# ---- req_arbiter_8 ----
### config.mk
export PLATFORM = sky130hd
export DESIGN_NAME = req_arbiter_8
export DESIGN_NICKNAME = d
export VERILOG_FILES = /design/src/rtl/req_arbiter_8_pkg.sv /design/src/rtl/req_arbiter_8_enc.sv /design/src/rtl/req_arbiter_8.sv
export SDC_FILE = /design/constraint.sdc
export NUM_CORES = 1
export LEC_CHECK = 0
export CAP_MARGIN = 20
export CORE_MARGIN = 2
export CORE_UTILIZATION = 45
export CTS_CLUSTER_SIZE = 14
export DETAILED_ROUTE_END_ITERATION = 10
export GPL_ROUTABILITY_DRIVEN = 0
export PLACE_DENSITY = 0.77
export SLEW_MARGIN = 10
export SYNTH_ARGS = -nofsm -noshare
export SYNTH_HDL_FRONTEND = slang
export SYNTH_SLANG_ARGS = --single-unit
### constraint.sdc
create_clock -name clk_i -period 1.8 [get_ports clk_i]
set_clock_uncertainty 0.15 [all_clocks]
set_input_delay 0.36 -clock clk_i [delete_from_list [all_inputs] [get_ports clk_i]]
set_output_delay 0.36 -clock clk_i [all_outputs]
set_load 0.1 [all_outputs]
### src/rtl/req_arbiter_8_pkg.sv
// Shared widths, FSM state encoding and grant helper for the 8-way arbiter.
package req_arbiter_8_pkg;

    localparam int N_REQ = 8;
    localparam int ID_W  = 3;

    typedef enum logic [1:0] {
        ST_IDLE  = 2'b00,
        ST_GRANT = 2'b01,
        ST_GAP   = 2'b10
    } state_e;

    function automatic logic [N_REQ-1:0] id2onehot(input logic [ID_W-1:0] id);
        logic [N_REQ-1:0] one;
        one = N_REQ'(1);
        return one << id;
    endfunction

endpackage

### src/rtl/req_arbiter_8_enc.sv
// Masked 8:3 priority encoder: highest set bit of vec&mask, else highest set bit of vec.
// Purely combinational, no state.
module masked_prio_enc8
    import req_arbiter_8_pkg::*;
(
    input  logic [N_REQ-1:0] vec_i,
    input  logic [N_REQ-1:0] mask_i,
    output logic [ID_W-1:0]  id_o,
    output logic             any_o
);

    logic [N_REQ-1:0] masked;
    logic [ID_W-1:0]  id_m;
    logic [ID_W-1:0]  id_u;

    assign masked = vec_i & mask_i;

    // Ascending scan so the last hit, i.e. the highest index, wins.
    always_comb begin
        id_m = '0;
        id_u = '0;
        for (int i = 0; i < N_REQ; i++) begin
            if (masked[i]) id_m = ID_W'(i);
            if (vec_i[i])  id_u = ID_W'(i);
        end
    end

    assign id_o  = (|masked) ? id_m : id_u;
    assign any_o = |vec_i;

endmodule

### src/rtl/req_arbiter_8.sv
// 8-way arbiter with registered one-hot grant, fixed or round-robin priority, hold limit.
// Grant visible one edge after request in IDLE/GAP; one dead cycle between any two grants.
module req_arbiter_8
    import req_arbiter_8_pkg::*;
#(
    parameter int MAX_HOLD = 16
) (
    input  logic             clk_i,
    input  logic             rst_i,
    input  logic             en_i,
    input  logic             mode_i,
    input  logic [N_REQ-1:0] req_i,
    output logic [N_REQ-1:0] gnt_o,
    output logic [ID_W-1:0]  gnt_id_o,
    output logic             gnt_valid_o,
    output logic             timeout_o
);

    localparam int CNT_W = ($clog2(MAX_HOLD) > 0) ? $clog2(MAX_HOLD) : 1;

    state_e           state_q, state_d;
    logic [N_REQ-1:0] gnt_q, gnt_d;
    logic [ID_W-1:0]  gnt_id_q, gnt_id_d;
    logic [ID_W-1:0]  last_id_q, last_id_d;
    logic [CNT_W-1:0] hold_cnt_q, hold_cnt_d;
    logic             timeout_q, timeout_d;

    logic [N_REQ-1:0] mask;
    logic [ID_W-1:0]  win_id;
    logic             win_any;
    logic             own_req;
    logic             hold_hit;

    // Round-robin searches below the last owner first; fixed priority searches everything.
    assign mask = mode_i ? ((N_REQ'(1) << last_id_q) - N_REQ'(1)) : '1;

    masked_prio_enc8 u_enc (
        .vec_i  (req_i),
        .mask_i (mask),
        .id_o   (win_id),
        .any_o  (win_any)
    );

    assign own_req  = req_i[gnt_id_q];
    assign hold_hit = (hold_cnt_q == CNT_W'(MAX_HOLD - 1));

    always_comb begin
        state_d    = state_q;
        gnt_d      = gnt_q;
        gnt_id_d   = gnt_id_q;
        last_id_d  = last_id_q;
        hold_cnt_d = hold_cnt_q;
        timeout_d  = 1'b0;
        case (state_q)
            ST_IDLE, ST_GAP: begin
                gnt_d   = '0;
                state_d = ST_IDLE;
                if (en_i && win_any) begin
                    gnt_d      = id2onehot(win_id);
                    gnt_id_d   = win_id;
                    hold_cnt_d = '0;
                    state_d    = ST_GRANT;
                end
            end
            ST_GRANT: begin
                if (!own_req || !en_i || hold_hit) begin
                    gnt_d     = '0;
                    last_id_d = gnt_id_q;
                    state_d   = ST_GAP;
                    // Only a release caused purely by the hold limit is reported.
                    timeout_d = hold_hit && own_req && en_i;
                end else begin
                    hold_cnt_d = hold_cnt_q + CNT_W'(1);
                end
            end
            default: begin
                gnt_d   = '0;
                state_d = ST_IDLE;
            end
        endcase
    end

    always_ff @(posedge clk_i) begin
        if (rst_i) begin
            state_q    <= ST_IDLE;
            gnt_q      <= '0;
            gnt_id_q   <= '0;
            last_id_q  <= '0;
            hold_cnt_q <= '0;
            timeout_q  <= 1'b0;
        end else begin
            state_q    <= state_d;
            gnt_q      <= gnt_d;
            gnt_id_q   <= gnt_id_d;
            last_id_q  <= last_id_d;
            hold_cnt_q <= hold_cnt_d;
            timeout_q  <= timeout_d;
        end
    end

    assign gnt_o       = gnt_q;
    assign gnt_id_o    = gnt_id_q;
    assign gnt_valid_o = |gnt_q;
    assign timeout_o   = timeout_q;

endmodule

# ---- mux4_rr_arbiter ----
File: config.mk
export PLATFORM = sky130hd
export DESIGN_NAME = mux4_rr_arbiter
export DESIGN_NICKNAME = d
export VERILOG_FILES = /design/src/rtl/mux_arb_pkg.sv /design/src/rtl/MUX4to1.sv /design/src/rtl/rr_pick4.sv /design/src/rtl/mux4_rr_arbiter.sv
export SDC_FILE = /design/constraint.sdc
export NUM_CORES = 1
export LEC_CHECK = 0
export ABC_AREA = 1
export CORE_ASPECT_RATIO = 1.75
export CORE_MARGIN = 2
export CORE_UTILIZATION = 30
export DETAILED_ROUTE_END_ITERATION = 6
export HOLD_SLACK_MARGIN = 0.03
export PLACE_DENSITY = 0.82
export SETUP_SLACK_MARGIN = 0.05
export SYNTH_ARGS = -nofsm -noshare
export SYNTH_HDL_FRONTEND = slang
export SYNTH_SLANG_ARGS = --single-unit
File: constraint.sdc
create_clock -name CLK -period 2.3 [get_ports CLK]
set_input_delay 0.575 -clock CLK [delete_from_list [all_inputs] [get_ports CLK]]
set_output_delay 0.575 -clock CLK [all_outputs]
set_load 0.1 [all_outputs]
File: src/rtl/mux_arb_pkg.sv
// Shared types and constants for the round-robin MUX4to1 arbiter.
//   NREQ          number of requesters sharing the datapath
//   state_e       arbiter FSM encoding (IDLE / GRANT)
//   SEL_R0..R3    one-hot select codes for requester 0..3
//   onehot_to_idx one-hot grant -> binary requester index
package mux_arb_pkg;

   localparam int unsigned NREQ = 4;

   typedef enum logic {
      IDLE  = 1'b0,
      GRANT = 1'b1
   } state_e;

   localparam logic [NREQ-1:0] SEL_R0 = 4'b0001;
   localparam logic [NREQ-1:0] SEL_R1 = 4'b0010;
   localparam logic [NREQ-1:0] SEL_R2 = 4'b0100;
   localparam logic [NREQ-1:0] SEL_R3 = 4'b1000;

   // Input is assumed one-hot (or zero, which maps to index 0).
   function automatic logic [1:0] onehot_to_idx(input logic [NREQ-1:0] oh);
      logic [1:0] idx;
      idx = '0;
      for (int unsigned i = 0; i < NREQ; i++) begin
         if (oh[i]) idx = 2'(i);
      end
      return idx;
   endfunction

endpackage

File: src/rtl/MUX4to1.sv
// Four-input word multiplexer with one-hot select.
//   DI0..DI3  in   BITWIDTH  data inputs
//   SEL       in   4         one-hot select; zero or multi-hot drives DO=0
//   DO        out  BITWIDTH  selected word (combinational)
module MUX4to1
   import mux_arb_pkg::*;
#(
   parameter int unsigned BITWIDTH = 32
) (
   input  logic [BITWIDTH-1:0] DI0,
   input  logic [BITWIDTH-1:0] DI1,
   input  logic [BITWIDTH-1:0] DI2,
   input  logic [BITWIDTH-1:0] DI3,
   input  logic [NREQ-1:0]     SEL,
   output logic [BITWIDTH-1:0] DO
);

   always_comb begin
      DO = '0;
      case (SEL)
         SEL_R0:  DO = DI0;
         SEL_R1:  DO = DI1;
         SEL_R2:  DO = DI2;
         SEL_R3:  DO = DI3;
         default: DO = '0;
      endcase
   end

endmodule

File: src/rtl/rr_pick4.sv
// Rotate-priority encoder: returns the first set request scanning from PTR
// upward (mod 4) as a one-hot vector; all-zero when no request is set.
//   REQ       in   4  request vector
//   PTR       in   2  index with highest priority
//   GNT_NEXT  out  4  one-hot pick (combinational)
module rr_pick4
   import mux_arb_pkg::*;
(
   input  logic [NREQ-1:0] REQ,
   input  logic [1:0]      PTR,
   output logic [NREQ-1:0] GNT_NEXT
);

   logic [1:0] scan_idx;
   logic       found;

   always_comb begin
      GNT_NEXT = '0;
      found    = 1'b0;
      scan_idx = '0;
      for (int unsigned i = 0; i < NREQ; i++) begin
         // 2-bit addition wraps 3 -> 0 naturally
         scan_idx = PTR + 2'(i);
         if (!found && REQ[scan_idx]) begin
            GNT_NEXT[scan_idx] = 1'b1;
            found              = 1'b1;
         end
      end
   end

endmodule

File: src/rtl/mux4_rr_arbiter.sv
// Round-robin arbiter sharing one MUX4to1 among four requesters, with bursts
// capped at MAX_BEATS transfers per grant and same-edge rearbitration.
//   CLK, RST   clock (rising) / asynchronous active-high reset
//   REQ        in   4         per-requester word available
//   DI0..DI3   in   BITWIDTH  requester data
//   OUT_READY  in   1         downstream accepts this cycle
//   GNT        out  4         registered one-hot grant, 0 when idle
//   SEL        out  4         MUX4to1 select, equal to GNT
//   OUT_VALID  out  1         granted requester still requesting (combinational)
//   DO         out  BITWIDTH  MUX4to1 output
//   BUSY       out  1         FSM in GRANT
module mux4_rr_arbiter
   import mux_arb_pkg::*;
#(
   parameter int unsigned BITWIDTH  = 32,
   parameter int unsigned MAX_BEATS = 4
) (
   input  logic                CLK,
   input  logic                RST,
   input  logic [NREQ-1:0]     REQ,
   input  logic [BITWIDTH-1:0] DI0,
   input  logic [BITWIDTH-1:0] DI1,
   input  logic [BITWIDTH-1:0] DI2,
   input  logic [BITWIDTH-1:0] DI3,
   input  logic                OUT_READY,
   output logic [NREQ-1:0]     GNT,
   output logic [NREQ-1:0]     SEL,
   output logic                OUT_VALID,
   output logic [BITWIDTH-1:0] DO,
   output logic                BUSY
);

   localparam int unsigned    CW        = $clog2(MAX_BEATS) + 1;
   localparam logic [CW-1:0]  LAST_BEAT = CW'(MAX_BEATS - 1);

   state_e          state_q, state_d;
   logic [NREQ-1:0] gnt_q,   gnt_d;
   logic [1:0]      ptr_q,   ptr_d;
   logic [CW-1:0]   cnt_q,   cnt_d;

   logic [1:0]      gnt_idx;
   logic [1:0]      pick_ptr;
   logic [NREQ-1:0] gnt_next;
   logic            xfer;
   logic            rel;

   assign gnt_idx   = onehot_to_idx(gnt_q);
   assign OUT_VALID = (state_q == GRANT) && |(gnt_q & REQ);
   assign xfer      = OUT_VALID && OUT_READY;
   // Release when the granted requester has dropped or the final beat goes out
   assign rel       = (state_q == GRANT) &&
                      (!OUT_VALID || (xfer && (cnt_q == LAST_BEAT)));
   // On release the pointer moves past the current owner before rearbitrating,
   // so a capped requester that still asks gets lowest priority.
   assign pick_ptr  = rel ? (gnt_idx + 2'd1) : ptr_q;

   assign GNT  = gnt_q;
   assign SEL  = gnt_q;
   assign BUSY = (state_q == GRANT);

   rr_pick4 u_pick (
      .REQ      (REQ),
      .PTR      (pick_ptr),
      .GNT_NEXT (gnt_next)
   );

   MUX4to1 #(.BITWIDTH(BITWIDTH)) u_mux (
      .DI0 (DI0),
      .DI1 (DI1),
      .DI2 (DI2),
      .DI3 (DI3),
      .SEL (gnt_q),
      .DO  (DO)
   );

   // Next-state: arbitration, release and beat counting
   always_comb begin
      state_d = state_q;
      gnt_d   = gnt_q;
      ptr_d   = ptr_q;
      cnt_d   = cnt_q;
      unique case (state_q)
         IDLE: begin
            if (|REQ) begin
               gnt_d   = gnt_next;
               state_d = GRANT;
            end
         end
         GRANT: begin
            if (rel) begin
               ptr_d   = pick_ptr;
               cnt_d   = '0;
               gnt_d   = gnt_next;
               state_d = (|REQ) ? GRANT : IDLE;
            end else if (xfer) begin
               cnt_d = cnt_q + CW'(1);
            end
         end
         default: begin
            state_d = IDLE;
            gnt_d   = '0;
         end
      endcase
   end

   // State registers
   always_ff @(posedge CLK or posedge RST) begin
      if (RST) begin
         state_q <= IDLE;
         gnt_q   <= '0;
         ptr_q   <= '0;
         cnt_q   <= '0;
      end else begin
         state_q <= state_d;
         gnt_q   <= gnt_d;
         ptr_q   <= ptr_d;
         cnt_q   <= cnt_d;
      end
   end

endmodule

**req_arbiter_8: gate families picked out**

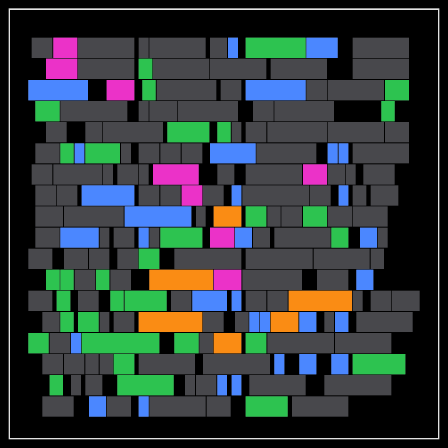
| family | colour | cells | most used |
|---|---|---|---|
| nor cells | blue | 31 | nor2_1 |
| mux cells | orange | 6 | mux2i_1 |
| non-inverting ao/oa cells | magenta | 8 | a22o_1 |
| aoi and oai cells | green | 32 | o21ai_0 |
most instantiated logic cell after routing: buf_4
final non-filler cell total: 224
logic gate fraction of the total cell area: 0.450

==> impl_table.tex, req_arbiter_8 <==
% Generated from flow reports
\begin{tabular}{lr}
\hline
Metric & Value \\
\hline
\multicolumn{2}{l}{\textbf{Global routing}} \\
\quad First-pass GRT wire length & 6.25 mm \\
\quad Vias in the first global route & 1307 \\
\multicolumn{2}{l}{\textbf{Placement}} \\
\quad Worst setup slack after placement & -700 ps \\
\multicolumn{2}{l}{\textbf{Final layout}} \\
\quad Final cell utilization of the core & 0.840 \\
\quad Non-clock buffer contribution to total cell area & 0.290 \\
\quad Area growth from synthesis to layout & 76.4\% \\
\quad Area used by sequential logic in the layout & 453 µm² \\
\quad Filler Cell Count & $\sim$130 \\
\multicolumn{2}{l}{\textbf{Setup path}} \\
\quad Depth of the worst register-to-register path & 8 \\
\quad Critical-path maximum fanout & 5 \\
\quad Launch point of the worst path & req\_i[6] \\
\quad Data arrival, critical path & between 2000 and 2500 ps \\
\multicolumn{2}{l}{\textbf{Routing}} \\
\quad Detailed-route vias per instance & $\sim$6.3 \\
\quad Initial DRT Pass Iterations & 4 \\
\quad Antenna Violating Nets Remaining & 0 \\
\multicolumn{2}{l}{\textbf{Status}} \\
\quad Violated checks & setup timing \\
\quad Result of the run & finished, violations left \\
\multicolumn{2}{l}{\textbf{Floorplan}} \\
\quad Overall die width & 55.2 µm \\
\multicolumn{2}{l}{\textbf{Clocking}} \\
\quad H-Tree Level Count & 1 \\
\multicolumn{2}{l}{\textbf{STA}} \\
\quad Worst hold margin & 359 ps \\
\quad Worst setup margin & -301 ps \\
\quad Total setup violations reported at the end of the flow & 18 \\
\quad Final sum of negative setup slack & -2580 ps \\
\quad Hold violation count in the final report & 0 \\
\multicolumn{2}{l}{\textbf{Synthesis}} \\
\quad Gate count of the mapped netlist & 137 \\
\quad Post-Synth Simple-Gate Area & 0.252 \\
\hline
\end{tabular}
-- req_arbiter_8: Yosys cell counts, drive strengths merged (2+ instances only) --
master / number / area [µm²]
nor2b: 3 / 18.8
nor2: 21 / 81.3
o21ai: 9 / 45.0
buf: 2 / 16.3
inv: 6 / 22.5
a311oi: 3 / 32.5
a32o: 2 / 20.0
nand2: 15 / 56.3
clkbuf: 2 / 8.75
nor3: 2 / 10.0
nor4: 3 / 18.8
dfxtp: 21 / 420
a211oi: 2 / 15.0
nand2b: 2 / 12.5
a21oi: 7 / 35.0
mux2i: 4 / 40.0
nand3: 6 / 35.0
mux4: 2 / 48.8
o31ai: 4 / 30.0
a22o: 3 / 26.3
-- req_arbiter_8: routing by layer --
layer	track usage	wire length, µm	vias to the layer above	share of wire
met1	0.311	1720	671	0.37
met2	0.446	2340	98	0.50
met3	0.0211	337	33	0.072
met5	0	0	-	0
met4	0.136	305	0	0.065
li1	-	-	618	-
**mux4_rr_arbiter: gate families picked out**

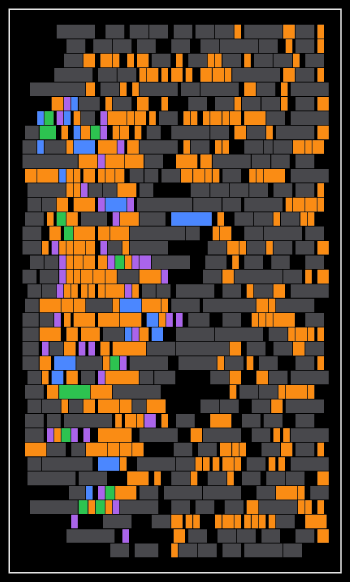
| family | colour | cells | most used |
|---|---|---|---|
| aoi and oai cells | green | 12 | o21ai_0 |
| inv cells | purple | 37 | inv_1 |
| nor cells | blue | 17 | nor2_1 |
| nand cells | orange | 251 | nand2_1 |
logic gate fraction of the total cell area: 0.348
most instantiated logic cell after routing: nand2_1
final non-filler cell total: 630

**mux4_rr_arbiter: sequential cells coloured by netlist name**

Other sequential cells in the stronger grey, the rest of the logic in the fainter grey.
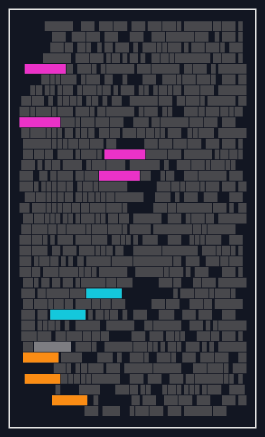
| signal | colour | placed flops |
|---|---|---|
| `ptr_q` | cyan | 2 |
| `GNT` | magenta | 4 |
| `cnt_q` | orange | 3 |
final cell utilization of the core: 0.821
area used by sequential logic in the layout: 267 µm²
flop share of the area: 0.0557

==> impl_table.tex, mux4_rr_arbiter <==
% Generated from flow reports
\begin{tabular}{lr}
\hline
Metric & Value \\
\hline
\multicolumn{2}{l}{\textbf{Setup path}} \\
\quad Highest-delay cell along the critical path & dfrtp\_4 \\
\quad Element type at the critical path end & output pin \\
\quad CP top delay family & buffers and inverters \\
\quad Count of buffering cells on the critical path with inverters included & 4 \\
\multicolumn{2}{l}{\textbf{Placement}} \\
\quad \# port buffers & 176 \\
\quad Weighted congestion reported at the end of routability-driven placement & 1.02 \\
\quad HPWL after detailed placement & 7.58 mm \\
\multicolumn{2}{l}{\textbf{STA}} \\
\quad Worst hold margin & roughly 500 ps \\
\quad Period minus WS final & 2440 ps \\
\quad Worst setup margin & -136 ps \\
\quad Total setup violations reported at the end of the flow & 32 \\
\multicolumn{2}{l}{\textbf{Final layout}} \\
\quad Largest register FFs & 4 \\
\multicolumn{2}{l}{\textbf{Synthesis}} \\
\quad Number of distinct library cells after synthesis & 20 \\
\quad Cell total in the yosys stat output & 346 \\
\quad Proportion of register bits with asynchronous set or reset after synthesis & 1.00 \\
\multicolumn{2}{l}{\textbf{Clocking}} \\
\quad Reg clk slew, reported paths & 50 ps \\
\multicolumn{2}{l}{\textbf{Status}} \\
\quad Violated checks & setup timing \\
\quad Result of the run & finished, violations left \\
\multicolumn{2}{l}{\textbf{Routing}} \\
\quad Met3 WL post-DR & 1.09 mm \\
\multicolumn{2}{l}{\textbf{Floorplan}} \\
\quad Die Footprint & 6610 µm² \\
\multicolumn{2}{l}{\textbf{Global routing}} \\
\quad GRT met3 Usage & 0.0931 \\
\hline
\end{tabular}
[mux4_rr_arbiter: cell usage in the layout, fill, tap and decap left out]
| cell | count |
|---|---|
| nand2_1 | 130 |
| clkdlybuf4s50_1 | 129 |
| nand2_2 | 41 |
| buf_12 | 36 |
| nand4_1 | 32 |
| buf_4 | 32 |
| inv_1 | 30 |
| nand2_4 | 23 |
| nand3_2 | 12 |
| nand3_1 | 10 |
| o21ai_0 | 8 |
| nor2_1 | 8 |
| buf_6 | 7 |
| nor2_4 | 5 |
| inv_2 | 5 |
| dfrtp_1 | 5 |
| dfrtp_4 | 4 |
| clkbuf_8 | 4 |
| dlygate4sd2_1 | 4 |
| nand3_4 | 3 |
| buf_8 | 3 |
| clkbuf_16 | 3 |
| nor2_2 | 2 |
| inv_4 | 2 |
| ha_2 | 2 |
| buf_16 | 2 |
| dfrtp_2 | 1 |
| o21ai_4 | 1 |
| a22o_1 | 1 |
| o21ai_1 | 1 |
| nor4_1 | 1 |
| nor4_4 | 1 |
| a21oi_1 | 1 |
| a21oi_2 | 1 |
| buf_2 | 1 |
| dlymetal6s2s_1 | 1 |

# ---- serial_adder_acc ----
**serial_adder_acc: sequential cells coloured by netlist name**

Other sequential cells in the stronger grey, the rest of the logic in the fainter grey.
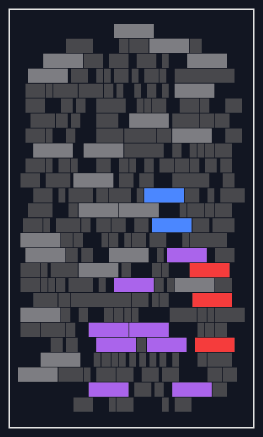

--- config.mk ---
export PLATFORM = sky130hd
export DESIGN_NAME = serial_adder_acc
export DESIGN_NICKNAME = d
export VERILOG_FILES = /design/src/rtl/serial_adder_acc.sv
export SDC_FILE = /design/constraint.sdc
export NUM_CORES = 1
export LEC_CHECK = 0
export CORE_ASPECT_RATIO = 1.75
export CORE_UTILIZATION = 50
export CTS_CLUSTER_DIAMETER = 40
export DETAILED_ROUTE_END_ITERATION = 16
export GPL_ROUTABILITY_DRIVEN = 0
export GPL_TIMING_DRIVEN = 0
export HOLD_SLACK_MARGIN = 0.15
export PLACE_DENSITY = 0.8
export SETUP_SLACK_MARGIN = 0.02
export SLEW_MARGIN = 15
export SYNTH_ARGS = -nofsm -noshare
export SYNTH_HDL_FRONTEND = slang
export SYNTH_SLANG_ARGS = --single-unit
export TNS_END_PERCENT = 30
--- constraint.sdc ---
create_clock -name clk -period 1.7 [get_ports clk]
set_clock_uncertainty 0.2 [all_clocks]
set_input_delay 0.34 -clock clk [delete_from_list [all_inputs] [get_ports clk]]
set_output_delay 0.34 -clock clk [all_outputs]
set_load 0.01 [all_outputs]
--- src/rtl/serial_adder_acc.sv ---
// Bit-serial adder: accepts a, b, cin, adds LSB-first one bit per clock, result valid WIDTH edges after accept.
// Backpressure: result (sum/cout) held in DONE until out_ready; no new operand accepted until back in IDLE.
module serial_adder_acc #(
  parameter int WIDTH = 8
) (
  input  logic             clk,
  input  logic             rst,
  input  logic             in_valid,
  output logic             in_ready,
  input  logic [WIDTH-1:0] a,
  input  logic [WIDTH-1:0] b,
  input  logic             cin,
  output logic             out_valid,
  input  logic             out_ready,
  output logic [WIDTH-1:0] sum,
  output logic             cout,
  output logic             busy
);

  localparam int CNT_W = $clog2(WIDTH);
  localparam logic [CNT_W-1:0] LAST_STEP = CNT_W'(WIDTH - 1);

  typedef enum logic [1:0] {
    IDLE = 2'd0,
    RUN  = 2'd1,
    DONE = 2'd2
  } state_t;

  state_t           state;
  logic [WIDTH-1:0] a_sr;
  logic [WIDTH-1:0] b_sr;
  logic [WIDTH-1:0] sum_sr;
  logic             carry;
  logic [CNT_W-1:0] cnt;
  logic             step_s;
  logic             step_c;

  always_comb begin
    step_s = a_sr[0] ^ b_sr[0] ^ carry;
    step_c = (a_sr[0] & b_sr[0]) | (carry & (a_sr[0] ^ b_sr[0]));
  end

  always_ff @(posedge clk) begin
    if (rst) begin
      state     <= IDLE;
      in_ready  <= 1'b1;
      out_valid <= 1'b0;
      busy      <= 1'b0;
      a_sr      <= '0;
      b_sr      <= '0;
      sum_sr    <= '0;
      carry     <= 1'b0;
      cnt       <= '0;
      cout      <= 1'b0;
    end else begin
      case (state)
        IDLE: begin
          if (in_valid) begin
            a_sr     <= a;
            b_sr     <= b;
            carry    <= cin;
            cnt      <= '0;
            state    <= RUN;
            in_ready <= 1'b0;
            busy     <= 1'b1;
          end
        end
        RUN: begin
          // Sum bits enter at the MSB so the LSB lands at bit 0 after WIDTH steps.
          a_sr   <= a_sr >> 1;
          b_sr   <= b_sr >> 1;
          sum_sr <= {step_s, sum_sr[WIDTH-1:1]};
          carry  <= step_c;
          if (cnt == LAST_STEP) begin
            state     <= DONE;
            busy      <= 1'b0;
            out_valid <= 1'b1;
            cout      <= step_c;
          end else begin
            cnt <= cnt + CNT_W'(1);
          end
        end
        DONE: begin
          if (out_ready) begin
            state     <= IDLE;
            out_valid <= 1'b0;
            in_ready  <= 1'b1;
          end
        end
        default: begin
          state     <= IDLE;
          in_ready  <= 1'b1;
          out_valid <= 1'b0;
          busy      <= 1'b0;
        end
      endcase
    end
  end

  assign sum = sum_sr;

endmodule

# ---- sprite_palette_bank_flat ----
--- config.mk ---
export PLATFORM = sky130hd
export DESIGN_NAME = sprite_palette_bank_flat
export DESIGN_NICKNAME = d
export VERILOG_FILES = /design/src/rtl/sprite_palette_bank_pkg.sv /design/src/rtl/sprite_palette_bank_if.sv /design/src/rtl/sprite_palette_bank_ram.sv /design/src/rtl/sprite_palette_bank.sv /design/src/flat_wrapper.sv
export SDC_FILE = /design/constraint.sdc
export NUM_CORES = 1
export LEC_CHECK = 0
export CAP_MARGIN = 25
export CORE_UTILIZATION = 40
export CTS_CLUSTER_SIZE = 24
export DETAILED_ROUTE_END_ITERATION = 12
export GPL_TIMING_DRIVEN = 1
export PLACE_DENSITY = 0.55
export SYNTH_ARGS = -nofsm -noshare
export SYNTH_HDL_FRONTEND = slang
export SYNTH_HIERARCHICAL = 1
export SYNTH_SLANG_ARGS = --single-unit
export TNS_END_PERCENT = 30
--- constraint.sdc ---
create_clock -name Clk -period 18.5 [get_ports Clk]
set_input_delay 1.85 -clock Clk [delete_from_list [all_inputs] [get_ports Clk]]
set_output_delay 1.85 -clock Clk [all_outputs]
set_load 0.02 [all_outputs]
--- src/rtl/sprite_palette_bank_pkg.sv ---
// palette_pkg: shared types and constants for the sprite palette bank.
//   rgb12_t     - 12-bit {r,g,b} colour word (4 bits per channel)
//   state_t     - controller state (INIT fills the RAM, RUN serves lookups)
//   DEFAULT_PAL - 16-entry palette replicated into every bank at init
//   FLASH_W     - width of the hit-flash frame counter
package palette_pkg;

    typedef logic [11:0] rgb12_t;

    typedef enum logic {
        INIT = 1'b0,
        RUN  = 1'b1
    } state_t;

    localparam int FLASH_W = 8;

    localparam rgb12_t [0:15] DEFAULT_PAL = '{
        12'hD1C, 12'h000, 12'hF0F, 12'h0F0,
        12'hFCA, 12'h00F, 12'hF00, 12'hFF0,
        12'h0FF, 12'h888, 12'h444, 12'hCCC,
        12'h963, 12'h369, 12'h5A5, 12'h116
    };

endpackage

--- src/rtl/sprite_palette_bank_if.sv ---
// sprite_palette_bank_if: lookup, palette-write, flash and colour-output
// signals of the sprite palette bank.
//   master - sprite/frame logic side: drives requests, receives colour
//   slave  - palette bank side
interface sprite_palette_bank_if #(
    parameter int IDX_W  = 4,
    parameter int BANK_W = 2,
    parameter int CH_W   = 4
);
    logic              rd_valid;
    logic [BANK_W-1:0] rd_bank;
    logic [IDX_W-1:0]  rd_index;
    logic              wr_en;
    logic [BANK_W-1:0] wr_bank;
    logic [IDX_W-1:0]  wr_index;
    logic [3*CH_W-1:0] wr_rgb;
    logic              frame_tick;
    logic              flash_start;
    logic [CH_W-1:0]   red;
    logic [CH_W-1:0]   green;
    logic [CH_W-1:0]   blue;
    logic              out_valid;
    logic              transparent;
    logic              busy;
    logic              flashing;

    modport master (
        output rd_valid, rd_bank, rd_index, wr_en, wr_bank, wr_index, wr_rgb,
               frame_tick, flash_start,
        input  red, green, blue, out_valid, transparent, busy, flashing
    );

    modport slave (
        input  rd_valid, rd_bank, rd_index, wr_en, wr_bank, wr_index, wr_rgb,
               frame_tick, flash_start,
        output red, green, blue, out_valid, transparent, busy, flashing
    );
endinterface

--- src/rtl/sprite_palette_bank_ram.sv ---
// palette_ram: 1-write / 1-read synchronous RAM holding all palette banks.
//   clk   - clock
//   we    - write enable; waddr/wdata - write port
//   raddr - read address; rdata - registered read data (one cycle later)
// A read and write to the same address in one cycle returns the old word.
module palette_ram #(
    parameter int DEPTH = 64,
    parameter int AW    = 6,
    parameter int DW    = 12
) (
    input  logic          clk,
    input  logic          we,
    input  logic [AW-1:0] waddr,
    input  logic [DW-1:0] wdata,
    input  logic [AW-1:0] raddr,
    output logic [DW-1:0] rdata
);
    logic [DW-1:0] mem [0:DEPTH-1];

    always_ff @(posedge clk) begin
        if (we)
            mem[waddr] <= wdata;
        rdata <= mem[raddr];
    end
endmodule

--- src/rtl/sprite_palette_bank.sv ---
// sprite_palette_bank: shared runtime-writable palette RAM for sprites.
//   Clk, Reset - clock, synchronous active-high reset
//   bus        - slave side: lookup request (rd_*), palette write (wr_*),
//                frame_tick / flash_start, colour out with out_valid,
//                transparent, busy (init running), flashing
// After reset every bank is filled from DEFAULT_PAL, one entry per cycle.
// Lookups take two cycles; a pending hit-flash forces opaque pixels white.
module sprite_palette_bank
    import palette_pkg::*;
#(
    parameter int IDX_W        = 4,
    parameter int BANKS        = 4,
    parameter int CH_W         = 4,
    parameter int TRANSP_IDX   = 0,
    parameter int FLASH_FRAMES = 8
) (
    input  logic Clk,
    input  logic Reset,
    sprite_palette_bank_if.slave bus
);
    localparam int BANK_W    = (BANKS > 1) ? $clog2(BANKS) : 1;
    localparam int ADDR_W    = BANK_W + IDX_W;
    localparam int DEPTH     = BANKS * (2 ** IDX_W);
    localparam int RGB_W     = 3 * CH_W;
    localparam int PAL_SEL_W = (ADDR_W < 4) ? ADDR_W : 4;

    // Rescale a 4-bit palette channel to CH_W bits (keeps the MSBs).
    function automatic logic [CH_W-1:0] scale4(input logic [3:0] n);
        logic [CH_W+3:0] t;
        t = {n, CH_W'(0)};
        return t[CH_W+3:4];
    endfunction

    function automatic logic [RGB_W-1:0] pal_word(input logic [3:0] sel);
        rgb12_t p;
        p = DEFAULT_PAL[sel];
        return {scale4(p[11:8]), scale4(p[7:4]), scale4(p[3:0])};
    endfunction

    // Out-of-range bank reads black; otherwise flash whitens opaque pixels.
    function automatic logic [RGB_W-1:0] shade(input logic [RGB_W-1:0] stored,
                                               input logic bad, input logic transp,
                                               input logic flash);
        if (bad)
            return '0;
        if (flash && !transp)
            return '1;
        return stored;
    endfunction

    state_t             state, state_nx;
    logic [ADDR_W-1:0]  init_addr;
    logic [FLASH_W-1:0] flash_cnt;
    logic               rd_ok, wr_ok, rd_accept;
    logic               ram_we;
    logic [ADDR_W-1:0]  ram_waddr, ram_raddr;
    logic [RGB_W-1:0]   ram_wdata, ram_rdata;
    logic               vld_p1, transp_p1, bad_p1;
    logic               vld_p2, transp_p2;
    logic [RGB_W-1:0]   rgb_p2;

    assign rd_ok     = int'(bus.rd_bank) < BANKS;
    assign wr_ok     = int'(bus.wr_bank) < BANKS;
    assign ram_raddr = rd_ok ? {bus.rd_bank, bus.rd_index} : '0;

    always_ff @(posedge Clk) begin
        if (Reset)
            state <= INIT;
        else
            state <= state_nx;
    end

    always_comb begin
        state_nx = state;
        case (state)
            INIT:    if (init_addr == ADDR_W'(DEPTH - 1)) state_nx = RUN;
            RUN:     state_nx = RUN;
            default: state_nx = INIT;
        endcase
    end

    // INIT owns the write port; user writes and reads wait for RUN.
    always_comb begin
        bus.busy  = 1'b0;
        ram_we    = 1'b0;
        ram_waddr = {bus.wr_bank, bus.wr_index};
        ram_wdata = bus.wr_rgb;
        rd_accept = 1'b0;
        case (state)
            INIT: begin
                bus.busy  = 1'b1;
                ram_we    = 1'b1;
                ram_waddr = init_addr;
                ram_wdata = pal_word(4'(init_addr[PAL_SEL_W-1:0]));
            end
            RUN: begin
                ram_we    = bus.wr_en && wr_ok;
                rd_accept = bus.rd_valid;
            end
            default: ;
        endcase
    end

    always_ff @(posedge Clk) begin
        if (Reset || state != INIT)
            init_addr <= '0;
        else
            init_addr <= init_addr + 1'b1;
    end

    // Start has priority over a coincident tick.
    always_ff @(posedge Clk) begin
        if (Reset)
            flash_cnt <= '0;
        else if (bus.flash_start)
            flash_cnt <= FLASH_W'(FLASH_FRAMES);
        else if (bus.frame_tick && flash_cnt != '0)
            flash_cnt <= flash_cnt - 1'b1;
    end

    assign bus.flashing = (flash_cnt != '0);

    palette_ram #(.DEPTH(DEPTH), .AW(ADDR_W), .DW(RGB_W)) u_ram (
        .clk   (Clk),
        .we    (ram_we),
        .waddr (ram_waddr),
        .wdata (ram_wdata),
        .raddr (ram_raddr),
        .rdata (ram_rdata)
    );

    // Stage 1: address captured by the RAM read register, plus valid,
    // transparency compare and bank-range flag.
    always_ff @(posedge Clk) begin
        if (Reset)
            vld_p1 <= 1'b0;
        else
            vld_p1 <= rd_accept;
    end

    always_ff @(posedge Clk) begin
        transp_p1 <= (bus.rd_index == IDX_W'(TRANSP_IDX));
        bad_p1    <= !rd_ok;
    end

    // Stage 2: final colour with flash applied; outputs hold between hits.
    always_ff @(posedge Clk) begin
        if (Reset) begin
            vld_p2    <= 1'b0;
            transp_p2 <= 1'b0;
            rgb_p2    <= '0;
        end else begin
            vld_p2 <= vld_p1;
            if (vld_p1) begin
                transp_p2 <= transp_p1;
                rgb_p2    <= shade(ram_rdata, bad_p1, transp_p1, bus.flashing);
            end
        end
    end

    assign bus.out_valid   = vld_p2;
    assign bus.transparent = transp_p2;
    assign bus.red         = rgb_p2[3*CH_W-1:2*CH_W];
    assign bus.green       = rgb_p2[2*CH_W-1:CH_W];
    assign bus.blue        = rgb_p2[CH_W-1:0];
endmodule

--- src/flat_wrapper.sv ---
// flat-port wrapper written by rule: the top's interface ports become plain ports
module sprite_palette_bank_flat import palette_pkg::*;
#(
    parameter int IDX_W        = 4,
    parameter int BANKS        = 4,
    parameter int CH_W         = 4,
    parameter int TRANSP_IDX   = 0,
    parameter int FLASH_FRAMES = 8
)
  (Clk, Reset, bus_rd_valid, bus_rd_bank, bus_rd_index, bus_wr_en, bus_wr_bank, bus_wr_index, bus_wr_rgb, bus_frame_tick, bus_flash_start, bus_red, bus_green, bus_blue, bus_out_valid, bus_transparent, bus_busy, bus_flashing);
  sprite_palette_bank_if #(.IDX_W(IDX_W), .BANK_W(2), .CH_W(CH_W)) bus_i ();
  input  logic Clk;
  input  logic Reset;
  input wire logic [$bits(bus_i.rd_valid)-1:0] bus_rd_valid;
  input wire logic [$bits(bus_i.rd_bank)-1:0] bus_rd_bank;
  input wire logic [$bits(bus_i.rd_index)-1:0] bus_rd_index;
  input wire logic [$bits(bus_i.wr_en)-1:0] bus_wr_en;
  input wire logic [$bits(bus_i.wr_bank)-1:0] bus_wr_bank;
  input wire logic [$bits(bus_i.wr_index)-1:0] bus_wr_index;
  input wire logic [$bits(bus_i.wr_rgb)-1:0] bus_wr_rgb;
  input wire logic [$bits(bus_i.frame_tick)-1:0] bus_frame_tick;
  input wire logic [$bits(bus_i.flash_start)-1:0] bus_flash_start;
  output wire logic [$bits(bus_i.red)-1:0] bus_red;
  output wire logic [$bits(bus_i.green)-1:0] bus_green;
  output wire logic [$bits(bus_i.blue)-1:0] bus_blue;
  output wire logic [$bits(bus_i.out_valid)-1:0] bus_out_valid;
  output wire logic [$bits(bus_i.transparent)-1:0] bus_transparent;
  output wire logic [$bits(bus_i.busy)-1:0] bus_busy;
  output wire logic [$bits(bus_i.flashing)-1:0] bus_flashing;
  assign bus_i.rd_valid = bus_rd_valid;
  assign bus_i.rd_bank = bus_rd_bank;
  assign bus_i.rd_index = bus_rd_index;
  assign bus_i.wr_en = bus_wr_en;
  assign bus_i.wr_bank = bus_wr_bank;
  assign bus_i.wr_index = bus_wr_index;
  assign bus_i.wr_rgb = bus_wr_rgb;
  assign bus_i.frame_tick = bus_frame_tick;
  assign bus_i.flash_start = bus_flash_start;
  assign bus_red = bus_i.red;
  assign bus_green = bus_i.green;
  assign bus_blue = bus_i.blue;
  assign bus_out_valid = bus_i.out_valid;
  assign bus_transparent = bus_i.transparent;
  assign bus_busy = bus_i.busy;
  assign bus_flashing = bus_i.flashing;
  sprite_palette_bank #(.IDX_W(IDX_W), .BANKS(BANKS), .CH_W(CH_W), .TRANSP_IDX(TRANSP_IDX), .FLASH_FRAMES(FLASH_FRAMES)) u_core (.Clk(Clk), .Reset(Reset), .bus(bus_i));
endmodule
# ---- multicycle_datapath ----
### config.mk
export PLATFORM = sky130hd
export DESIGN_NAME = multicycle_datapath
export DESIGN_NICKNAME = d
export VERILOG_FILES = /design/src/rtl/mcdp_pkg.sv /design/src/rtl/mcdp_decode.sv /design/src/rtl/multicycle_datapath.sv
export SDC_FILE = /design/constraint.sdc
export NUM_CORES = 1
export LEC_CHECK = 0
export CORE_UTILIZATION = 53
export CTS_BUF_LIST = sky130_fd_sc_hd__clkbuf_8
export DETAILED_ROUTE_END_ITERATION = 10
export DONT_BUFFER_PORTS = 1
export PLACE_DENSITY_LB_ADDON = 0.2
export SYNTH_ARGS = -nofsm -noshare
export SYNTH_HDL_FRONTEND = slang
export SYNTH_SLANG_ARGS = --single-unit
export TNS_END_PERCENT = 10
### constraint.sdc
create_clock -name clk -period 13.8 [get_ports clk]
set_input_delay 2.07 -clock clk [delete_from_list [all_inputs] [get_ports clk]]
set_output_delay 2.07 -clock clk [all_outputs]
set_load 0.02 [all_outputs]
### src/rtl/mcdp_pkg.sv
// Shared constants and types for the multi-cycle LEGv8-subset datapath.
package mcdp_pkg;

    localparam logic [10:0] OP_ADD  = 11'b10001011000;
    localparam logic [10:0] OP_SUB  = 11'b11001011000;
    localparam logic [10:0] OP_AND  = 11'b10001010000;
    localparam logic [10:0] OP_ORR  = 11'b10101010000;
    localparam logic [10:0] OP_LDUR = 11'b11111000010;
    localparam logic [10:0] OP_STUR = 11'b11111000000;
    localparam logic [7:0]  OP_CBZ  = 8'b10110100;
    localparam logic [5:0]  OP_B    = 6'b000101;

    typedef enum logic [2:0] {FETCH, DECODE, EXEC, MEM, WB, TRAP} state_e;

    typedef enum logic [1:0] {ALU_ADD, ALU_SUB, ALU_AND, ALU_ORR} alu_op_e;

    typedef enum logic [2:0] {CL_R, CL_LDUR, CL_STUR, CL_CBZ, CL_B, CL_ILL} iclass_e;

endpackage

### src/rtl/mcdp_decode.sv
// Combinational instruction decoder: class, ALU op, register selects, immediates.
module mcdp_decode
    import mcdp_pkg::*;
#(
    parameter int DATA_W = 64,
    parameter int ADDR_W = 64
) (
    input  logic [31:0]       ir_i,
    output alu_op_e           alu_op_o,
    output iclass_e           iclass_o,
    output logic [4:0]        rsel1_o,
    output logic [4:0]        rsel2_o,
    output logic [4:0]        wsel_o,
    output logic [DATA_W-1:0] imm_d_o,
    output logic [ADDR_W-1:0] imm_br_o,
    output logic              illegal_o
);

    always_comb begin
        alu_op_o = ALU_ADD;
        iclass_o = CL_ILL;
        case (ir_i[31:21])
            OP_ADD:  iclass_o = CL_R;
            OP_SUB:  begin iclass_o = CL_R; alu_op_o = ALU_SUB; end
            OP_AND:  begin iclass_o = CL_R; alu_op_o = ALU_AND; end
            OP_ORR:  begin iclass_o = CL_R; alu_op_o = ALU_ORR; end
            OP_LDUR: iclass_o = CL_LDUR;
            OP_STUR: iclass_o = CL_STUR;
            default: begin
                if (ir_i[31:24] == OP_CBZ)
                    iclass_o = CL_CBZ;
                else if (ir_i[31:26] == OP_B)
                    iclass_o = CL_B;
            end
        endcase
    end

    // Stores and CBZ read Rt on port 2 so the value is available in B.
    assign rsel1_o   = ir_i[9:5];
    assign rsel2_o   = (iclass_o == CL_STUR || iclass_o == CL_CBZ) ? ir_i[4:0] : ir_i[20:16];
    assign wsel_o    = ir_i[4:0];
    assign illegal_o = (iclass_o == CL_ILL);

    assign imm_d_o  = DATA_W'($signed(ir_i[20:12]));
    assign imm_br_o = (iclass_o == CL_CBZ) ? ADDR_W'($signed({ir_i[23:5], 2'b00}))
                                           : ADDR_W'($signed({ir_i[25:0], 2'b00}));

endmodule

### src/rtl/multicycle_datapath.sv
// Multi-cycle LEGv8-subset datapath: FETCH/DECODE/EXEC/MEM/WB FSM with
// req/ack memories, external register file, retire pulse and sticky trap.
module multicycle_datapath
    import mcdp_pkg::*;
#(
    parameter int                DATA_W   = 64,
    parameter int                ADDR_W   = 64,
    parameter logic [ADDR_W-1:0] PC_RESET = '0
) (
    input  logic              clk,
    input  logic              rst,
    output logic              imem_req,
    output logic [ADDR_W-1:0] imem_addr,
    input  logic              imem_ack,
    input  logic [31:0]       imem_rdata,
    output logic              dmem_req,
    output logic              dmem_we,
    output logic [ADDR_W-1:0] dmem_addr,
    output logic [DATA_W-1:0] dmem_wdata,
    input  logic              dmem_ack,
    input  logic [DATA_W-1:0] dmem_rdata,
    output logic [4:0]        rf_rsel1,
    output logic [4:0]        rf_rsel2,
    input  logic [DATA_W-1:0] rf_rdata1,
    input  logic [DATA_W-1:0] rf_rdata2,
    output logic [4:0]        rf_wsel,
    output logic [DATA_W-1:0] rf_wdata,
    output logic              rf_we,
    output logic              retire,
    output logic              trap
);

    state_e            state_q, state_d;
    logic [ADDR_W-1:0] pc_q, pc_d;
    logic [31:0]       ir_q, ir_d;
    logic [DATA_W-1:0] a_q, a_d, b_q, b_d, alu_q, alu_d, mdr_q, mdr_d;

    alu_op_e           alu_op;
    iclass_e           cls;
    logic [DATA_W-1:0] imm_d, opb, alu_res;
    logic [ADDR_W-1:0] imm_br;
    logic              illegal;

    mcdp_decode #(.DATA_W(DATA_W), .ADDR_W(ADDR_W)) u_dec (
        .ir_i      (ir_q),
        .alu_op_o  (alu_op),
        .iclass_o  (cls),
        .rsel1_o   (rf_rsel1),
        .rsel2_o   (rf_rsel2),
        .wsel_o    (rf_wsel),
        .imm_d_o   (imm_d),
        .imm_br_o  (imm_br),
        .illegal_o (illegal)
    );

    assign opb = (cls == CL_R) ? b_q : imm_d;

    always_comb begin
        case (alu_op)
            ALU_SUB: alu_res = a_q - opb;
            ALU_AND: alu_res = a_q & opb;
            ALU_ORR: alu_res = a_q | opb;
            default: alu_res = a_q + opb;
        endcase
    end

    always_ff @(posedge clk or negedge rst) begin
        if (!rst) begin
            state_q <= FETCH;
            pc_q    <= PC_RESET;
            ir_q    <= '0;
            a_q     <= '0;
            b_q     <= '0;
            alu_q   <= '0;
            mdr_q   <= '0;
        end else begin
            state_q <= state_d;
            pc_q    <= pc_d;
            ir_q    <= ir_d;
            a_q     <= a_d;
            b_q     <= b_d;
            alu_q   <= alu_d;
            mdr_q   <= mdr_d;
        end
    end

    always_comb begin
        state_d  = state_q;
        pc_d     = pc_q;
        ir_d     = ir_q;
        a_d      = a_q;
        b_d      = b_q;
        alu_d    = alu_q;
        mdr_d    = mdr_q;
        imem_req = 1'b0;
        dmem_req = 1'b0;
        dmem_we  = 1'b0;
        rf_we    = 1'b0;
        retire   = 1'b0;
        case (state_q)
            FETCH: begin
                // The reset state is FETCH, so the request is held off until rst is released.
                imem_req = rst;
                if (imem_ack) begin
                    ir_d    = imem_rdata;
                    state_d = DECODE;
                end
            end
            DECODE: begin
                a_d     = rf_rdata1;
                b_d     = rf_rdata2;
                state_d = illegal ? TRAP : EXEC;
            end
            EXEC: begin
                alu_d = alu_res;
                case (cls)
                    CL_R:             state_d = WB;
                    CL_LDUR, CL_STUR: state_d = MEM;
                    CL_CBZ: begin
                        pc_d    = (b_q == '0) ? pc_q + imm_br : pc_q + ADDR_W'(4);
                        retire  = 1'b1;
                        state_d = FETCH;
                    end
                    CL_B: begin
                        pc_d    = pc_q + imm_br;
                        retire  = 1'b1;
                        state_d = FETCH;
                    end
                    default:          state_d = TRAP;
                endcase
            end
            MEM: begin
                dmem_req = 1'b1;
                dmem_we  = (cls == CL_STUR);
                if (dmem_ack) begin
                    if (cls == CL_STUR) begin
                        pc_d    = pc_q + ADDR_W'(4);
                        retire  = 1'b1;
                        state_d = FETCH;
                    end else begin
                        mdr_d   = dmem_rdata;
                        state_d = WB;
                    end
                end
            end
            WB: begin
                rf_we   = 1'b1;
                pc_d    = pc_q + ADDR_W'(4);
                retire  = 1'b1;
                state_d = FETCH;
            end
            default: state_d = TRAP;
        endcase
    end

    assign trap       = (state_q == TRAP);
    assign imem_addr  = pc_q;
    assign dmem_addr  = ADDR_W'(alu_q);
    assign dmem_wdata = b_q;
    assign rf_wdata   = (cls == CL_LDUR) ? mdr_q : alu_q;

endmodule


==> notes/layouts.md <==
Pictures saved along the way, in no particular order.

Power grid.
Pins as bars on the die edge.
Plate I
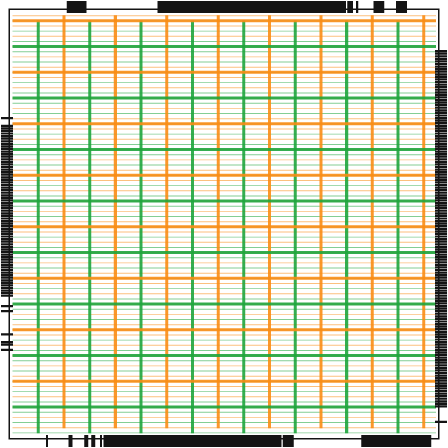
Plate II
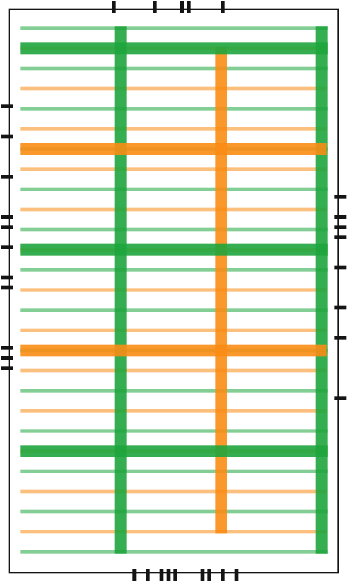
Plate III
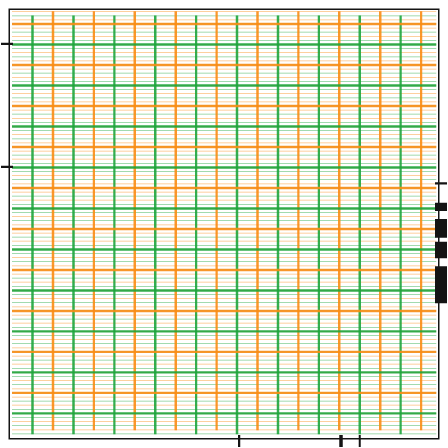
Of these, fewest pins: Plate II
Of these, most pins: Plate I
Plate II is serial_adder_acc.
Plate III is sprite_palette_bank_flat.
Plate I is multicycle_datapath.

Key to Plate III:
| net | colour |
|---|---|
| VSS | green |
| VDD | orange |
met5 straps: 20
rows: 103
signal pins: 46
met1 rails: 104

**multicycle_datapath: zoomed window**

Region (32, 145) to (82, 195) µm. Cells in grey, sequential cells in the stronger grey; small squares are vias.
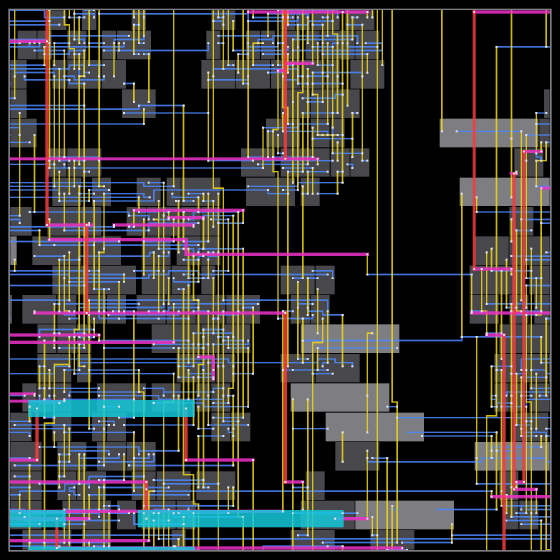
| layer | colour |
|---|---|
| M5 | cyan |
| M4 | red |
| M3 | magenta |
| M2 | yellow |
| M1 | blue |
most frequent: a21oi_1 (18), a21o_1 (16), nor2_1 (13)
sequential cells in the window: 7
netlist names of flops here include: `dmem_addr` (3), `dmem_wdata` (3)
cells with their middle in the window: 152

==> impl_table.tex, multicycle_datapath <==
% Generated from flow reports
\begin{tabular}{lr}
\hline
Metric & Value \\
\hline
\multicolumn{2}{l}{\textbf{Status}} \\
\quad Result of the run & finished, final reports clean \\
\multicolumn{2}{l}{\textbf{Setup path}} \\
\quad Element type at the critical path end & flip-flop \\
\quad Cell breakdown of the critical path & nor4b\_4, nand4\_1, buf\_4, mux2i\_1, ha\_1, and3\_1, nor2\_1, a21oi\_1, ha\_1, a21o\_1, a31o\_2, a221oi\_2, o211ai\_2, a211oi\_2, o21ai\_2, a221oi\_2, o41ai\_1, a21o\_1, o21ai\_1, nand4b\_1, o311ai\_1 \\
\quad Data arrival, critical path & 7030 ps \\
\quad Biggest cell delay along the critical path & 990 ps \\
\multicolumn{2}{l}{\textbf{Final layout}} \\
\quad Flop share of the area & 0.312 \\
\quad Clock buffer count & between 70 and 80 \\
\multicolumn{2}{l}{\textbf{Placement}} \\
\quad \# port buffers & 0 \\
\multicolumn{2}{l}{\textbf{Floorplan}} \\
\quad Starting utilization of the core area & 0.540 \\
\multicolumn{2}{l}{\textbf{Synthesis}} \\
\quad Cell area leaders & dfrtp\_1, mux2\_2, a21oi\_1 \\
\multicolumn{2}{l}{\textbf{Global routing}} \\
\quad GRT met3 Usage & 0.0915 \\
\multicolumn{2}{l}{\textbf{Routing}} \\
\quad Wirelength per Cell & 24.0 µm \\
\quad Drc violations & 0 \\
\multicolumn{2}{l}{\textbf{Flow run}} \\
\quad Total of max-cap violations & 0 \\
\multicolumn{2}{l}{\textbf{Power and ir drop}} \\
\quad Combinational group share of total power & 0.583 \\
\hline
\end{tabular}
[multicycle_datapath: flip-flops by register name (all words and copies together) (netlist names)]
register	cells
dmem_wdata	64
ir_q	32
imem_addr	62
dmem_addr	64
state_q	3
a_q	64
mdr_q	64
[multicycle_datapath: stage by stage]
stage | power (mW) | instances | hold slack, ps | cell area, µm² | worst slack, ps
final | 8.45 | 3658 | 501 | 28300 | 7310
after global routing | 9.05 | 3649 | 519 | 28300 | 6970
after CTS | 8.39 | 3646 | 507 | 28300 | 7430
after detailed placement | 7.23 | 3534 | 494 | 26900 | 7410
after global placement | 7.17 | 3534 | 483 | 26900 | 7610
after floorplan | 5.93 | 3038 | 475 | 26600 | 7690
[multicycle_datapath: path summary, 6_finish.rpt]
check	start	to	slack, ps	depth (start not counted)
worst min register to register	mdr_q[42]	mdr_q[42]	500	1
worst max register to register	ir_q[21]	dmem_addr[60]	7310	21
min in group asynchronous	rst	mdr_q[15]	1120	0
max in group asynchronous	rst	dmem_addr[57]	12120	0
worst min-delay path	mdr_q[42]	mdr_q[42]	500	1
worst max-delay path	ir_q[21]	dmem_addr[60]	7310	21
**serial_adder_acc: clock routing**

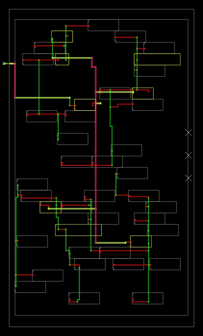
Late-Pin Clk Latency: 290 ps
clock group power: 898 µW
clock tree sinks: 34
Num CTS Buffers: 5

About 'sequential cells coloured by netlist name' of serial_adder_acc:
| signal | colour | placed flops |
|---|---|---|
| `cnt` | red | 3 |
| `sum` | purple | 8 |
| `state` | blue | 2 |
flop share of the area: 0.333
Power Sequential: 875 µW
area used by sequential logic in the layout: 681 µm²
final cell utilization of the core: 0.699

==> impl_table.tex, serial_adder_acc <==
% Generated from flow reports
\begin{tabular}{lr}
\hline
Metric & Value \\
\hline
\multicolumn{2}{l}{\textbf{Synthesis}} \\
\quad Post-synth top cells & nand2\_1, dfxtp\_1, a21oi\_1 \\
\quad Portion of the post-synthesis area used by sequential elements & 0.436 \\
\quad Xor+xnor area frac & 0 \\
\quad Most frequent cell after synthesis & nand2\_1 \\
\quad Main kind of combinational logic by area & AND-OR/OR-AND gates \\
\quad Post-synth area from yosys stat & roughly 1600 µm² \\
\quad Yosys reg bits & 34 \\
\multicolumn{2}{l}{\textbf{Final layout}} \\
\quad Inverter count & 0 \\
\quad Final antenna diode count & 0 \\
\quad Clock network area share & 0.0672 \\
\multicolumn{2}{l}{\textbf{STA}} \\
\quad Total setup violations reported at the end of the flow & 0 \\
\quad Worst hold margin & 201 ps \\
\quad Maximum achievable frequency & 0.622 GHz \\
\quad Worst setup margin & 93.0 ps \\
\multicolumn{2}{l}{\textbf{Routing}} \\
\quad Drc violations & 3 \\
\quad Met1 wire length & around 1.3 mm \\
\multicolumn{2}{l}{\textbf{Worst hold path}} \\
\quad Class of the most critical hold timing path & in -> reg \\
\multicolumn{2}{l}{\textbf{Status}} \\
\quad Violated checks & DRC \\
\quad Result of the run & finished, violations left \\
\multicolumn{2}{l}{\textbf{Global routing}} \\
\quad First-pass GRT wire length & approximately 6 mm \\
\multicolumn{2}{l}{\textbf{Clocking}} \\
\quad H-Tree Level Count & 2 \\
\multicolumn{2}{l}{\textbf{Floorplan}} \\
\quad Site row count & 26 \\
\quad Starting utilization of the core area & 0.533 \\
\quad Tap cell instance count & 28 \\
\quad Core footprint & 2930 µm² \\
\multicolumn{2}{l}{\textbf{Flow run}} \\
\quad Total of max-cap violations & 0 \\
\multicolumn{2}{l}{\textbf{Setup path}} \\
\quad CP top delay family & simple AND/OR/NAND/NOR gates \\
\hline
\end{tabular}
-- serial_adder_acc: placed cells by master (no fill, tap or decap), types with 2 or more instances in the layout --
| master | count |
|---|---|
| a211oi_1 | 5 |
| a211oi_2 | 11 |
| a21oi_1 | 30 |
| a22oi_1 | 2 |
| buf_4 | 4 |
| buf_6 | 3 |
| bufinv_16 | 2 |
| clkbuf_1 | 4 |
| clkbuf_8 | 5 |
| clkdlybuf4s50_1 | 18 |
| dfxtp_1 | 34 |
| dlygate4sd2_1 | 12 |
| nand2_1 | 35 |
| nand2b_1 | 5 |
| nand3b_1 | 4 |
| nor2_1 | 9 |
| nor2_2 | 10 |
-- serial_adder_acc: state kept, by name, summed over array words and instances, names as in the netlist --
name	cells
a_sr	8
b_sr	8
sum	8
cnt	3
state	2
busy	1
carry	1
cout	1
in_ready	1
out_valid	1
-- serial_adder_acc: final timing paths --
check              start      end  slack, ps  depth (start not counted)
setup / recovery  cnt[0]   cnt[2]         90                          5
setup reg to reg  cnt[0]   cnt[2]         90                          5
hold / removal       rst  b_sr[1]        200                          2
hold reg to reg     cout     cout        260                          2
**sprite_palette_bank_flat: zoomed window**

Region (46, 188) to (96, 238) µm. Cells in grey, sequential cells in the stronger grey; small squares are vias.
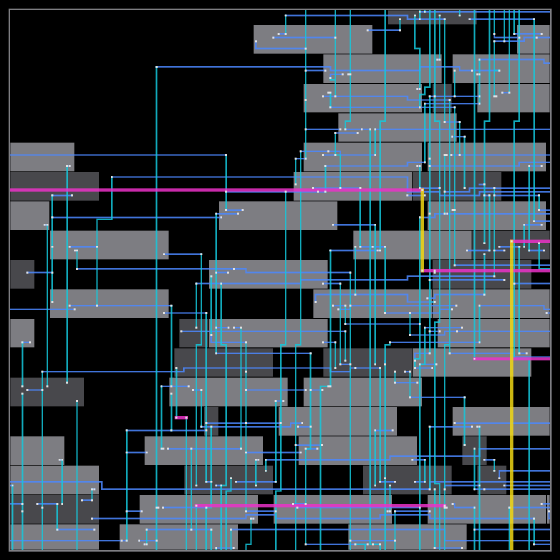
| layer | colour |
|---|---|
| M2 | cyan |
| M4 | yellow |
| M3 | magenta |
| M1 | blue |
sequential cells in the window: 34
cells with their middle in the window: 50
netlist names of flops here include: `u_core/u_ram/mem` (34)
most frequent: edfxtp_1 (34), mux4_2 (7), clkbuf_16 (3)

==> impl_table.tex, sprite_palette_bank_flat <==
% Generated from flow reports
\begin{tabular}{lr}
\hline
Metric & Value \\
\hline
\multicolumn{2}{l}{\textbf{Global routing}} \\
\quad First-pass GRT wire length & 117 mm \\
\multicolumn{2}{l}{\textbf{STA}} \\
\quad Unrepaired setup endpoints after global routing & false \\
\quad Maximum achievable frequency & 0.202 GHz \\
\multicolumn{2}{l}{\textbf{Setup path}} \\
\quad Worst setup slack for register-to-register paths & 14780 ps \\
\quad R2r startpoint & u\_core/init\_addr[0] \\
\quad Element type at the critical path end & flip-flop \\
\multicolumn{2}{l}{\textbf{Routing}} \\
\quad Drc violations & 0 \\
\quad Total length of routed met2 wires & 39.1 mm \\
\quad Top routing layer used & met4 \\
\multicolumn{2}{l}{\textbf{Final layout}} \\
\quad Non-clock buffer contribution to total cell area & 0.0333 \\
\quad Multi-input gates & between 600 and 700 \\
\quad Filler Cell Count & about 6700 \\
\quad Most instantiated logic cell after routing & edfxtp\_1 \\
\quad Flop share of the area & 0.654 \\
\quad Biggest area consumer among cell classes & flip-flops and latches \\
\multicolumn{2}{l}{\textbf{Status}} \\
\quad Result of the run & finished, final reports clean \\
\multicolumn{2}{l}{\textbf{Synthesis}} \\
\quad Most frequent cell after synthesis & edfxtp\_1 \\
\quad Share of the synthesized area in the top cell type & 0.725 \\
\quad Average size of a mapped cell & about 20 µm² \\
\quad Proportion of register bits with asynchronous set or reset after synthesis & 0 \\
\multicolumn{2}{l}{\textbf{Power and ir drop}} \\
\quad Power share of the clock group & 0.404 \\
\multicolumn{2}{l}{\textbf{Placement}} \\
\quad Placed Area & 33900 µm² \\
\multicolumn{2}{l}{\textbf{Clocking}} \\
\quad Number of buffers added to fix hold violations after cts & 0 \\
\hline
\end{tabular}
-- sprite_palette_bank_flat: kinds of logic after synthesis --
group / count (synthesis) / synth area share
AND-OR/OR-AND: 166 / 0.0395
XOR/XNOR: 3 / 0.000826
adder cells (fa/ha/maj): 9 / 0.00354
flip-flops: 811 / 0.752
buffers and inverters: 110 / 0.0185
AND/OR/NAND/NOR: 239 / 0.0370
multiplexers: 229 / 0.148
-- sprite_palette_bank_flat: critical path: stages --
cell	delay (ps)
buf_8	600
buf_12	620
buf_4	740
mux4_2	580
nor2b_1	140
a221o_1	320
a311oi_1	260
o31ai_1	100
-- sprite_palette_bank_flat: state kept, by name, summed over array words and instances (netlist names), 6 cells and up --
register	cells
u_core/u_ram/mem	768
u_core/rgb_p2	12
u_core/u_ram/rdata	12
u_core/flash_cnt	8
u_core/init_addr	6
-- sprite_palette_bank_flat: worst paths after layout --
path / to
worst max-delay path: u_core/u_ram/rdata[1]
worst min-delay path: u_core/flash_cnt[0]
worst max register to register: u_core/u_ram/mem[31][5]
worst min register to register: u_core/flash_cnt[0]

# ---- seq_detector_param ----
File: config.mk
export PLATFORM = sky130hd
export DESIGN_NAME = seq_detector_param
export DESIGN_NICKNAME = d
export VERILOG_FILES = /design/src/rtl/seq_det_pkg.sv /design/src/rtl/seq_det_prefix_match.sv /design/src/rtl/seq_detector_param.sv
export SDC_FILE = /design/constraint.sdc
export NUM_CORES = 1
export LEC_CHECK = 0
export CORE_UTILIZATION = 38
export CTS_BUF_LIST = sky130_fd_sc_hd__clkbuf_4 sky130_fd_sc_hd__clkbuf_8 sky130_fd_sc_hd__clkbuf_16
export CTS_CLUSTER_DIAMETER = 40
export DETAILED_ROUTE_END_ITERATION = 6
export PLACE_DENSITY = 0.6
export SKIP_LAST_GASP = 1
export SYNTH_ARGS = -nofsm -noshare
export SYNTH_HDL_FRONTEND = slang
export SYNTH_SLANG_ARGS = --single-unit
File: constraint.sdc
create_clock -name clk -period 4.16 [get_ports clk]
set_input_delay 0.832 -clock clk [delete_from_list [all_inputs] [get_ports clk]]
set_output_delay 0.832 -clock clk [all_outputs]
set_load 0.01 [all_outputs]
File: src/rtl/seq_det_pkg.sv
// Shared types and reset constants for the programmable serial pattern detector.
package seq_det_pkg;

  typedef enum logic {
    SEARCH = 1'b0,
    MATCH  = 1'b1
  } state_e;

  localparam logic [3:0] RST_PAT = 4'b1010;
  localparam int         RST_LEN = 4;

endpackage

File: src/rtl/seq_det_prefix_match.sv
// Combinational compare of the sample history against the active pattern.
// Reports a full L-bit match and the longest proper pattern prefix ending at the newest sample.
module seq_det_prefix_match
  import seq_det_pkg::*;
#(
  parameter int MAX_LEN = 8,
  parameter int LEN_W   = $clog2(MAX_LEN + 1)
) (
  input  logic [MAX_LEN-1:0] hist_i,
  input  logic [LEN_W-1:0]   depth_i,
  input  logic [MAX_LEN-1:0] pat_i,
  input  logic [LEN_W-1:0]   len_i,
  output logic               full_match_o,
  output logic [LEN_W-1:0]   progress_o
);

  localparam logic [MAX_LEN-1:0] ONES = '1;

  logic [MAX_LEN-1:0] len_mask;

  // The first k pattern bits sit at pat[L-1:L-k]; shifting them down aligns them with hist[k-1:0].
  always_comb begin
    full_match_o = 1'b0;
    progress_o   = '0;
    len_mask     = ONES >> (MAX_LEN - int'(len_i));
    if (len_i != '0 && depth_i >= len_i && ((hist_i ^ pat_i) & len_mask) == '0)
      full_match_o = 1'b1;
    for (int k = 1; k < MAX_LEN; k++) begin
      if (k < int'(len_i) && k <= int'(depth_i)) begin
        if (((hist_i ^ (pat_i >> (int'(len_i) - k))) & (ONES >> (MAX_LEN - k))) == '0)
          progress_o = LEN_W'(k);
      end
    end
  end

endmodule

File: src/rtl/seq_detector_param.sv
// Run-time programmable serial pattern detector: Moore flag z, match strobe, saturating counter.
// Outputs are registered one edge after the accepted sample; x_valid low freezes all state.
module seq_detector_param
  import seq_det_pkg::*;
#(
  parameter int MAX_LEN = 8,
  parameter int LEN_W   = $clog2(MAX_LEN + 1),
  parameter int CNT_W   = 8
) (
  input  logic               clk,
  input  logic               rst_n,
  input  logic               x,
  input  logic               x_valid,
  input  logic               cfg_load,
  input  logic [MAX_LEN-1:0] cfg_pattern,
  input  logic [LEN_W-1:0]   cfg_len,
  input  logic               cfg_overlap,
  input  logic               cnt_clr,
  output logic               z,
  output logic               match_pulse,
  output logic [CNT_W-1:0]   match_count,
  output logic [LEN_W-1:0]   progress
);

  state_e             state_q, state_d;
  logic [MAX_LEN-1:0] pat_q, pat_d;
  logic [LEN_W-1:0]   len_q, len_d;
  logic               ovl_q, ovl_d;
  logic [MAX_LEN-1:0] hist_q, hist_d;
  logic [LEN_W-1:0]   depth_q, depth_d;
  logic [LEN_W-1:0]   prog_q, prog_d;
  logic               pulse_q, pulse_d;
  logic [CNT_W-1:0]   cnt_q, cnt_d;

  logic [LEN_W-1:0]   len_eff;
  logic [MAX_LEN-1:0] samp_hist;
  logic [LEN_W-1:0]   samp_depth;
  logic [LEN_W-1:0]   samp_prog;
  logic               full_match;

  assign len_eff    = (len_q > LEN_W'(MAX_LEN)) ? LEN_W'(MAX_LEN) : len_q;
  assign samp_hist  = {hist_q[MAX_LEN-2:0], x};
  assign samp_depth = (depth_q == LEN_W'(MAX_LEN)) ? depth_q : depth_q + LEN_W'(1);

  // Evaluated on the would-be history so the match is decided in the same cycle the bit arrives.
  seq_det_prefix_match #(
    .MAX_LEN (MAX_LEN),
    .LEN_W   (LEN_W)
  ) u_prefix_match (
    .hist_i       (samp_hist),
    .depth_i      (samp_depth),
    .pat_i        (pat_q),
    .len_i        (len_eff),
    .full_match_o (full_match),
    .progress_o   (samp_prog)
  );

  always_ff @(posedge clk or negedge rst_n) begin
    if (!rst_n) begin
      state_q <= SEARCH;
      pat_q   <= MAX_LEN'(RST_PAT);
      len_q   <= LEN_W'(RST_LEN);
      ovl_q   <= 1'b1;
      hist_q  <= '0;
      depth_q <= '0;
      prog_q  <= '0;
      pulse_q <= 1'b0;
      cnt_q   <= '0;
    end else begin
      state_q <= state_d;
      pat_q   <= pat_d;
      len_q   <= len_d;
      ovl_q   <= ovl_d;
      hist_q  <= hist_d;
      depth_q <= depth_d;
      prog_q  <= prog_d;
      pulse_q <= pulse_d;
      cnt_q   <= cnt_d;
    end
  end

  always_comb begin
    state_d = state_q;
    pat_d   = pat_q;
    len_d   = len_q;
    ovl_d   = ovl_q;
    hist_d  = hist_q;
    depth_d = depth_q;
    prog_d  = prog_q;
    pulse_d = 1'b0;
    cnt_d   = cnt_q;
    if (cfg_load) begin
      pat_d   = cfg_pattern;
      len_d   = cfg_len;
      ovl_d   = cfg_overlap;
      hist_d  = '0;
      depth_d = '0;
      prog_d  = '0;
      state_d = SEARCH;
    end else if (x_valid) begin
      hist_d  = samp_hist;
      depth_d = samp_depth;
      prog_d  = samp_prog;
      case (state_q)
        SEARCH:  if (full_match) state_d = MATCH;
        MATCH:   if (!full_match) state_d = SEARCH;
        default: state_d = SEARCH;
      endcase
      if (full_match) begin
        pulse_d = 1'b1;
        if (cnt_q != '1) cnt_d = cnt_q + CNT_W'(1);
        // Non-overlapping: forget the bits just consumed by this match.
        if (!ovl_q) begin
          depth_d = '0;
          prog_d  = '0;
        end
      end
    end
    if (cnt_clr) cnt_d = '0;
  end

  assign z           = (state_q == MATCH);
  assign match_pulse = pulse_q;
  assign match_count = cnt_q;
  assign progress    = prog_q;

endmodule
# ---- vga_stream ----
### config.mk
export PLATFORM = sky130hd
export DESIGN_NAME = vga_stream
export DESIGN_NICKNAME = d
export VERILOG_FILES = /design/src/rtl/vga_pkg.sv /design/src/rtl/vga_timing.sv /design/src/rtl/vga_stream.sv
export SDC_FILE = /design/constraint.sdc
export NUM_CORES = 1
export LEC_CHECK = 0
export CAP_MARGIN = 0
export CORE_MARGIN = 1.5
export CORE_UTILIZATION = 50
export CTS_CLUSTER_DIAMETER = 60
export DETAILED_ROUTE_END_ITERATION = 6
export PLACE_DENSITY_LB_ADDON = 0.25
export SKIP_CTS_REPAIR_TIMING = 1
export SYNTH_ARGS = -nofsm -noshare
export SYNTH_HDL_FRONTEND = slang
export SYNTH_HIERARCHICAL = 1
export SYNTH_SLANG_ARGS = --single-unit
### constraint.sdc
create_clock -name clk -period 2.05 [get_ports clk]
set_input_delay 0.205 -clock clk [delete_from_list [all_inputs] [get_ports clk]]
set_output_delay 0.205 -clock clk [all_outputs]
set_load 0.005 [all_outputs]
### src/rtl/vga_pkg.sv
// Shared VGA timing defaults (640x480@60), sync polarity constants and
// the porch/sync total helper used by the raster counters.
package vga_pkg;

   localparam int DEF_CLK_DIV  = 2;
   localparam int DEF_H_ACTIVE = 640;
   localparam int DEF_H_FP     = 16;
   localparam int DEF_H_SYNC   = 96;
   localparam int DEF_H_BP     = 48;
   localparam int DEF_V_ACTIVE = 480;
   localparam int DEF_V_FP     = 10;
   localparam int DEF_V_SYNC   = 2;
   localparam int DEF_V_BP     = 33;
   localparam int DEF_BPP      = 3;
   localparam int DEF_PPW      = 16;

   localparam bit SYNC_ACTIVE_LOW  = 1'b0;
   localparam bit SYNC_ACTIVE_HIGH = 1'b1;

   function automatic int timing_total(input int active, input int fp,
                                       input int sync, input int bp);
      return active + fp + sync + bp;
   endfunction

endpackage

### src/rtl/vga_timing.sv
// Pixel-clock divider and raster counters. Exposes the per-pixel tick and
// combinational flags describing the pixel (h,v) the counters point at.
module vga_timing
   import vga_pkg::*;
#(
   parameter int CLK_DIV  = DEF_CLK_DIV,
   parameter int H_ACTIVE = DEF_H_ACTIVE,
   parameter int H_FP     = DEF_H_FP,
   parameter int H_SYNC   = DEF_H_SYNC,
   parameter int H_BP     = DEF_H_BP,
   parameter int V_ACTIVE = DEF_V_ACTIVE,
   parameter int V_FP     = DEF_V_FP,
   parameter int V_SYNC   = DEF_V_SYNC,
   parameter int V_BP     = DEF_V_BP,
   parameter int PPW      = DEF_PPW
) (
   input  logic clk,
   input  logic clear,
   output logic tick,
   output logic active,
   output logic word_start,
   output logic origin,
   output logic hs_on,
   output logic vs_on
);

   localparam int H_TOTAL = timing_total(H_ACTIVE, H_FP, H_SYNC, H_BP);
   localparam int V_TOTAL = timing_total(V_ACTIVE, V_FP, V_SYNC, V_BP);
   localparam int HW = $clog2(H_TOTAL + 1);
   localparam int VW = $clog2(V_TOTAL + 1);
   localparam int DW = (CLK_DIV > 1) ? $clog2(CLK_DIV) : 1;

   logic [DW-1:0] div;
   logic [HW-1:0] h;
   logic [VW-1:0] v;

   // With CLK_DIV=1 the divider never leaves 0, so every cycle ticks.
   assign tick = (div == DW'(CLK_DIV - 1));

   // Divider always runs; the raster position moves only on tick.
   always_ff @(posedge clk) begin
      if (clear) begin
         div <= '0;
         h   <= '0;
         v   <= '0;
      end else begin
         div <= tick ? '0 : div + DW'(1);
         if (tick) begin
            if (h == HW'(H_TOTAL - 1)) begin
               h <= '0;
               v <= (v == VW'(V_TOTAL - 1)) ? '0 : v + VW'(1);
            end else begin
               h <= h + HW'(1);
            end
         end
      end
   end

   assign active     = (h < HW'(H_ACTIVE)) && (v < VW'(V_ACTIVE));
   assign word_start = ((h % HW'(PPW)) == '0);
   assign origin     = (h == '0) && (v == '0);
   assign hs_on      = (h >= HW'(H_ACTIVE + H_FP)) && (h < HW'(H_ACTIVE + H_FP + H_SYNC));
   assign vs_on      = (v >= VW'(V_ACTIVE + V_FP)) && (v < VW'(V_ACTIVE + V_FP + V_SYNC));

endmodule

### src/rtl/vga_stream.sv
// VGA scan-out engine: single-word prefetch slot fed over valid/ready with
// explicit word/line addressing, pixel shift register and registered pins.
module vga_stream
   import vga_pkg::*;
#(
   parameter int CLK_DIV  = DEF_CLK_DIV,
   parameter int H_ACTIVE = DEF_H_ACTIVE,
   parameter int H_FP     = DEF_H_FP,
   parameter int H_SYNC   = DEF_H_SYNC,
   parameter int H_BP     = DEF_H_BP,
   parameter int V_ACTIVE = DEF_V_ACTIVE,
   parameter int V_FP     = DEF_V_FP,
   parameter int V_SYNC   = DEF_V_SYNC,
   parameter int V_BP     = DEF_V_BP,
   parameter bit SYNC_POL = SYNC_ACTIVE_LOW,
   parameter int BPP      = DEF_BPP,
   parameter int PPW      = DEF_PPW,
   localparam int WORDS   = H_ACTIVE / PPW,
   localparam int XW      = (WORDS > 1) ? $clog2(WORDS) : 1,
   localparam int YW      = (V_ACTIVE > 1) ? $clog2(V_ACTIVE) : 1,
   localparam int WW      = BPP * PPW
) (
   input  logic          clk,
   input  logic          rst,
   input  logic          enable,
   input  logic [WW-1:0] word_data,
   input  logic          word_valid,
   output logic          word_ready,
   output logic [XW-1:0] word_x,
   output logic [YW-1:0] line_y,
   output logic          vga_HS,
   output logic          vga_VS,
   output logic [BPP-1:0] vga_rgb,
   output logic          frame_start,
   output logic          underflow
);

   logic clear;
   logic tick, active, word_start, origin, hs_on, vs_on;
   logic run, slot_full, consume, take;
   logic [WW-1:0] slot, shift;
   logic [XW-1:0] ptr_x, next_x;
   logic [YW-1:0] ptr_y, next_y;

   assign clear = rst | ~enable;

   vga_timing #(
      .CLK_DIV (CLK_DIV),
      .H_ACTIVE(H_ACTIVE), .H_FP(H_FP), .H_SYNC(H_SYNC), .H_BP(H_BP),
      .V_ACTIVE(V_ACTIVE), .V_FP(V_FP), .V_SYNC(V_SYNC), .V_BP(V_BP),
      .PPW     (PPW)
   ) u_timing (
      .clk       (clk),
      .clear     (clear),
      .tick      (tick),
      .active    (active),
      .word_start(word_start),
      .origin    (origin),
      .hs_on     (hs_on),
      .vs_on     (vs_on)
   );

   // run is a registered "out of reset" flag so word_ready stays low for
   // the first cycle after reset/disable is released.
   assign word_ready = run & ~slot_full;
   assign word_x     = ptr_x;
   assign line_y     = ptr_y;

   // Next request address: word-in-line, then line-in-frame wrap.
   always_comb begin
      next_x = ptr_x + XW'(1);
      next_y = ptr_y;
      if (ptr_x == XW'(WORDS - 1)) begin
         next_x = '0;
         next_y = (ptr_y == YW'(V_ACTIVE - 1)) ? '0 : ptr_y + YW'(1);
      end
   end

   // A consume at a word boundary takes priority: a word offered that
   // same cycle is not accepted and the slot stays empty.
   always_comb begin
      consume = tick & active & word_start;
      take    = word_ready & word_valid & ~consume;
   end

   // Prefetch slot, shift register, request pointer and output registers.
   always_ff @(posedge clk) begin
      if (clear) begin
         run         <= 1'b0;
         slot_full   <= 1'b0;
         slot        <= '0;
         shift       <= '0;
         ptr_x       <= '0;
         ptr_y       <= '0;
         vga_HS      <= ~SYNC_POL;
         vga_VS      <= ~SYNC_POL;
         vga_rgb     <= '0;
         frame_start <= 1'b0;
         underflow   <= 1'b0;
      end else begin
         run         <= 1'b1;
         frame_start <= 1'b0;
         underflow   <= 1'b0;
         if (tick) begin
            vga_HS      <= hs_on ? SYNC_POL : ~SYNC_POL;
            vga_VS      <= vs_on ? SYNC_POL : ~SYNC_POL;
            frame_start <= origin;
            if (active) begin
               if (word_start) begin
                  if (slot_full) begin
                     vga_rgb   <= slot[BPP-1:0];
                     shift     <= slot >> BPP;
                     slot_full <= 1'b0;
                  end else begin
                     vga_rgb   <= '0;
                     shift     <= '0;
                     underflow <= 1'b1;
                     ptr_x     <= next_x;
                     ptr_y     <= next_y;
                  end
               end else begin
                  vga_rgb <= shift[BPP-1:0];
                  shift   <= shift >> BPP;
               end
            end else begin
               vga_rgb <= '0;
            end
         end
         if (take) begin
            slot      <= word_data;
            slot_full <= 1'b1;
            ptr_x     <= next_x;
            ptr_y     <= next_y;
         end
      end
   end

endmodule

==> screenshots <==
Power grid.
Pins as bars on the die edge.
picture 1
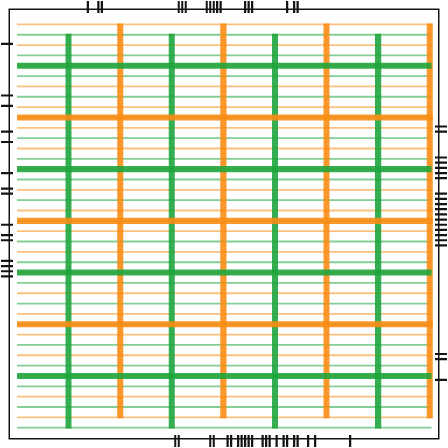
picture 2
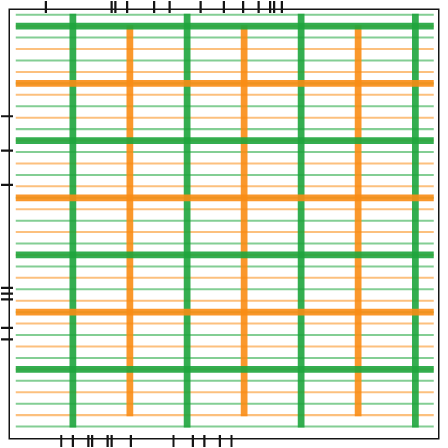
picture 1 -> vga_stream
picture 2 -> seq_detector_param

Key to picture 2:
| net | colour |
|---|---|
| VSS | green |
| VDD | orange |
met4 straps: 7
met5 straps: 7

**seq_detector_param: sequential cells coloured by netlist name**

Other sequential cells in the stronger grey, the rest of the logic in the fainter grey.
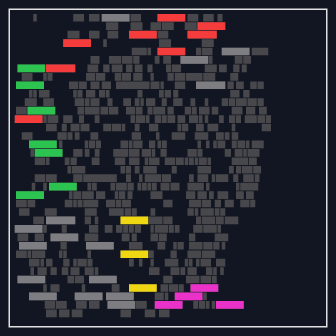
| signal | colour | placed flops |
|---|---|---|
| `pat_q` | red | 8 |
| `progress` | yellow | 3 |
| `hist_q` | green | 7 |
| `depth_q` | magenta | 4 |
not coloured: 15
final cell utilization of the core: 0.435
flop share of the area: 0.220
Power Sequential: 443 µW
area used by sequential logic in the layout: 931 µm²

==> impl_table.tex, seq_detector_param <==
% Generated from flow reports
\begin{tabular}{lr}
\hline
Metric & Value \\
\hline
\multicolumn{2}{l}{\textbf{STA}} \\
\quad Maximum clock skew at final layout & 5.51 ps \\
\quad Worst hold margin & 488 ps \\
\multicolumn{2}{l}{\textbf{Clocking}} \\
\quad Number of buffers on the longest clock path & 2 \\
\quad Cts repair resizes & 0 \\
\multicolumn{2}{l}{\textbf{Power and ir drop}} \\
\quad Power after layout & 1.28 mW \\
\quad Flop pwr share & 0.345 \\
\quad Internal power component & 818 µW \\
\quad Biggest consumer & combinational cells \\
\quad P\_sw & about 460 µW \\
\multicolumn{2}{l}{\textbf{Synthesis}} \\
\quad Netlist Area Pre-Place & 3780 µm² \\
\quad Most used flip-flop cell after synthesis & dfrtp\_1 \\
\quad Cell total in the yosys stat output & between 400 and 500 \\
\multicolumn{2}{l}{\textbf{Floorplan}} \\
\quad Site row count & 36 \\
\quad Core footprint & 9730 µm² \\
\quad I/O pin cnt & 33 \\
\multicolumn{2}{l}{\textbf{Global routing}} \\
\quad Overflow left after global routing & 0 \\
\quad GRT met3 Usage & 0.0297 \\
\multicolumn{2}{l}{\textbf{Status}} \\
\quad Result of the run & finished, final reports clean \\
\multicolumn{2}{l}{\textbf{Final layout}} \\
\quad Inverter count & 14 \\
\multicolumn{2}{l}{\textbf{Worst hold path}} \\
\quad Hold Path Origin & z \\
\hline
\end{tabular}
## seq_detector_param: flip-flops by register name (all words and copies together), names as in the netlist
| name | count |
|---|---|
| pat_q | 8 |
| progress | 3 |
| ovl_q | 1 |
| hist_q | 7 |
| z | 1 |
| match_pulse | 1 |
| match_count | 8 |
| len_q | 4 |
| depth_q | 4 |
## seq_detector_param: metrics by stage
step           instances  cell area [µm²]
3_5_place_dp         581             4100
3_3_place_gp         581             4100
2_1_floorplan        451             3780
5_1_grt              589             4230
4_1_cts              589             4230
6_report             589             4230
## seq_detector_param: kinds of logic after synthesis
logic type	Yosys count	synth area share
adder cells (fa/ha/maj)	16	0.0529
other	1	0.000991
buffers and inverters	55	0.0695
AND-OR/OR-AND	131	0.249
multiplexers	34	0.0979
flip-flops	37	0.246
AND/OR/NAND/NOR	142	0.202
XOR/XNOR	35	0.0810
## seq_detector_param: critical path, stage by stage, from the launching register on
cell and delay [ps]:
dfstp_2 800, nand2_1 250, inv_1 160, ha_1 250
inv_1 90, ha_1 390, a21oi_1 60, a2111o_1 370
a2111oi_2 260, o2111ai_1 190, or3_1 330, o31ai_1 240
a21oi_1 70
**vga_stream: zoomed window**

Region (3, 59) to (53, 109) µm. Cells in grey, sequential cells in the stronger grey; small squares are vias.
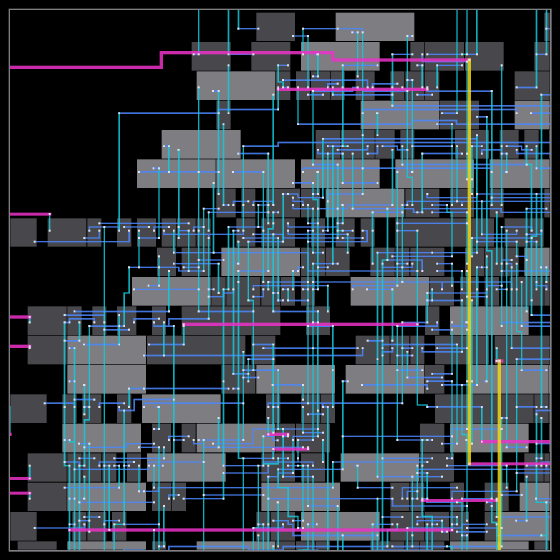
| layer | colour |
|---|---|
| M2 | cyan |
| M3 | magenta |
| M1 | blue |
| M4 | yellow |
most frequent: nand2_1 (30), dfxtp_1 (30), a21oi_1 (16)
netlist names of flops here include: `slot` (16), `shift` (14)
sequential cells in the window: 30
cells with their middle in the window: 154

==> impl_table.tex, vga_stream <==
% Generated from flow reports
\begin{tabular}{lr}
\hline
Metric & Value \\
\hline
\multicolumn{2}{l}{\textbf{Placement}} \\
\quad Inst Count DP & around 910 \\
\multicolumn{2}{l}{\textbf{Worst hold path}} \\
\quad Class of the most critical hold timing path & in -> reg \\
\multicolumn{2}{l}{\textbf{Global routing}} \\
\quad Overflow left after global routing & 0 \\
\quad Gr usage total & 0.229 \\
\multicolumn{2}{l}{\textbf{Status}} \\
\quad Result of the run & finished, final reports clean \\
\multicolumn{2}{l}{\textbf{Synthesis}} \\
\quad Post-Synth Simple-Gate Area & 0.292 \\
\quad Most frequent cell after synthesis & dfxtp\_1 \\
\quad Most used flip-flop cell after synthesis & dfxtp\_1 \\
\quad Share of the synthesized area in the top cell type & 0.460 \\
\multicolumn{2}{l}{\textbf{Setup path}} \\
\quad Setup CP Type & reg -> reg \\
\quad Depth of the worst register-to-register path & 8 \\
\quad Element type at the critical path end & flip-flop \\
\multicolumn{2}{l}{\textbf{Final layout}} \\
\quad NumNets Final & 850 \\
\quad Final antenna diode count & 0 \\
\quad Registers with the most flip-flops & slot x48, shift x45 \\
\quad Area used by sequential logic in the layout & $\sim$2800 µm² \\
\quad Most instantiated logic cell after routing & dfxtp\_1 \\
\multicolumn{2}{l}{\textbf{Floorplan}} \\
\quad Die Footprint & 12700 µm² \\
\multicolumn{2}{l}{\textbf{Routing}} \\
\quad Met3 WL post-DR & 689 µm \\
\quad Total wire length after detailed routing & 14.4 mm \\
\quad Top routing layer used & met4 \\
\multicolumn{2}{l}{\textbf{STA}} \\
\quad Period minus WS final & 1940 ps \\
\hline
\end{tabular}
-- vga_stream: critical path: stages, from the launching register on --
cell,delay (ps)
dfxtp_1,330
and3_1,200
nand2_1,90
and3_1,230
a32o_1,250
nand4_2,120
buf_4,170
o311ai_1,310
o41ai_2,120
-- vga_stream: layout make-up --
cell class	instances	share of cell area
well taps	143	0.0234
inverters	11	0.00556
clock buffers	25	0.0661
flip-flops and latches	138	0.361
repair buffers	107	0.142
clock inverters	7	0.0115
multi-input cells	517	0.390
-- vga_stream: power by group through the flow --
stage	sequential, mW	combinational, mW	clock [mW]
after floorplan	2.80	0.236	0
after global placement	2.81	0.415	0
after detailed placement	2.81	0.421	0
after CTS	2.75	0.425	3.06
after global routing	2.76	0.474	3.18
final	2.75	0.435	3.02
-- vga_stream: worst max path at each step --
stage,to,slack (ps),cells past startpoint,startpoint
2_1_floorplan,line_y[7],60,8,u_timing/v[7]
3_3_place_gp,line_y[7],160,7,u_timing/v[7]
3_5_place_dp,u_timing/v[3],90,5,u_timing/h[0]
4_1_cts,u_timing/v[3],70,5,u_timing/h[0]
5_1_grt,line_y[5],-2,8,u_timing/h[0]
6_report,line_y[8],110,8,u_timing/v[7]

# ---- ima_line_tx ----
**ima_line_tx: gate families picked out**

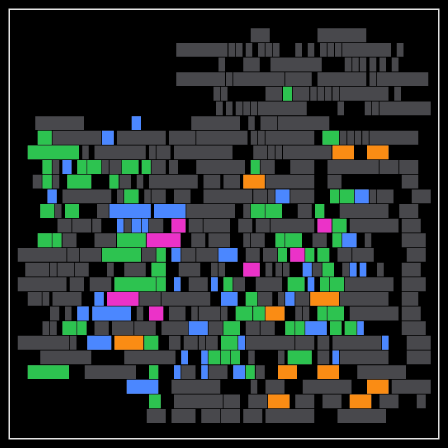

`src/rtl/ima_pkg.sv`:
```
// rtl/ima_pkg.sv - shared state encoding, LFSR constants and line-length helpers for the line transmitter
package ima_pkg;

    typedef enum logic [2:0] {
        ST_IDLE,
        ST_WAIT_RDY,
        ST_SYNC,
        ST_BLACK_L,
        ST_ACTIVE,
        ST_BLACK_R,
        ST_TRAIL,
        ST_WAIT_ACK
    } ima_state_e;

    localparam logic [15:0] LFSR_SEED = 16'hACE1;

    // Fibonacci form, taps 16,14,13,11: feedback from bits 0,2,3,5, shifting right.
    function automatic logic [15:0] lfsr_step(input logic [15:0] q);
        return {q[0] ^ q[2] ^ q[3] ^ q[5], q[15:1]};
    endfunction

    // Sync + left black + active + right black + trailer.
    function automatic int line_len(input int bpn_l, input int read_pixel, input int bpn_r);
        return bpn_l + read_pixel + bpn_r + 2;
    endfunction

    function automatic int max2(input int a, input int b);
        return (a > b) ? a : b;
    endfunction

endpackage

```
`src/rtl/ima_lfsr16.sv`:
```
// rtl/ima_lfsr16.sv - 16-bit Fibonacci LFSR noise source, advances only when enabled
module ima_lfsr16
    import ima_pkg::*;
(
    input  logic        clk,
    input  logic        rst_n,
    input  logic        en,
    output logic [15:0] q
);

    // Step the register once per enabled cycle; reset returns it to the seed.
    always_ff @(posedge clk or negedge rst_n) begin
        if (!rst_n) begin
            q <= LFSR_SEED;
        end else if (en) begin
            q <= lfsr_step(q);
        end
    end

endmodule

```
`src/rtl/ima_line_tx.sv`:
```
// rtl/ima_line_tx.sv - line framer: sync, noisy black borders, active pixels, trailer, sink handshake
module ima_line_tx
    import ima_pkg::*;
#(
    parameter int DATA_WIDTH  = 8,
    parameter int BPN_L       = 100,
    parameter int READ_PIXEL  = 16,
    parameter int BPN_R       = 100,
    parameter int NOISE_BITS  = 3,
    parameter int ACK_TIMEOUT = 1023
) (
    input  logic                  clk,
    input  logic                  rst_n,
    input  logic                  start,
    input  logic [DATA_WIDTH-1:0] black_level,
    input  logic                  s_valid,
    input  logic [DATA_WIDTH-1:0] s_data,
    output logic                  s_ready,
    input  logic                  dst_ready,
    output logic                  o_valid,
    output logic [DATA_WIDTH-1:0] odata,
    output logic                  busy,
    output logic                  line_done,
    output logic                  err
);

    localparam int CNT_MAX = max2(max2(BPN_L, READ_PIXEL), max2(BPN_R, ACK_TIMEOUT));
    localparam int CNT_W   = $clog2(CNT_MAX + 1);

    ima_state_e            state, state_n;
    logic [CNT_W-1:0]      cnt, cnt_n;
    logic [DATA_WIDTH-1:0] bl_q;
    logic                  bl_load;
    logic                  beat;
    logic [DATA_WIDTH-1:0] beat_data;
    logic                  done;
    logic                  set_err;
    logic                  lfsr_en;
    logic [15:0]           lfsr_q;
    logic [DATA_WIDTH:0]   noisy_sum;
    logic [DATA_WIDTH-1:0] noisy_black;

    ima_lfsr16 u_lfsr (
        .clk   (clk),
        .rst_n (rst_n),
        .en    (lfsr_en),
        .q     (lfsr_q)
    );

    // Black pixel value: latched level plus LFSR noise, clamped at full scale instead of wrapping.
    always_comb begin
        noisy_sum   = {1'b0, bl_q} + {{(DATA_WIDTH + 1 - NOISE_BITS){1'b0}}, lfsr_q[NOISE_BITS-1:0]};
        noisy_black = noisy_sum[DATA_WIDTH] ? {DATA_WIDTH{1'b1}} : noisy_sum[DATA_WIDTH-1:0];
    end

    assign s_ready = (state == ST_ACTIVE);
    assign busy    = (state != ST_IDLE);

    // Next-state and beat generation; each region's counter restarts at zero on entry.
    always_comb begin
        state_n   = state;
        cnt_n     = cnt;
        bl_load   = 1'b0;
        beat      = 1'b0;
        beat_data = bl_q;
        done      = 1'b0;
        set_err   = 1'b0;
        lfsr_en   = 1'b0;
        unique case (state)
            ST_IDLE: begin
                if (start) state_n = ST_WAIT_RDY;
            end
            ST_WAIT_RDY: begin
                if (dst_ready) begin
                    state_n = ST_SYNC;
                    bl_load = 1'b1;
                    cnt_n   = '0;
                end
            end
            ST_SYNC: begin
                beat    = 1'b1;
                cnt_n   = '0;
                state_n = (BPN_L > 0) ? ST_BLACK_L : ST_ACTIVE;
            end
            ST_BLACK_L: begin
                beat      = 1'b1;
                beat_data = noisy_black;
                lfsr_en   = 1'b1;
                if (cnt == CNT_W'(BPN_L - 1)) begin
                    cnt_n   = '0;
                    state_n = ST_ACTIVE;
                end else begin
                    cnt_n = cnt + 1'b1;
                end
            end
            ST_ACTIVE: begin
                if (s_valid) begin
                    beat      = 1'b1;
                    beat_data = s_data;
                    if (cnt == CNT_W'(READ_PIXEL - 1)) begin
                        cnt_n   = '0;
                        state_n = (BPN_R > 0) ? ST_BLACK_R : ST_TRAIL;
                    end else begin
                        cnt_n = cnt + 1'b1;
                    end
                end
            end
            ST_BLACK_R: begin
                beat      = 1'b1;
                beat_data = noisy_black;
                lfsr_en   = 1'b1;
                if (cnt == CNT_W'(BPN_R - 1)) begin
                    cnt_n   = '0;
                    state_n = ST_TRAIL;
                end else begin
                    cnt_n = cnt + 1'b1;
                end
            end
            ST_TRAIL: begin
                beat    = 1'b1;
                done    = 1'b1;
                cnt_n   = '0;
                state_n = ST_WAIT_ACK;
            end
            ST_WAIT_ACK: begin
                if (!dst_ready) begin
                    cnt_n   = '0;
                    state_n = ST_IDLE;
                end else if (cnt == CNT_W'(ACK_TIMEOUT - 1)) begin
                    cnt_n   = '0;
                    set_err = 1'b1;
                    state_n = ST_IDLE;
                end else begin
                    cnt_n = cnt + 1'b1;
                end
            end
            default: begin
                state_n = ST_IDLE;
                cnt_n   = '0;
            end
        endcase
    end

    // State, counters and the registered pixel output; err is sticky until reset.
    always_ff @(posedge clk or negedge rst_n) begin
        if (!rst_n) begin
            state     <= ST_IDLE;
            cnt       <= '0;
            bl_q      <= '0;
            o_valid   <= 1'b0;
            odata     <= '0;
            line_done <= 1'b0;
            err       <= 1'b0;
        end else begin
            state     <= state_n;
            cnt       <= cnt_n;
            o_valid   <= beat;
            line_done <= done;
            if (bl_load) bl_q <= black_level;
            if (beat) odata <= beat_data;
            if (set_err) err <= 1'b1;
        end
    end

endmodule

```
`config.mk`:
```
export PLATFORM = sky130hd
export DESIGN_NAME = ima_line_tx
export DESIGN_NICKNAME = d
export VERILOG_FILES = /design/src/rtl/ima_pkg.sv /design/src/rtl/ima_lfsr16.sv /design/src/rtl/ima_line_tx.sv
export SDC_FILE = /design/constraint.sdc
export NUM_CORES = 1
export LEC_CHECK = 0
export ABC_AREA = 0
export CAP_MARGIN = 10
export CORE_UTILIZATION = 45
export CTS_CLUSTER_SIZE = 24
export DETAILED_ROUTE_END_ITERATION = 6
export PLACE_DENSITY = 0.71
export REMOVE_ABC_BUFFERS = 1
export SETUP_SLACK_MARGIN = 0.4
export SLEW_MARGIN = 20
export SYNTH_ARGS = -nofsm -noshare
export SYNTH_HDL_FRONTEND = slang
export SYNTH_SLANG_ARGS = --single-unit
export TNS_END_PERCENT = 100
```
`constraint.sdc`:
```
create_clock -name clk -period 2.1 [get_ports clk]
set_input_delay 0.42 -clock clk [delete_from_list [all_inputs] [get_ports clk]]
set_output_delay 0.42 -clock clk [all_outputs]
set_load 0.02 [all_outputs]
```
# ---- branch_unit_ras_flat ----
**src/rtl/branch_unit_ras_pkg.sv**
```systemverilog
// Shared branch-unit types: op encoding, RAS defaults and op decode.
package cpu_br_pkg;

  typedef enum logic [2:0] {
    OP_NONE = 3'd0,
    OP_BNE  = 3'd1,
    OP_BEQ  = 3'd2,
    OP_JMP  = 3'd3,
    OP_CALL = 3'd4,
    OP_RET  = 3'd5
  } br_op_t;

  localparam int DEF_RAS_DEPTH  = 8;
  localparam int RAS_PTR_W      = $clog2(DEF_RAS_DEPTH);
  localparam int DEF_INST_BYTES = 4;

  // Reserved encodings 6-7 collapse onto NONE.
  function automatic br_op_t decode_op(input logic [2:0] raw);
    br_op_t op;
    case (raw)
      3'd1, 3'd2, 3'd3, 3'd4, 3'd5: op = br_op_t'(raw);
      default:                      op = OP_NONE;
    endcase
    return op;
  endfunction

endpackage

```
**src/rtl/branch_unit_ras_if.sv**
```systemverilog
// Issue-side and resolution-side signals of the branch unit.
interface branch_unit_ras_if #(parameter int XLEN = 32);
  logic            in_valid;
  logic [2:0]      op;
  logic [XLEN-1:0] pc;
  logic [XLEN-1:0] rs0;
  logic [XLEN-1:0] rs1;
  logic [XLEN-1:0] imm;
  logic            stall;
  logic            flush;
  logic            br_valid;
  logic            br_taken;
  logic [XLEN-1:0] br_target;
  logic [XLEN-1:0] link_addr;
  logic            ras_empty;
  logic            ras_full;
  logic            ras_ovf;

  modport master (
    output in_valid, op, pc, rs0, rs1, imm, stall, flush,
    input  br_valid, br_taken, br_target, link_addr, ras_empty, ras_full, ras_ovf
  );

  modport slave (
    input  in_valid, op, pc, rs0, rs1, imm, stall, flush,
    output br_valid, br_taken, br_target, link_addr, ras_empty, ras_full, ras_ovf
  );
endinterface

```
**src/rtl/branch_unit_ras_stack.sv**
```systemverilog
// Circular return-address stack. r_top indexes the newest entry; a push
// writes the slot after it, so a push on a full stack lands on the oldest.
module ras_stack
  import cpu_br_pkg::*;
#(
  parameter int DEPTH = DEF_RAS_DEPTH,
  parameter int W     = 32
) (
  input  logic         clk,
  input  logic         rst_n,
  input  logic         push,
  input  logic         pop,
  input  logic [W-1:0] push_data,
  output logic [W-1:0] top_data,
  output logic         empty,
  output logic         full,
  output logic         ovf
);
  localparam int PTR_W = $clog2(DEPTH);
  localparam int CNT_W = PTR_W + 1;

  logic [W-1:0]     r_mem [DEPTH];
  logic [PTR_W-1:0] r_top;
  logic [CNT_W-1:0] r_count;
  logic             r_ovf;
  logic [PTR_W-1:0] w_top_inc;
  logic [PTR_W-1:0] w_top_dec;

  assign w_top_inc = r_top + PTR_W'(1);
  assign w_top_dec = r_top - PTR_W'(1);
  assign empty     = (r_count == '0);
  assign full      = (r_count == CNT_W'(DEPTH));
  assign ovf       = r_ovf;
  assign top_data  = r_mem[r_top];

  // Entry storage: data only, no reset needed.
  always_ff @(posedge clk) begin
    if (push) r_mem[w_top_inc] <= push_data;
  end

  // Pointer, occupancy and sticky overflow tracking.
  always_ff @(posedge clk or negedge rst_n) begin
    if (!rst_n) begin
      r_top   <= '0;
      r_count <= '0;
      r_ovf   <= 1'b0;
    end else if (push) begin
      r_top <= w_top_inc;
      if (full) r_ovf   <= 1'b1;
      else      r_count <= r_count + CNT_W'(1);
    end else if (pop && !empty) begin
      r_top   <= w_top_dec;
      r_count <= r_count - CNT_W'(1);
    end
  end

endmodule

```
**src/rtl/branch_unit_ras.sv**
```systemverilog
// Registered branch resolution with return-address stack; result one
// cycle after an accepted issue drives fetch redirect.
module branch_unit_ras
  import cpu_br_pkg::*;
#(
  parameter int XLEN       = 32,
  parameter int RAS_DEPTH  = DEF_RAS_DEPTH,
  parameter int INST_BYTES = DEF_INST_BYTES
) (
  input  logic              clk,
  input  logic              rst_n,
  branch_unit_ras_if.slave  bus
);
  br_op_t          w_op;
  logic            w_accept;
  logic            w_push;
  logic            w_pop;
  logic [XLEN-1:0] w_sum;
  logic [XLEN-1:0] w_link;
  logic [XLEN-1:0] w_ras_top;
  logic            w_ras_empty;
  logic            w_ras_full;
  logic            w_ras_ovf;
  logic            w_taken_p0;
  logic [XLEN-1:0] w_target_p0;

  logic            r_vld_p1;
  logic            r_taken_p1;
  logic [XLEN-1:0] r_target_p1;
  logic [XLEN-1:0] r_link_p1;

  assign w_op     = decode_op(bus.op);
  assign w_accept = bus.in_valid && !bus.stall && !bus.flush;
  assign w_push   = w_accept && (w_op == OP_CALL);
  assign w_pop    = w_accept && (w_op == OP_RET);
  assign w_sum    = bus.pc + bus.imm;
  assign w_link   = bus.pc + XLEN'(INST_BYTES);

  ras_stack #(.DEPTH(RAS_DEPTH), .W(XLEN)) u_ras (
    .clk       (clk),
    .rst_n     (rst_n),
    .push      (w_push),
    .pop       (w_pop),
    .push_data (w_link),
    .top_data  (w_ras_top),
    .empty     (w_ras_empty),
    .full      (w_ras_full),
    .ovf       (w_ras_ovf)
  );

  // Stage p0: compare and target select from the issuing operands.
  always_comb begin
    w_taken_p0  = 1'b0;
    w_target_p0 = '0;
    case (w_op)
      OP_BNE:  begin w_taken_p0 = (bus.rs0 != bus.rs1); w_target_p0 = w_sum; end
      OP_BEQ:  begin w_taken_p0 = (bus.rs0 == bus.rs1); w_target_p0 = w_sum; end
      OP_JMP,
      OP_CALL: begin w_taken_p0 = 1'b1;                 w_target_p0 = w_sum; end
      OP_RET:  begin
        w_taken_p0  = 1'b1;
        w_target_p0 = w_ras_empty ? bus.rs0 : w_ras_top;
      end
      default: begin w_taken_p0 = 1'b0;                 w_target_p0 = '0;    end
    endcase
  end

  // Stage p1: result registers; flush beats stall, idle cycles keep data.
  always_ff @(posedge clk or negedge rst_n) begin
    if (!rst_n) begin
      r_vld_p1    <= 1'b0;
      r_taken_p1  <= 1'b0;
      r_target_p1 <= '0;
      r_link_p1   <= '0;
    end else if (bus.flush) begin
      r_vld_p1   <= 1'b0;
      r_taken_p1 <= 1'b0;
    end else if (!bus.stall) begin
      r_vld_p1 <= bus.in_valid;
      if (bus.in_valid) begin
        r_taken_p1  <= w_taken_p0;
        r_target_p1 <= w_target_p0;
        r_link_p1   <= w_link;
      end
    end
  end

  assign bus.br_valid  = r_vld_p1;
  assign bus.br_taken  = r_taken_p1;
  assign bus.br_target = r_target_p1;
  assign bus.link_addr = r_link_p1;
  assign bus.ras_empty = w_ras_empty;
  assign bus.ras_full  = w_ras_full;
  assign bus.ras_ovf   = w_ras_ovf;

endmodule

```
**src/flat_wrapper.sv**
```systemverilog
// flat-port wrapper written by rule: the top's interface ports become plain ports
module branch_unit_ras_flat import cpu_br_pkg::*;
#(
  parameter int XLEN       = 32,
  parameter int RAS_DEPTH  = DEF_RAS_DEPTH,
  parameter int INST_BYTES = DEF_INST_BYTES
)
  (clk, rst_n, bus_in_valid, bus_op, bus_pc, bus_rs0, bus_rs1, bus_imm, bus_stall, bus_flush, bus_br_valid, bus_br_taken, bus_br_target, bus_link_addr, bus_ras_empty, bus_ras_full, bus_ras_ovf);
  branch_unit_ras_if #(.XLEN(XLEN)) bus_i ();
  input  logic clk;
  input  logic rst_n;
  input wire logic [$bits(bus_i.in_valid)-1:0] bus_in_valid;
  input wire logic [$bits(bus_i.op)-1:0] bus_op;
  input wire logic [$bits(bus_i.pc)-1:0] bus_pc;
  input wire logic [$bits(bus_i.rs0)-1:0] bus_rs0;
  input wire logic [$bits(bus_i.rs1)-1:0] bus_rs1;
  input wire logic [$bits(bus_i.imm)-1:0] bus_imm;
  input wire logic [$bits(bus_i.stall)-1:0] bus_stall;
  input wire logic [$bits(bus_i.flush)-1:0] bus_flush;
  output wire logic [$bits(bus_i.br_valid)-1:0] bus_br_valid;
  output wire logic [$bits(bus_i.br_taken)-1:0] bus_br_taken;
  output wire logic [$bits(bus_i.br_target)-1:0] bus_br_target;
  output wire logic [$bits(bus_i.link_addr)-1:0] bus_link_addr;
  output wire logic [$bits(bus_i.ras_empty)-1:0] bus_ras_empty;
  output wire logic [$bits(bus_i.ras_full)-1:0] bus_ras_full;
  output wire logic [$bits(bus_i.ras_ovf)-1:0] bus_ras_ovf;
  assign bus_i.in_valid = bus_in_valid;
  assign bus_i.op = bus_op;
  assign bus_i.pc = bus_pc;
  assign bus_i.rs0 = bus_rs0;
  assign bus_i.rs1 = bus_rs1;
  assign bus_i.imm = bus_imm;
  assign bus_i.stall = bus_stall;
  assign bus_i.flush = bus_flush;
  assign bus_br_valid = bus_i.br_valid;
  assign bus_br_taken = bus_i.br_taken;
  assign bus_br_target = bus_i.br_target;
  assign bus_link_addr = bus_i.link_addr;
  assign bus_ras_empty = bus_i.ras_empty;
  assign bus_ras_full = bus_i.ras_full;
  assign bus_ras_ovf = bus_i.ras_ovf;
  branch_unit_ras #(.XLEN(XLEN), .RAS_DEPTH(RAS_DEPTH), .INST_BYTES(INST_BYTES)) u_core (.clk(clk), .rst_n(rst_n), .bus(bus_i));
endmodule
```
**config.mk**
```make
export PLATFORM = sky130hd
export DESIGN_NAME = branch_unit_ras_flat
export DESIGN_NICKNAME = d
export VERILOG_FILES = /design/src/rtl/branch_unit_ras_pkg.sv /design/src/rtl/branch_unit_ras_if.sv /design/src/rtl/branch_unit_ras_stack.sv /design/src/rtl/branch_unit_ras.sv /design/src/flat_wrapper.sv
export SDC_FILE = /design/constraint.sdc
export NUM_CORES = 1
export LEC_CHECK = 0
export CORE_MARGIN = 2
export CORE_UTILIZATION = 45
export CTS_BUF_LIST = sky130_fd_sc_hd__clkbuf_2
export DETAILED_ROUTE_END_ITERATION = 16
export GPL_TIMING_DRIVEN = 0
export PLACE_DENSITY = 0.67
export SYNTH_ARGS = -nofsm -noshare
export SYNTH_HDL_FRONTEND = slang
export SYNTH_SLANG_ARGS = --single-unit
```
**constraint.sdc**
```tcl
create_clock -name clk -period 14.1 [get_ports clk]
set_input_delay 3.525 -clock clk [delete_from_list [all_inputs] [get_ports clk]]
set_output_delay 3.525 -clock clk [all_outputs]
set_load 0.005 [all_outputs]
```

## Gallery

Power grid.
Pins as bars on the die edge.
(a)
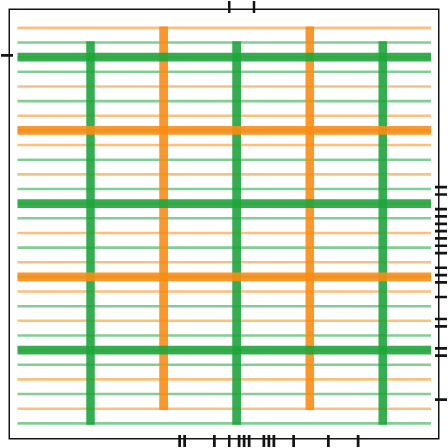
(b)
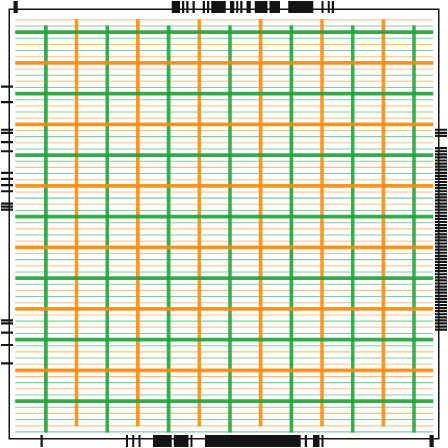
(b) -> branch_unit_ras_flat
(a) -> ima_line_tx
- most pins: (b)

**branch_unit_ras_flat: zoomed window**

Region (22, 117) to (72, 167) µm. Cells in grey, sequential cells in the stronger grey; small squares are vias.
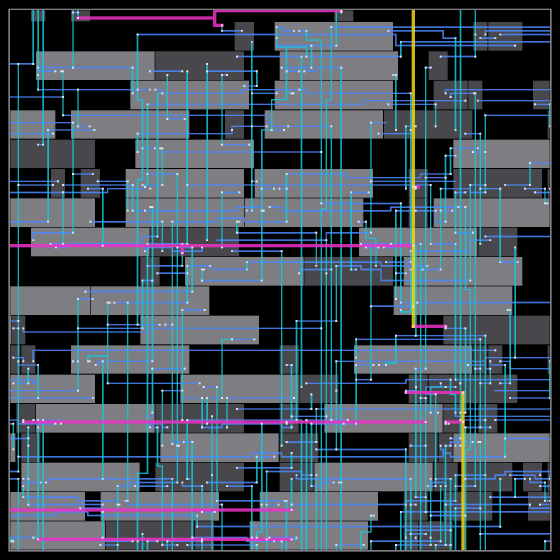
| layer | colour |
|---|---|
| M1 | blue |
| M4 | yellow |
| M3 | magenta |
| M2 | cyan |
sequential cells in the window: 38
netlist names of flops here include: `u_core.u_ras.r_mem` (37), `u_core.bus.link_addr` (1)
most frequent: edfxtp_1 (37), clkbuf_2 (14), mux4_2 (9)
cells with their middle in the window: 88

==> impl_table.tex, branch_unit_ras_flat <==
% Generated from flow reports
\begin{tabular}{lr}
\hline
Metric & Value \\
\hline
\multicolumn{2}{l}{\textbf{Synthesis}} \\
\quad Area fraction in full adders, half adders and majority gates & 0.0304 \\
\quad Post-synth area from yosys stat & 15500 µm² \\
\multicolumn{2}{l}{\textbf{Worst hold path}} \\
\quad Endpoint of the worst hold-timing path & u\_core.u\_ras.ovf \\
\multicolumn{2}{l}{\textbf{Final layout}} \\
\quad Multi-input gates & 726 \\
\quad Inverter count & 15 \\
\quad Clock buffer count & roughly 120 \\
\multicolumn{2}{l}{\textbf{Global routing}} \\
\quad Met1 Track Usage GR & 0.354 \\
\quad Gr usage total & 0.263 \\
\multicolumn{2}{l}{\textbf{Power and ir drop}} \\
\quad LEAKAGE & 7.16 nW \\
\multicolumn{2}{l}{\textbf{Setup path}} \\
\quad Count of buffering cells on the critical path with inverters included & 7 \\
\quad Highest-delay cell along the critical path & nor4\_2 \\
\quad Data arrival, critical path & 7700 ps \\
\quad Critical path required time & 14680 ps \\
\multicolumn{2}{l}{\textbf{STA}} \\
\quad Worst setup margin & 6990 ps \\
\multicolumn{2}{l}{\textbf{Routing}} \\
\quad Initial DRT Pass Iterations & 6 \\
\multicolumn{2}{l}{\textbf{Clocking}} \\
\quad Reg clk slew, reported paths & 110 ps \\
\multicolumn{2}{l}{\textbf{Status}} \\
\quad Result of the run & finished, final reports clean \\
\hline
\end{tabular}
## branch_unit_ras_flat: cell usage in the layout (no fill, tap or decap), types with 25 or more instances in the layout
| master | count |
|---|---|
| mux4_2 | 62 |
| clkbuf_2 | 120 |
| o21ai_0 | 29 |
| mux2i_1 | 29 |
| nor2_1 | 60 |
| dfrtp_1 | 74 |
| a21oi_1 | 57 |
| clkdlybuf4s50_1 | 203 |
| nand2_1 | 158 |
| a211oi_1 | 25 |
| clkbuf_1 | 31 |
| xor2_1 | 62 |
| xnor2_1 | 35 |
| edfxtp_1 | 256 |
| ha_1 | 36 |
## branch_unit_ras_flat: where the power goes
part / leakage [nW] / internal [mW] / switching [mW]
sequential: 3.24 / 1.10 / 0.0401
clock: 0.572 / 0.249 / 0.395
combinational: 3.35 / 0.408 / 0.497
total: 7.16 / 1.76 / 0.932
## branch_unit_ras_flat: registers in the layout, summed over array words and instances (netlist names)
signal,flops
u_core.bus.br_taken,1
u_core.bus.br_target,32
u_core.bus.br_valid,1
u_core.bus.link_addr,32
u_core.u_ras.ovf,1
u_core.u_ras.r_count,4
u_core.u_ras.r_mem,256
u_core.u_ras.r_top,3
**ima_line_tx: sequential cells coloured by netlist name**

Other sequential cells in the stronger grey, the rest of the logic in the fainter grey.
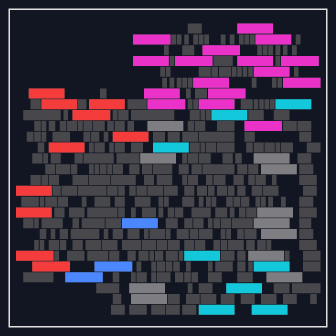
| signal | colour | placed flops |
|---|---|---|
| `bl_q` | cyan | 8 |
| `cnt` | red | 10 |
| `u_lfsr.q` | magenta | 16 |
| `state` | blue | 3 |
not coloured: 11
flop share of the area: 0.331
area used by sequential logic in the layout: 1220 µm²

Notes on 'gate families picked out' of ima_line_tx above:
| family | colour | cells | most used |
|---|---|---|---|
| nor cells | blue | 38 | nor2_1 |
| mux cells | orange | 11 | mux2_2 |
| aoi and oai cells | green | 63 | a21oi_1 |
| non-inverting ao/oa cells | magenta | 7 | a21o_1 |
most instantiated logic cell after routing: nand2_1
final non-filler cell total: 438

==> impl_table.tex, ima_line_tx <==
% Generated from flow reports
\begin{tabular}{lr}
\hline
Metric & Value \\
\hline
\multicolumn{2}{l}{\textbf{Power and ir drop}} \\
\quad Internal power component & 2.66 mW \\
\quad Combinational group share of total power & 0.550 \\
\quad Combinational Power & between 2 and 3 mW \\
\multicolumn{2}{l}{\textbf{Global routing}} \\
\quad Overflow left after global routing & 0 \\
\multicolumn{2}{l}{\textbf{STA}} \\
\quad Period Utilization, post-route & 0.913 \\
\quad Worst hold margin & 57.3 ps \\
\multicolumn{2}{l}{\textbf{Flow run}} \\
\quad Stage-log warning count & 28 \\
\multicolumn{2}{l}{\textbf{Clocking}} \\
\quad CTS tree & done \\
\quad H-Tree Level Count & 2 \\
\multicolumn{2}{l}{\textbf{Setup path}} \\
\quad Count of buffering cells on the critical path with inverters included & 0 \\
\quad Instance count on the critical path & 7 \\
\multicolumn{2}{l}{\textbf{Status}} \\
\quad Result of the run & finished, final reports clean \\
\multicolumn{2}{l}{\textbf{Routing}} \\
\quad Total number of vias & 2420 \\
\multicolumn{2}{l}{\textbf{Synthesis}} \\
\quad Portion of the post-synthesis area used by sequential elements & 0.448 \\
\multicolumn{2}{l}{\textbf{Placement}} \\
\quad Weighted congestion reported at the end of routability-driven placement & 0.874 \\
\hline
\end{tabular}
[ima_line_tx: sequential cells by signal, indices dropped and copies added (netlist names)]
name and count:
bl_q 8, line_done 1, o_valid 1, err 1
state 3, u_lfsr.q 16, cnt 10, odata 8
[ima_line_tx: per-layer routing]
layer | part of all wire | wire length (µm) | track usage | vias up
met5 | 0 | 0 | 0 | -
met4 | 0.017 | 114 | 0.0891 | 0
met3 | 0.042 | 284 | 0.0377 | 11
met2 | 0.50 | 3370 | 0.362 | 61
met1 | 0.44 | 2990 | 0.290 | 1152
li1 | - | - | - | 1196
[ima_line_tx: timing repair]
action                                  4_1_cts  5_1_grt
endpoints found under the setup margin       27       45
pin swaps                                    11       15
endpoints found under the hold margin         0        0
resized                                      37       44
setup buffers                                18        7
[ima_line_tx: final cells by class]
type / count / area (µm²)
Timing Repair Buffer: 72 / 666
Fill cell: 439 / 1970
Clock buffer: 5 / 68.8
Clock inverter: 3 / 46.3
Sequential cell: 48 / 1220
Multi-Input combinational cell: 230 / 1560
Inverter: 8 / 30.0
Tap cell: 72 / 90.1

# ---- operand_pair ----
**operand_pair: sequential cells coloured by netlist name**

Other sequential cells in the stronger grey, the rest of the logic in the fainter grey.
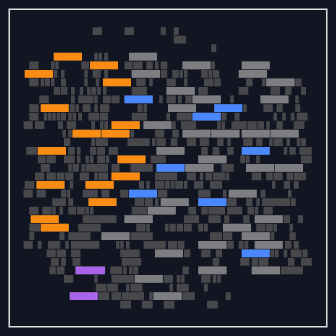
**operand_pair: power grid**

Pins as bars on the die edge.
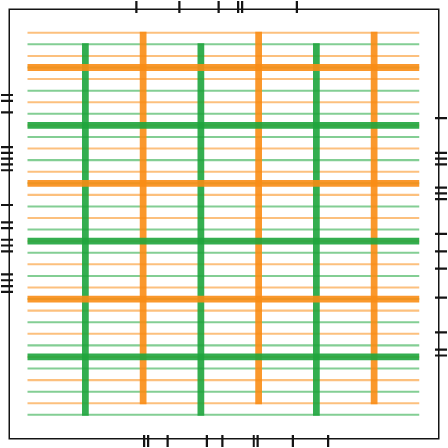
**operand_pair: clock routing**

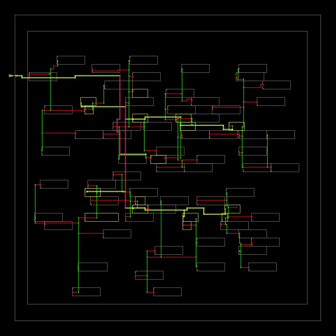
===== src/rtl/operand_pair.sv =====
// Byte-stream pairing stage: collects two bytes into an operand pair and
// buffers pairs in a 2-entry FIFO feeding the downstream ADD/SUB stage.
module operand_pair #(
  parameter bit SWAP = 1'b0
) (
  input  logic        clk,
  input  logic        rst_n,
  input  logic [7:0]  in_data_i,
  input  logic        in_valid_i,
  output logic        in_ready_o,
  input  logic        flush_i,
  output logic [7:0]  out_a_o,
  output logic [7:0]  out_b_o,
  output logic        out_valid_o,
  input  logic        out_ready_i,
  output logic [15:0] pair_cnt_o
);

  typedef enum logic {
    EMPTY = 1'b0,
    HALF  = 1'b1
  } state_e;

  state_e      state_q;
  logic [7:0]  hold_q;
  logic [7:0]  fa_q [2];
  logic [7:0]  fb_q [2];
  logic        rd_q;
  logic        wr_q;
  logic [1:0]  cnt_q;
  logic [1:0]  cnt_d;
  logic [15:0] pair_cnt_q;
  logic [15:0] pair_cnt_d;

  logic        in_hs;
  logic        push;
  logic        pop;
  logic [7:0]  pa;
  logic [7:0]  pb;

  always_comb begin
    in_ready_o = (state_q == EMPTY) || (cnt_q != 2'd2);
    in_hs      = in_valid_i && in_ready_o;
    push       = in_hs && (state_q == HALF) && !flush_i;
    pop        = (cnt_q != 2'd0) && out_ready_i;
    pa         = SWAP ? in_data_i : hold_q;
    pb         = SWAP ? hold_q : in_data_i;
    cnt_d      = cnt_q;
    if (push && !pop) cnt_d = cnt_q + 2'd1;
    if (pop && !push) cnt_d = cnt_q - 2'd1;
    pair_cnt_d = pair_cnt_q;
    if (pop) pair_cnt_d = pair_cnt_q + 16'd1;
  end

  // Pairing FSM; a flush wins over any byte accepted in the same cycle.
  always_ff @(posedge clk or negedge rst_n) begin
    if (!rst_n) begin
      state_q <= EMPTY;
      hold_q  <= 8'h00;
    end else if (flush_i) begin
      state_q <= EMPTY;
    end else if (in_hs) begin
      unique case (state_q)
        EMPTY: begin
          hold_q  <= in_data_i;
          state_q <= HALF;
        end
        HALF: state_q <= EMPTY;
        default: state_q <= EMPTY;
      endcase
    end
  end

  always_ff @(posedge clk or negedge rst_n) begin
    if (!rst_n) begin
      for (int i = 0; i < 2; i++) begin
        fa_q[i] <= 8'h00;
        fb_q[i] <= 8'h00;
      end
      rd_q       <= 1'b0;
      wr_q       <= 1'b0;
      cnt_q      <= 2'd0;
      pair_cnt_q <= 16'h0000;
    end else begin
      if (push) begin
        fa_q[wr_q] <= pa;
        fb_q[wr_q] <= pb;
        wr_q       <= ~wr_q;
      end
      if (pop) rd_q <= ~rd_q;
      cnt_q      <= cnt_d;
      pair_cnt_q <= pair_cnt_d;
    end
  end

  assign out_valid_o = (cnt_q != 2'd0);
  assign out_a_o     = fa_q[rd_q];
  assign out_b_o     = fb_q[rd_q];
  assign pair_cnt_o  = pair_cnt_q;

endmodule


===== config.mk =====
export PLATFORM = sky130hd
export DESIGN_NAME = operand_pair
export DESIGN_NICKNAME = d
export VERILOG_FILES = /design/src/rtl/operand_pair.sv
export SDC_FILE = /design/constraint.sdc
export NUM_CORES = 1
export LEC_CHECK = 0
export ABC_AREA = 1
export CORE_MARGIN = 4
export CORE_UTILIZATION = 35
export DETAILED_ROUTE_END_ITERATION = 7
export PLACE_DENSITY = 0.56
export SYNTH_ARGS = -nofsm -noshare
export SYNTH_HDL_FRONTEND = slang
export SYNTH_SLANG_ARGS = --single-unit

===== constraint.sdc =====
create_clock -name clk -period 1.4 [get_ports clk]
set_input_delay 0.21 -clock clk [delete_from_list [all_inputs] [get_ports clk]]
set_output_delay 0.21 -clock clk [all_outputs]
set_load 0.01 [all_outputs]

==> impl_table.tex <==
% Generated from flow reports
\begin{tabular}{lr}
\hline
Metric & Value \\
\hline
\multicolumn{2}{l}{\textbf{Routing}} \\
\quad Met1 wire length & around 2.9 mm \\
\quad Wirelength per Cell & roughly 13 µm \\
\quad Antenna Violating Nets Remaining & 0 \\
\quad Initial DRT Pass Iterations & 4 \\
\quad Total wire length after detailed routing & 6.45 mm \\
\quad Top routing layer used & met4 \\
\quad Drc violations & 0 \\
\multicolumn{2}{l}{\textbf{Synthesis}} \\
\quad Syn Nets & between 300 and 400 \\
\quad Number of distinct library cells after synthesis & 28 \\
\quad Main kind of combinational logic by area & simple AND/OR/NAND/NOR gates \\
\quad Most frequent cell after synthesis & nand2\_1 \\
\quad Post-synth EDFFs & 0 \\
\quad Post-synth top cells & nand2\_1, dfrtp\_1, inv\_1 \\
\quad Area fraction in full adders, half adders and majority gates & 0.00835 \\
\quad Post-Synth Simple-Gate Area & 0.258 \\
\quad Yosys warning tally & 0 \\
\quad Post-synthesis compound-gate area fraction & 0.114 \\
\multicolumn{2}{l}{\textbf{Final layout}} \\
\quad Filler Cell Count & 795 \\
\quad Clock network area share & 0.0505 \\
\quad Area of all placed cells without fillers & $\sim$4200 µm² \\
\quad Final antenna diode count & 0 \\
\quad Biggest area consumer among cell classes & flip-flops and latches \\
\quad Share of cells above drive strength 1 & 0.415 \\
\quad Area growth from synthesis to layout & 38.9\% \\
\quad Logic gate fraction of the total cell area & 0.325 \\
\multicolumn{2}{l}{\textbf{Setup path}} \\
\quad Data arrival, critical path & 1270 ps \\
\quad Highest-delay cell along the critical path & dfrtp\_1 \\
\quad Count of buffering cells on the critical path with inverters included & 3 \\
\quad R2r startpoint & cnt\_q[1] \\
\quad CP top delay family & flip-flops \\
\quad Category of the worst setup path launch point & flip-flop \\
\quad Cell breakdown of the critical path & buf\_6, clkbuf\_16, nand2\_2, nand2\_1, buf\_2 \\
\quad Critical path required time & between 1000 and 1500 ps \\
\quad Depth of the worst register-to-register path & 7 \\
\quad Setup CP Type & reg -> out \\
\multicolumn{2}{l}{\textbf{STA}} \\
\quad Worst hold margin & 373 ps \\
\quad Period minus WS final & 1480 ps \\
\quad Period Utilization, post-route & 1.06 \\
\quad Worst setup margin & -79.9 ps \\
\quad Maximum achievable frequency & 0.676 GHz \\
\quad Total setup violations reported at the end of the flow & 14 \\
\quad Final tally of max-slew violations & 0 \\
\multicolumn{2}{l}{\textbf{Status}} \\
\quad Result of the run & finished, violations left \\
\quad Violated checks & setup timing \\
\multicolumn{2}{l}{\textbf{Clocking}} \\
\quad Cts repair resizes & 96 \\
\multicolumn{2}{l}{\textbf{Placement}} \\
\quad \# port buffers & between 40 and 50 \\
\quad Weighted congestion reported at the end of routability-driven placement & just under 0.9 \\
\multicolumn{2}{l}{\textbf{Global routing}} \\
\quad Gr usage total & 0.139 \\
\multicolumn{2}{l}{\textbf{Flow run}} \\
\quad Stage-log warning count & 29 \\
\hline
\end{tabular}
Notes on 'sequential cells coloured by netlist name' of operand_pair above:
| signal | colour | placed flops |
|---|---|---|
| `cnt_q` | purple | 2 |
| `pair_cnt_o` | orange | 16 |
| `hold_q` | blue | 8 |
not coloured: 35
area used by sequential logic in the layout: 1530 µm²
Power Sequential: 2.91 mW
final cell utilization of the core: 0.504
flop share of the area: 0.367

Notes on 'power grid' of operand_pair above:
| net | colour |
|---|---|
| VSS | green |
| VDD | orange |
met5 straps: 6
rows: 33
Peak VDD IR: 1010 µV
core footprint: 8260 µm²
Die Y: 101 µm
overall die width: 101 µm

Notes on 'clock routing' of operand_pair above:
maximum clock skew at final layout: 8.39 ps
Num CTS Buffers: 9

[power by group]
part	switching, mW	internal [mW]
combinational	1.64	1.70
clock	0.696	0.918
sequential	0.499	2.41
[per-stage QoR]
stage / setup TNS (ps) / std cells / total power [mW]
3_5_place_dp: -5430 / 485 / 6.10
6_report: -721 / 515 / 7.85
3_3_place_gp: -4600 / 485 / 6.03
4_1_cts: -950 / 514 / 7.63
5_1_grt: -1940 / 515 / 8.44
2_1_floorplan: -50.8 / 321 / 4.59
[worst max-delay path by stage]
stage | startpoint | endpoint | slack (ps) | cells past startpoint
finish | rd_q | out_b_o[2] | -80 | 5
CTS | rd_q | out_a_o[7] | -120 | 6
detailed placement | flush_i | cnt_q[1] | -250 | 7
global placement | flush_i | cnt_q[1] | -220 | 7
floorplan | cnt_q[0] | cnt_q[1] | -50 | 8
global route | rd_q | out_a_o[5] | -150 | 5
[sequential cells by signal (all words and copies together), names as in the netlist]
| signal | cells |
|---|---|
| cnt_q | 2 |
| fa_q | 16 |
| fb_q | 16 |
| hold_q | 8 |
| pair_cnt_o | 16 |
| rd_q | 1 |
| state_q | 1 |
| wr_q | 1 |


==> layout pictures side by side <==
Zoomed window.
shot_01.png
Region (0, 51) to (50, 101) µm. Cells in grey, sequential cells in the stronger grey; small squares are vias.
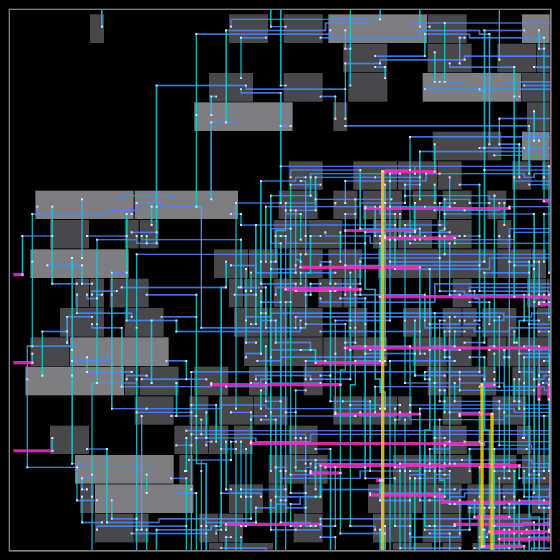
shot_02.png
Region (0, 29) to (50, 79) µm. Cells in grey, sequential cells in the stronger grey; small squares are vias.
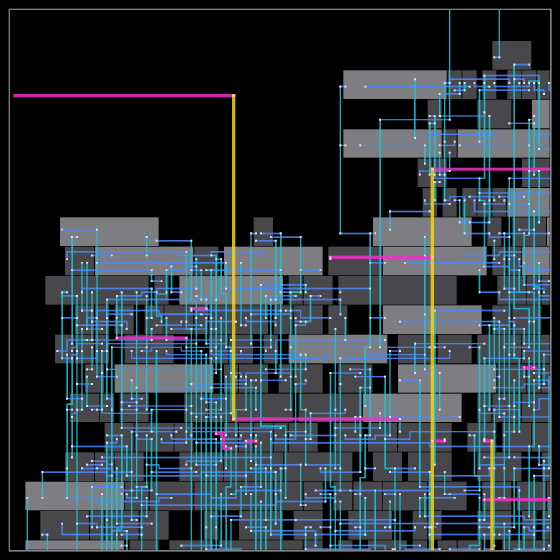
shot_03.png
Region (0, 50) to (50, 100) µm. Cells in grey, sequential cells in the stronger grey; small squares are vias.
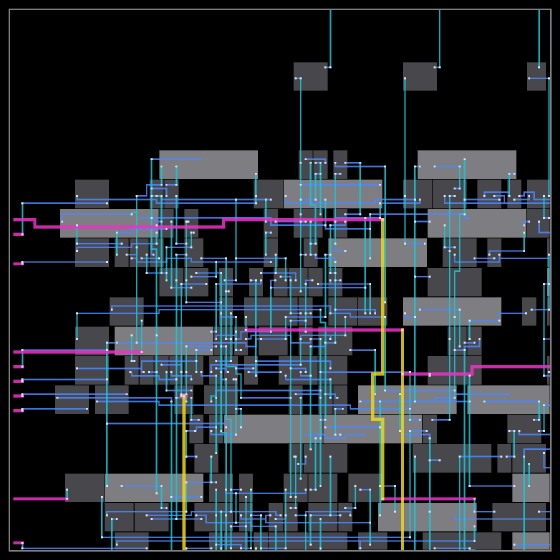
- shot_03.png = operand_pair
- shot_02.png = ima_line_tx
- shot_01.png = seq_detector_param


==> notes/layouts.md <==
Pictures saved along the way, in no particular order.

Placed cells, one colour a class.
image #1
Scale bar: 10 µm. Fill, decap, tap and diode cells in grey.
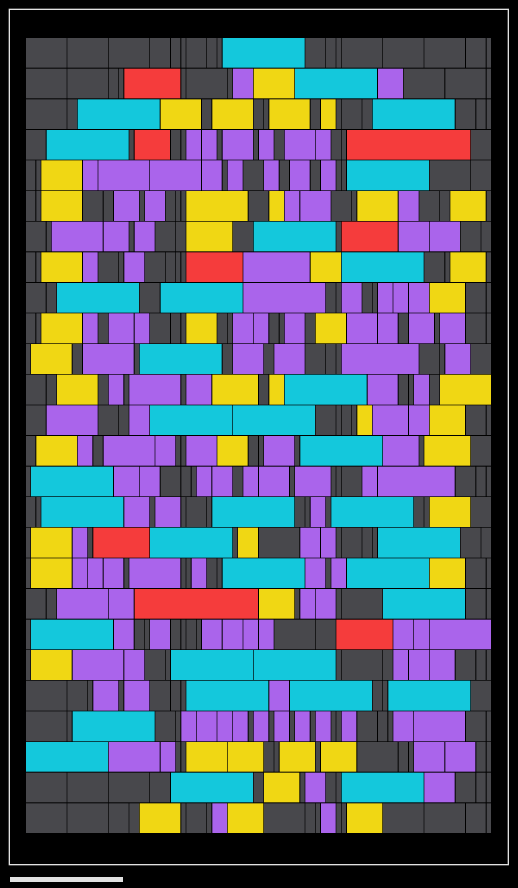
image #2
Scale bar: 20 µm. Fill, decap, tap and diode cells in grey.
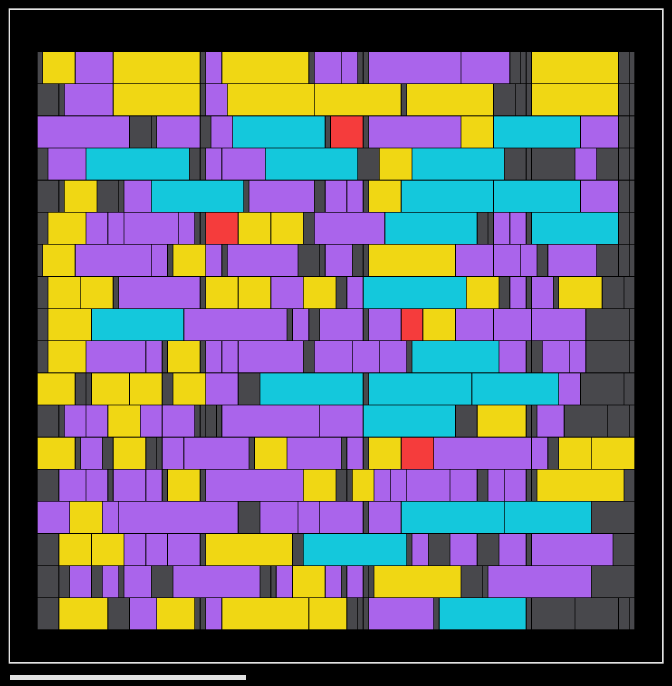
image #3
Scale bar: 20 µm. Fill, decap, tap and diode cells in grey.
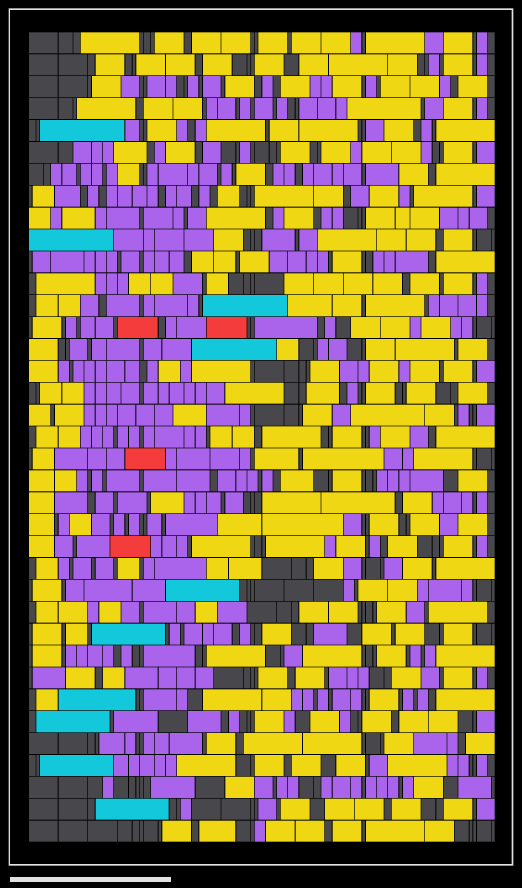
The one with the most sequential cells is image #1.
serial_adder_acc -> image #1
req_arbiter_8 -> image #2
mux4_rr_arbiter -> image #3

Key to image #2:
| class | colour | cells | share of their area |
|---|---|---|---|
| remaining buffers and delay cells | yellow | 56 | 30% |
| sequential cells | cyan | 21 | 22% |
| clock drivers and dummy loads | red | 4 | 1.3% |
| remaining logic cells | purple | 113 | 47% |

Power is estimated from default activity; no workload was simulated.
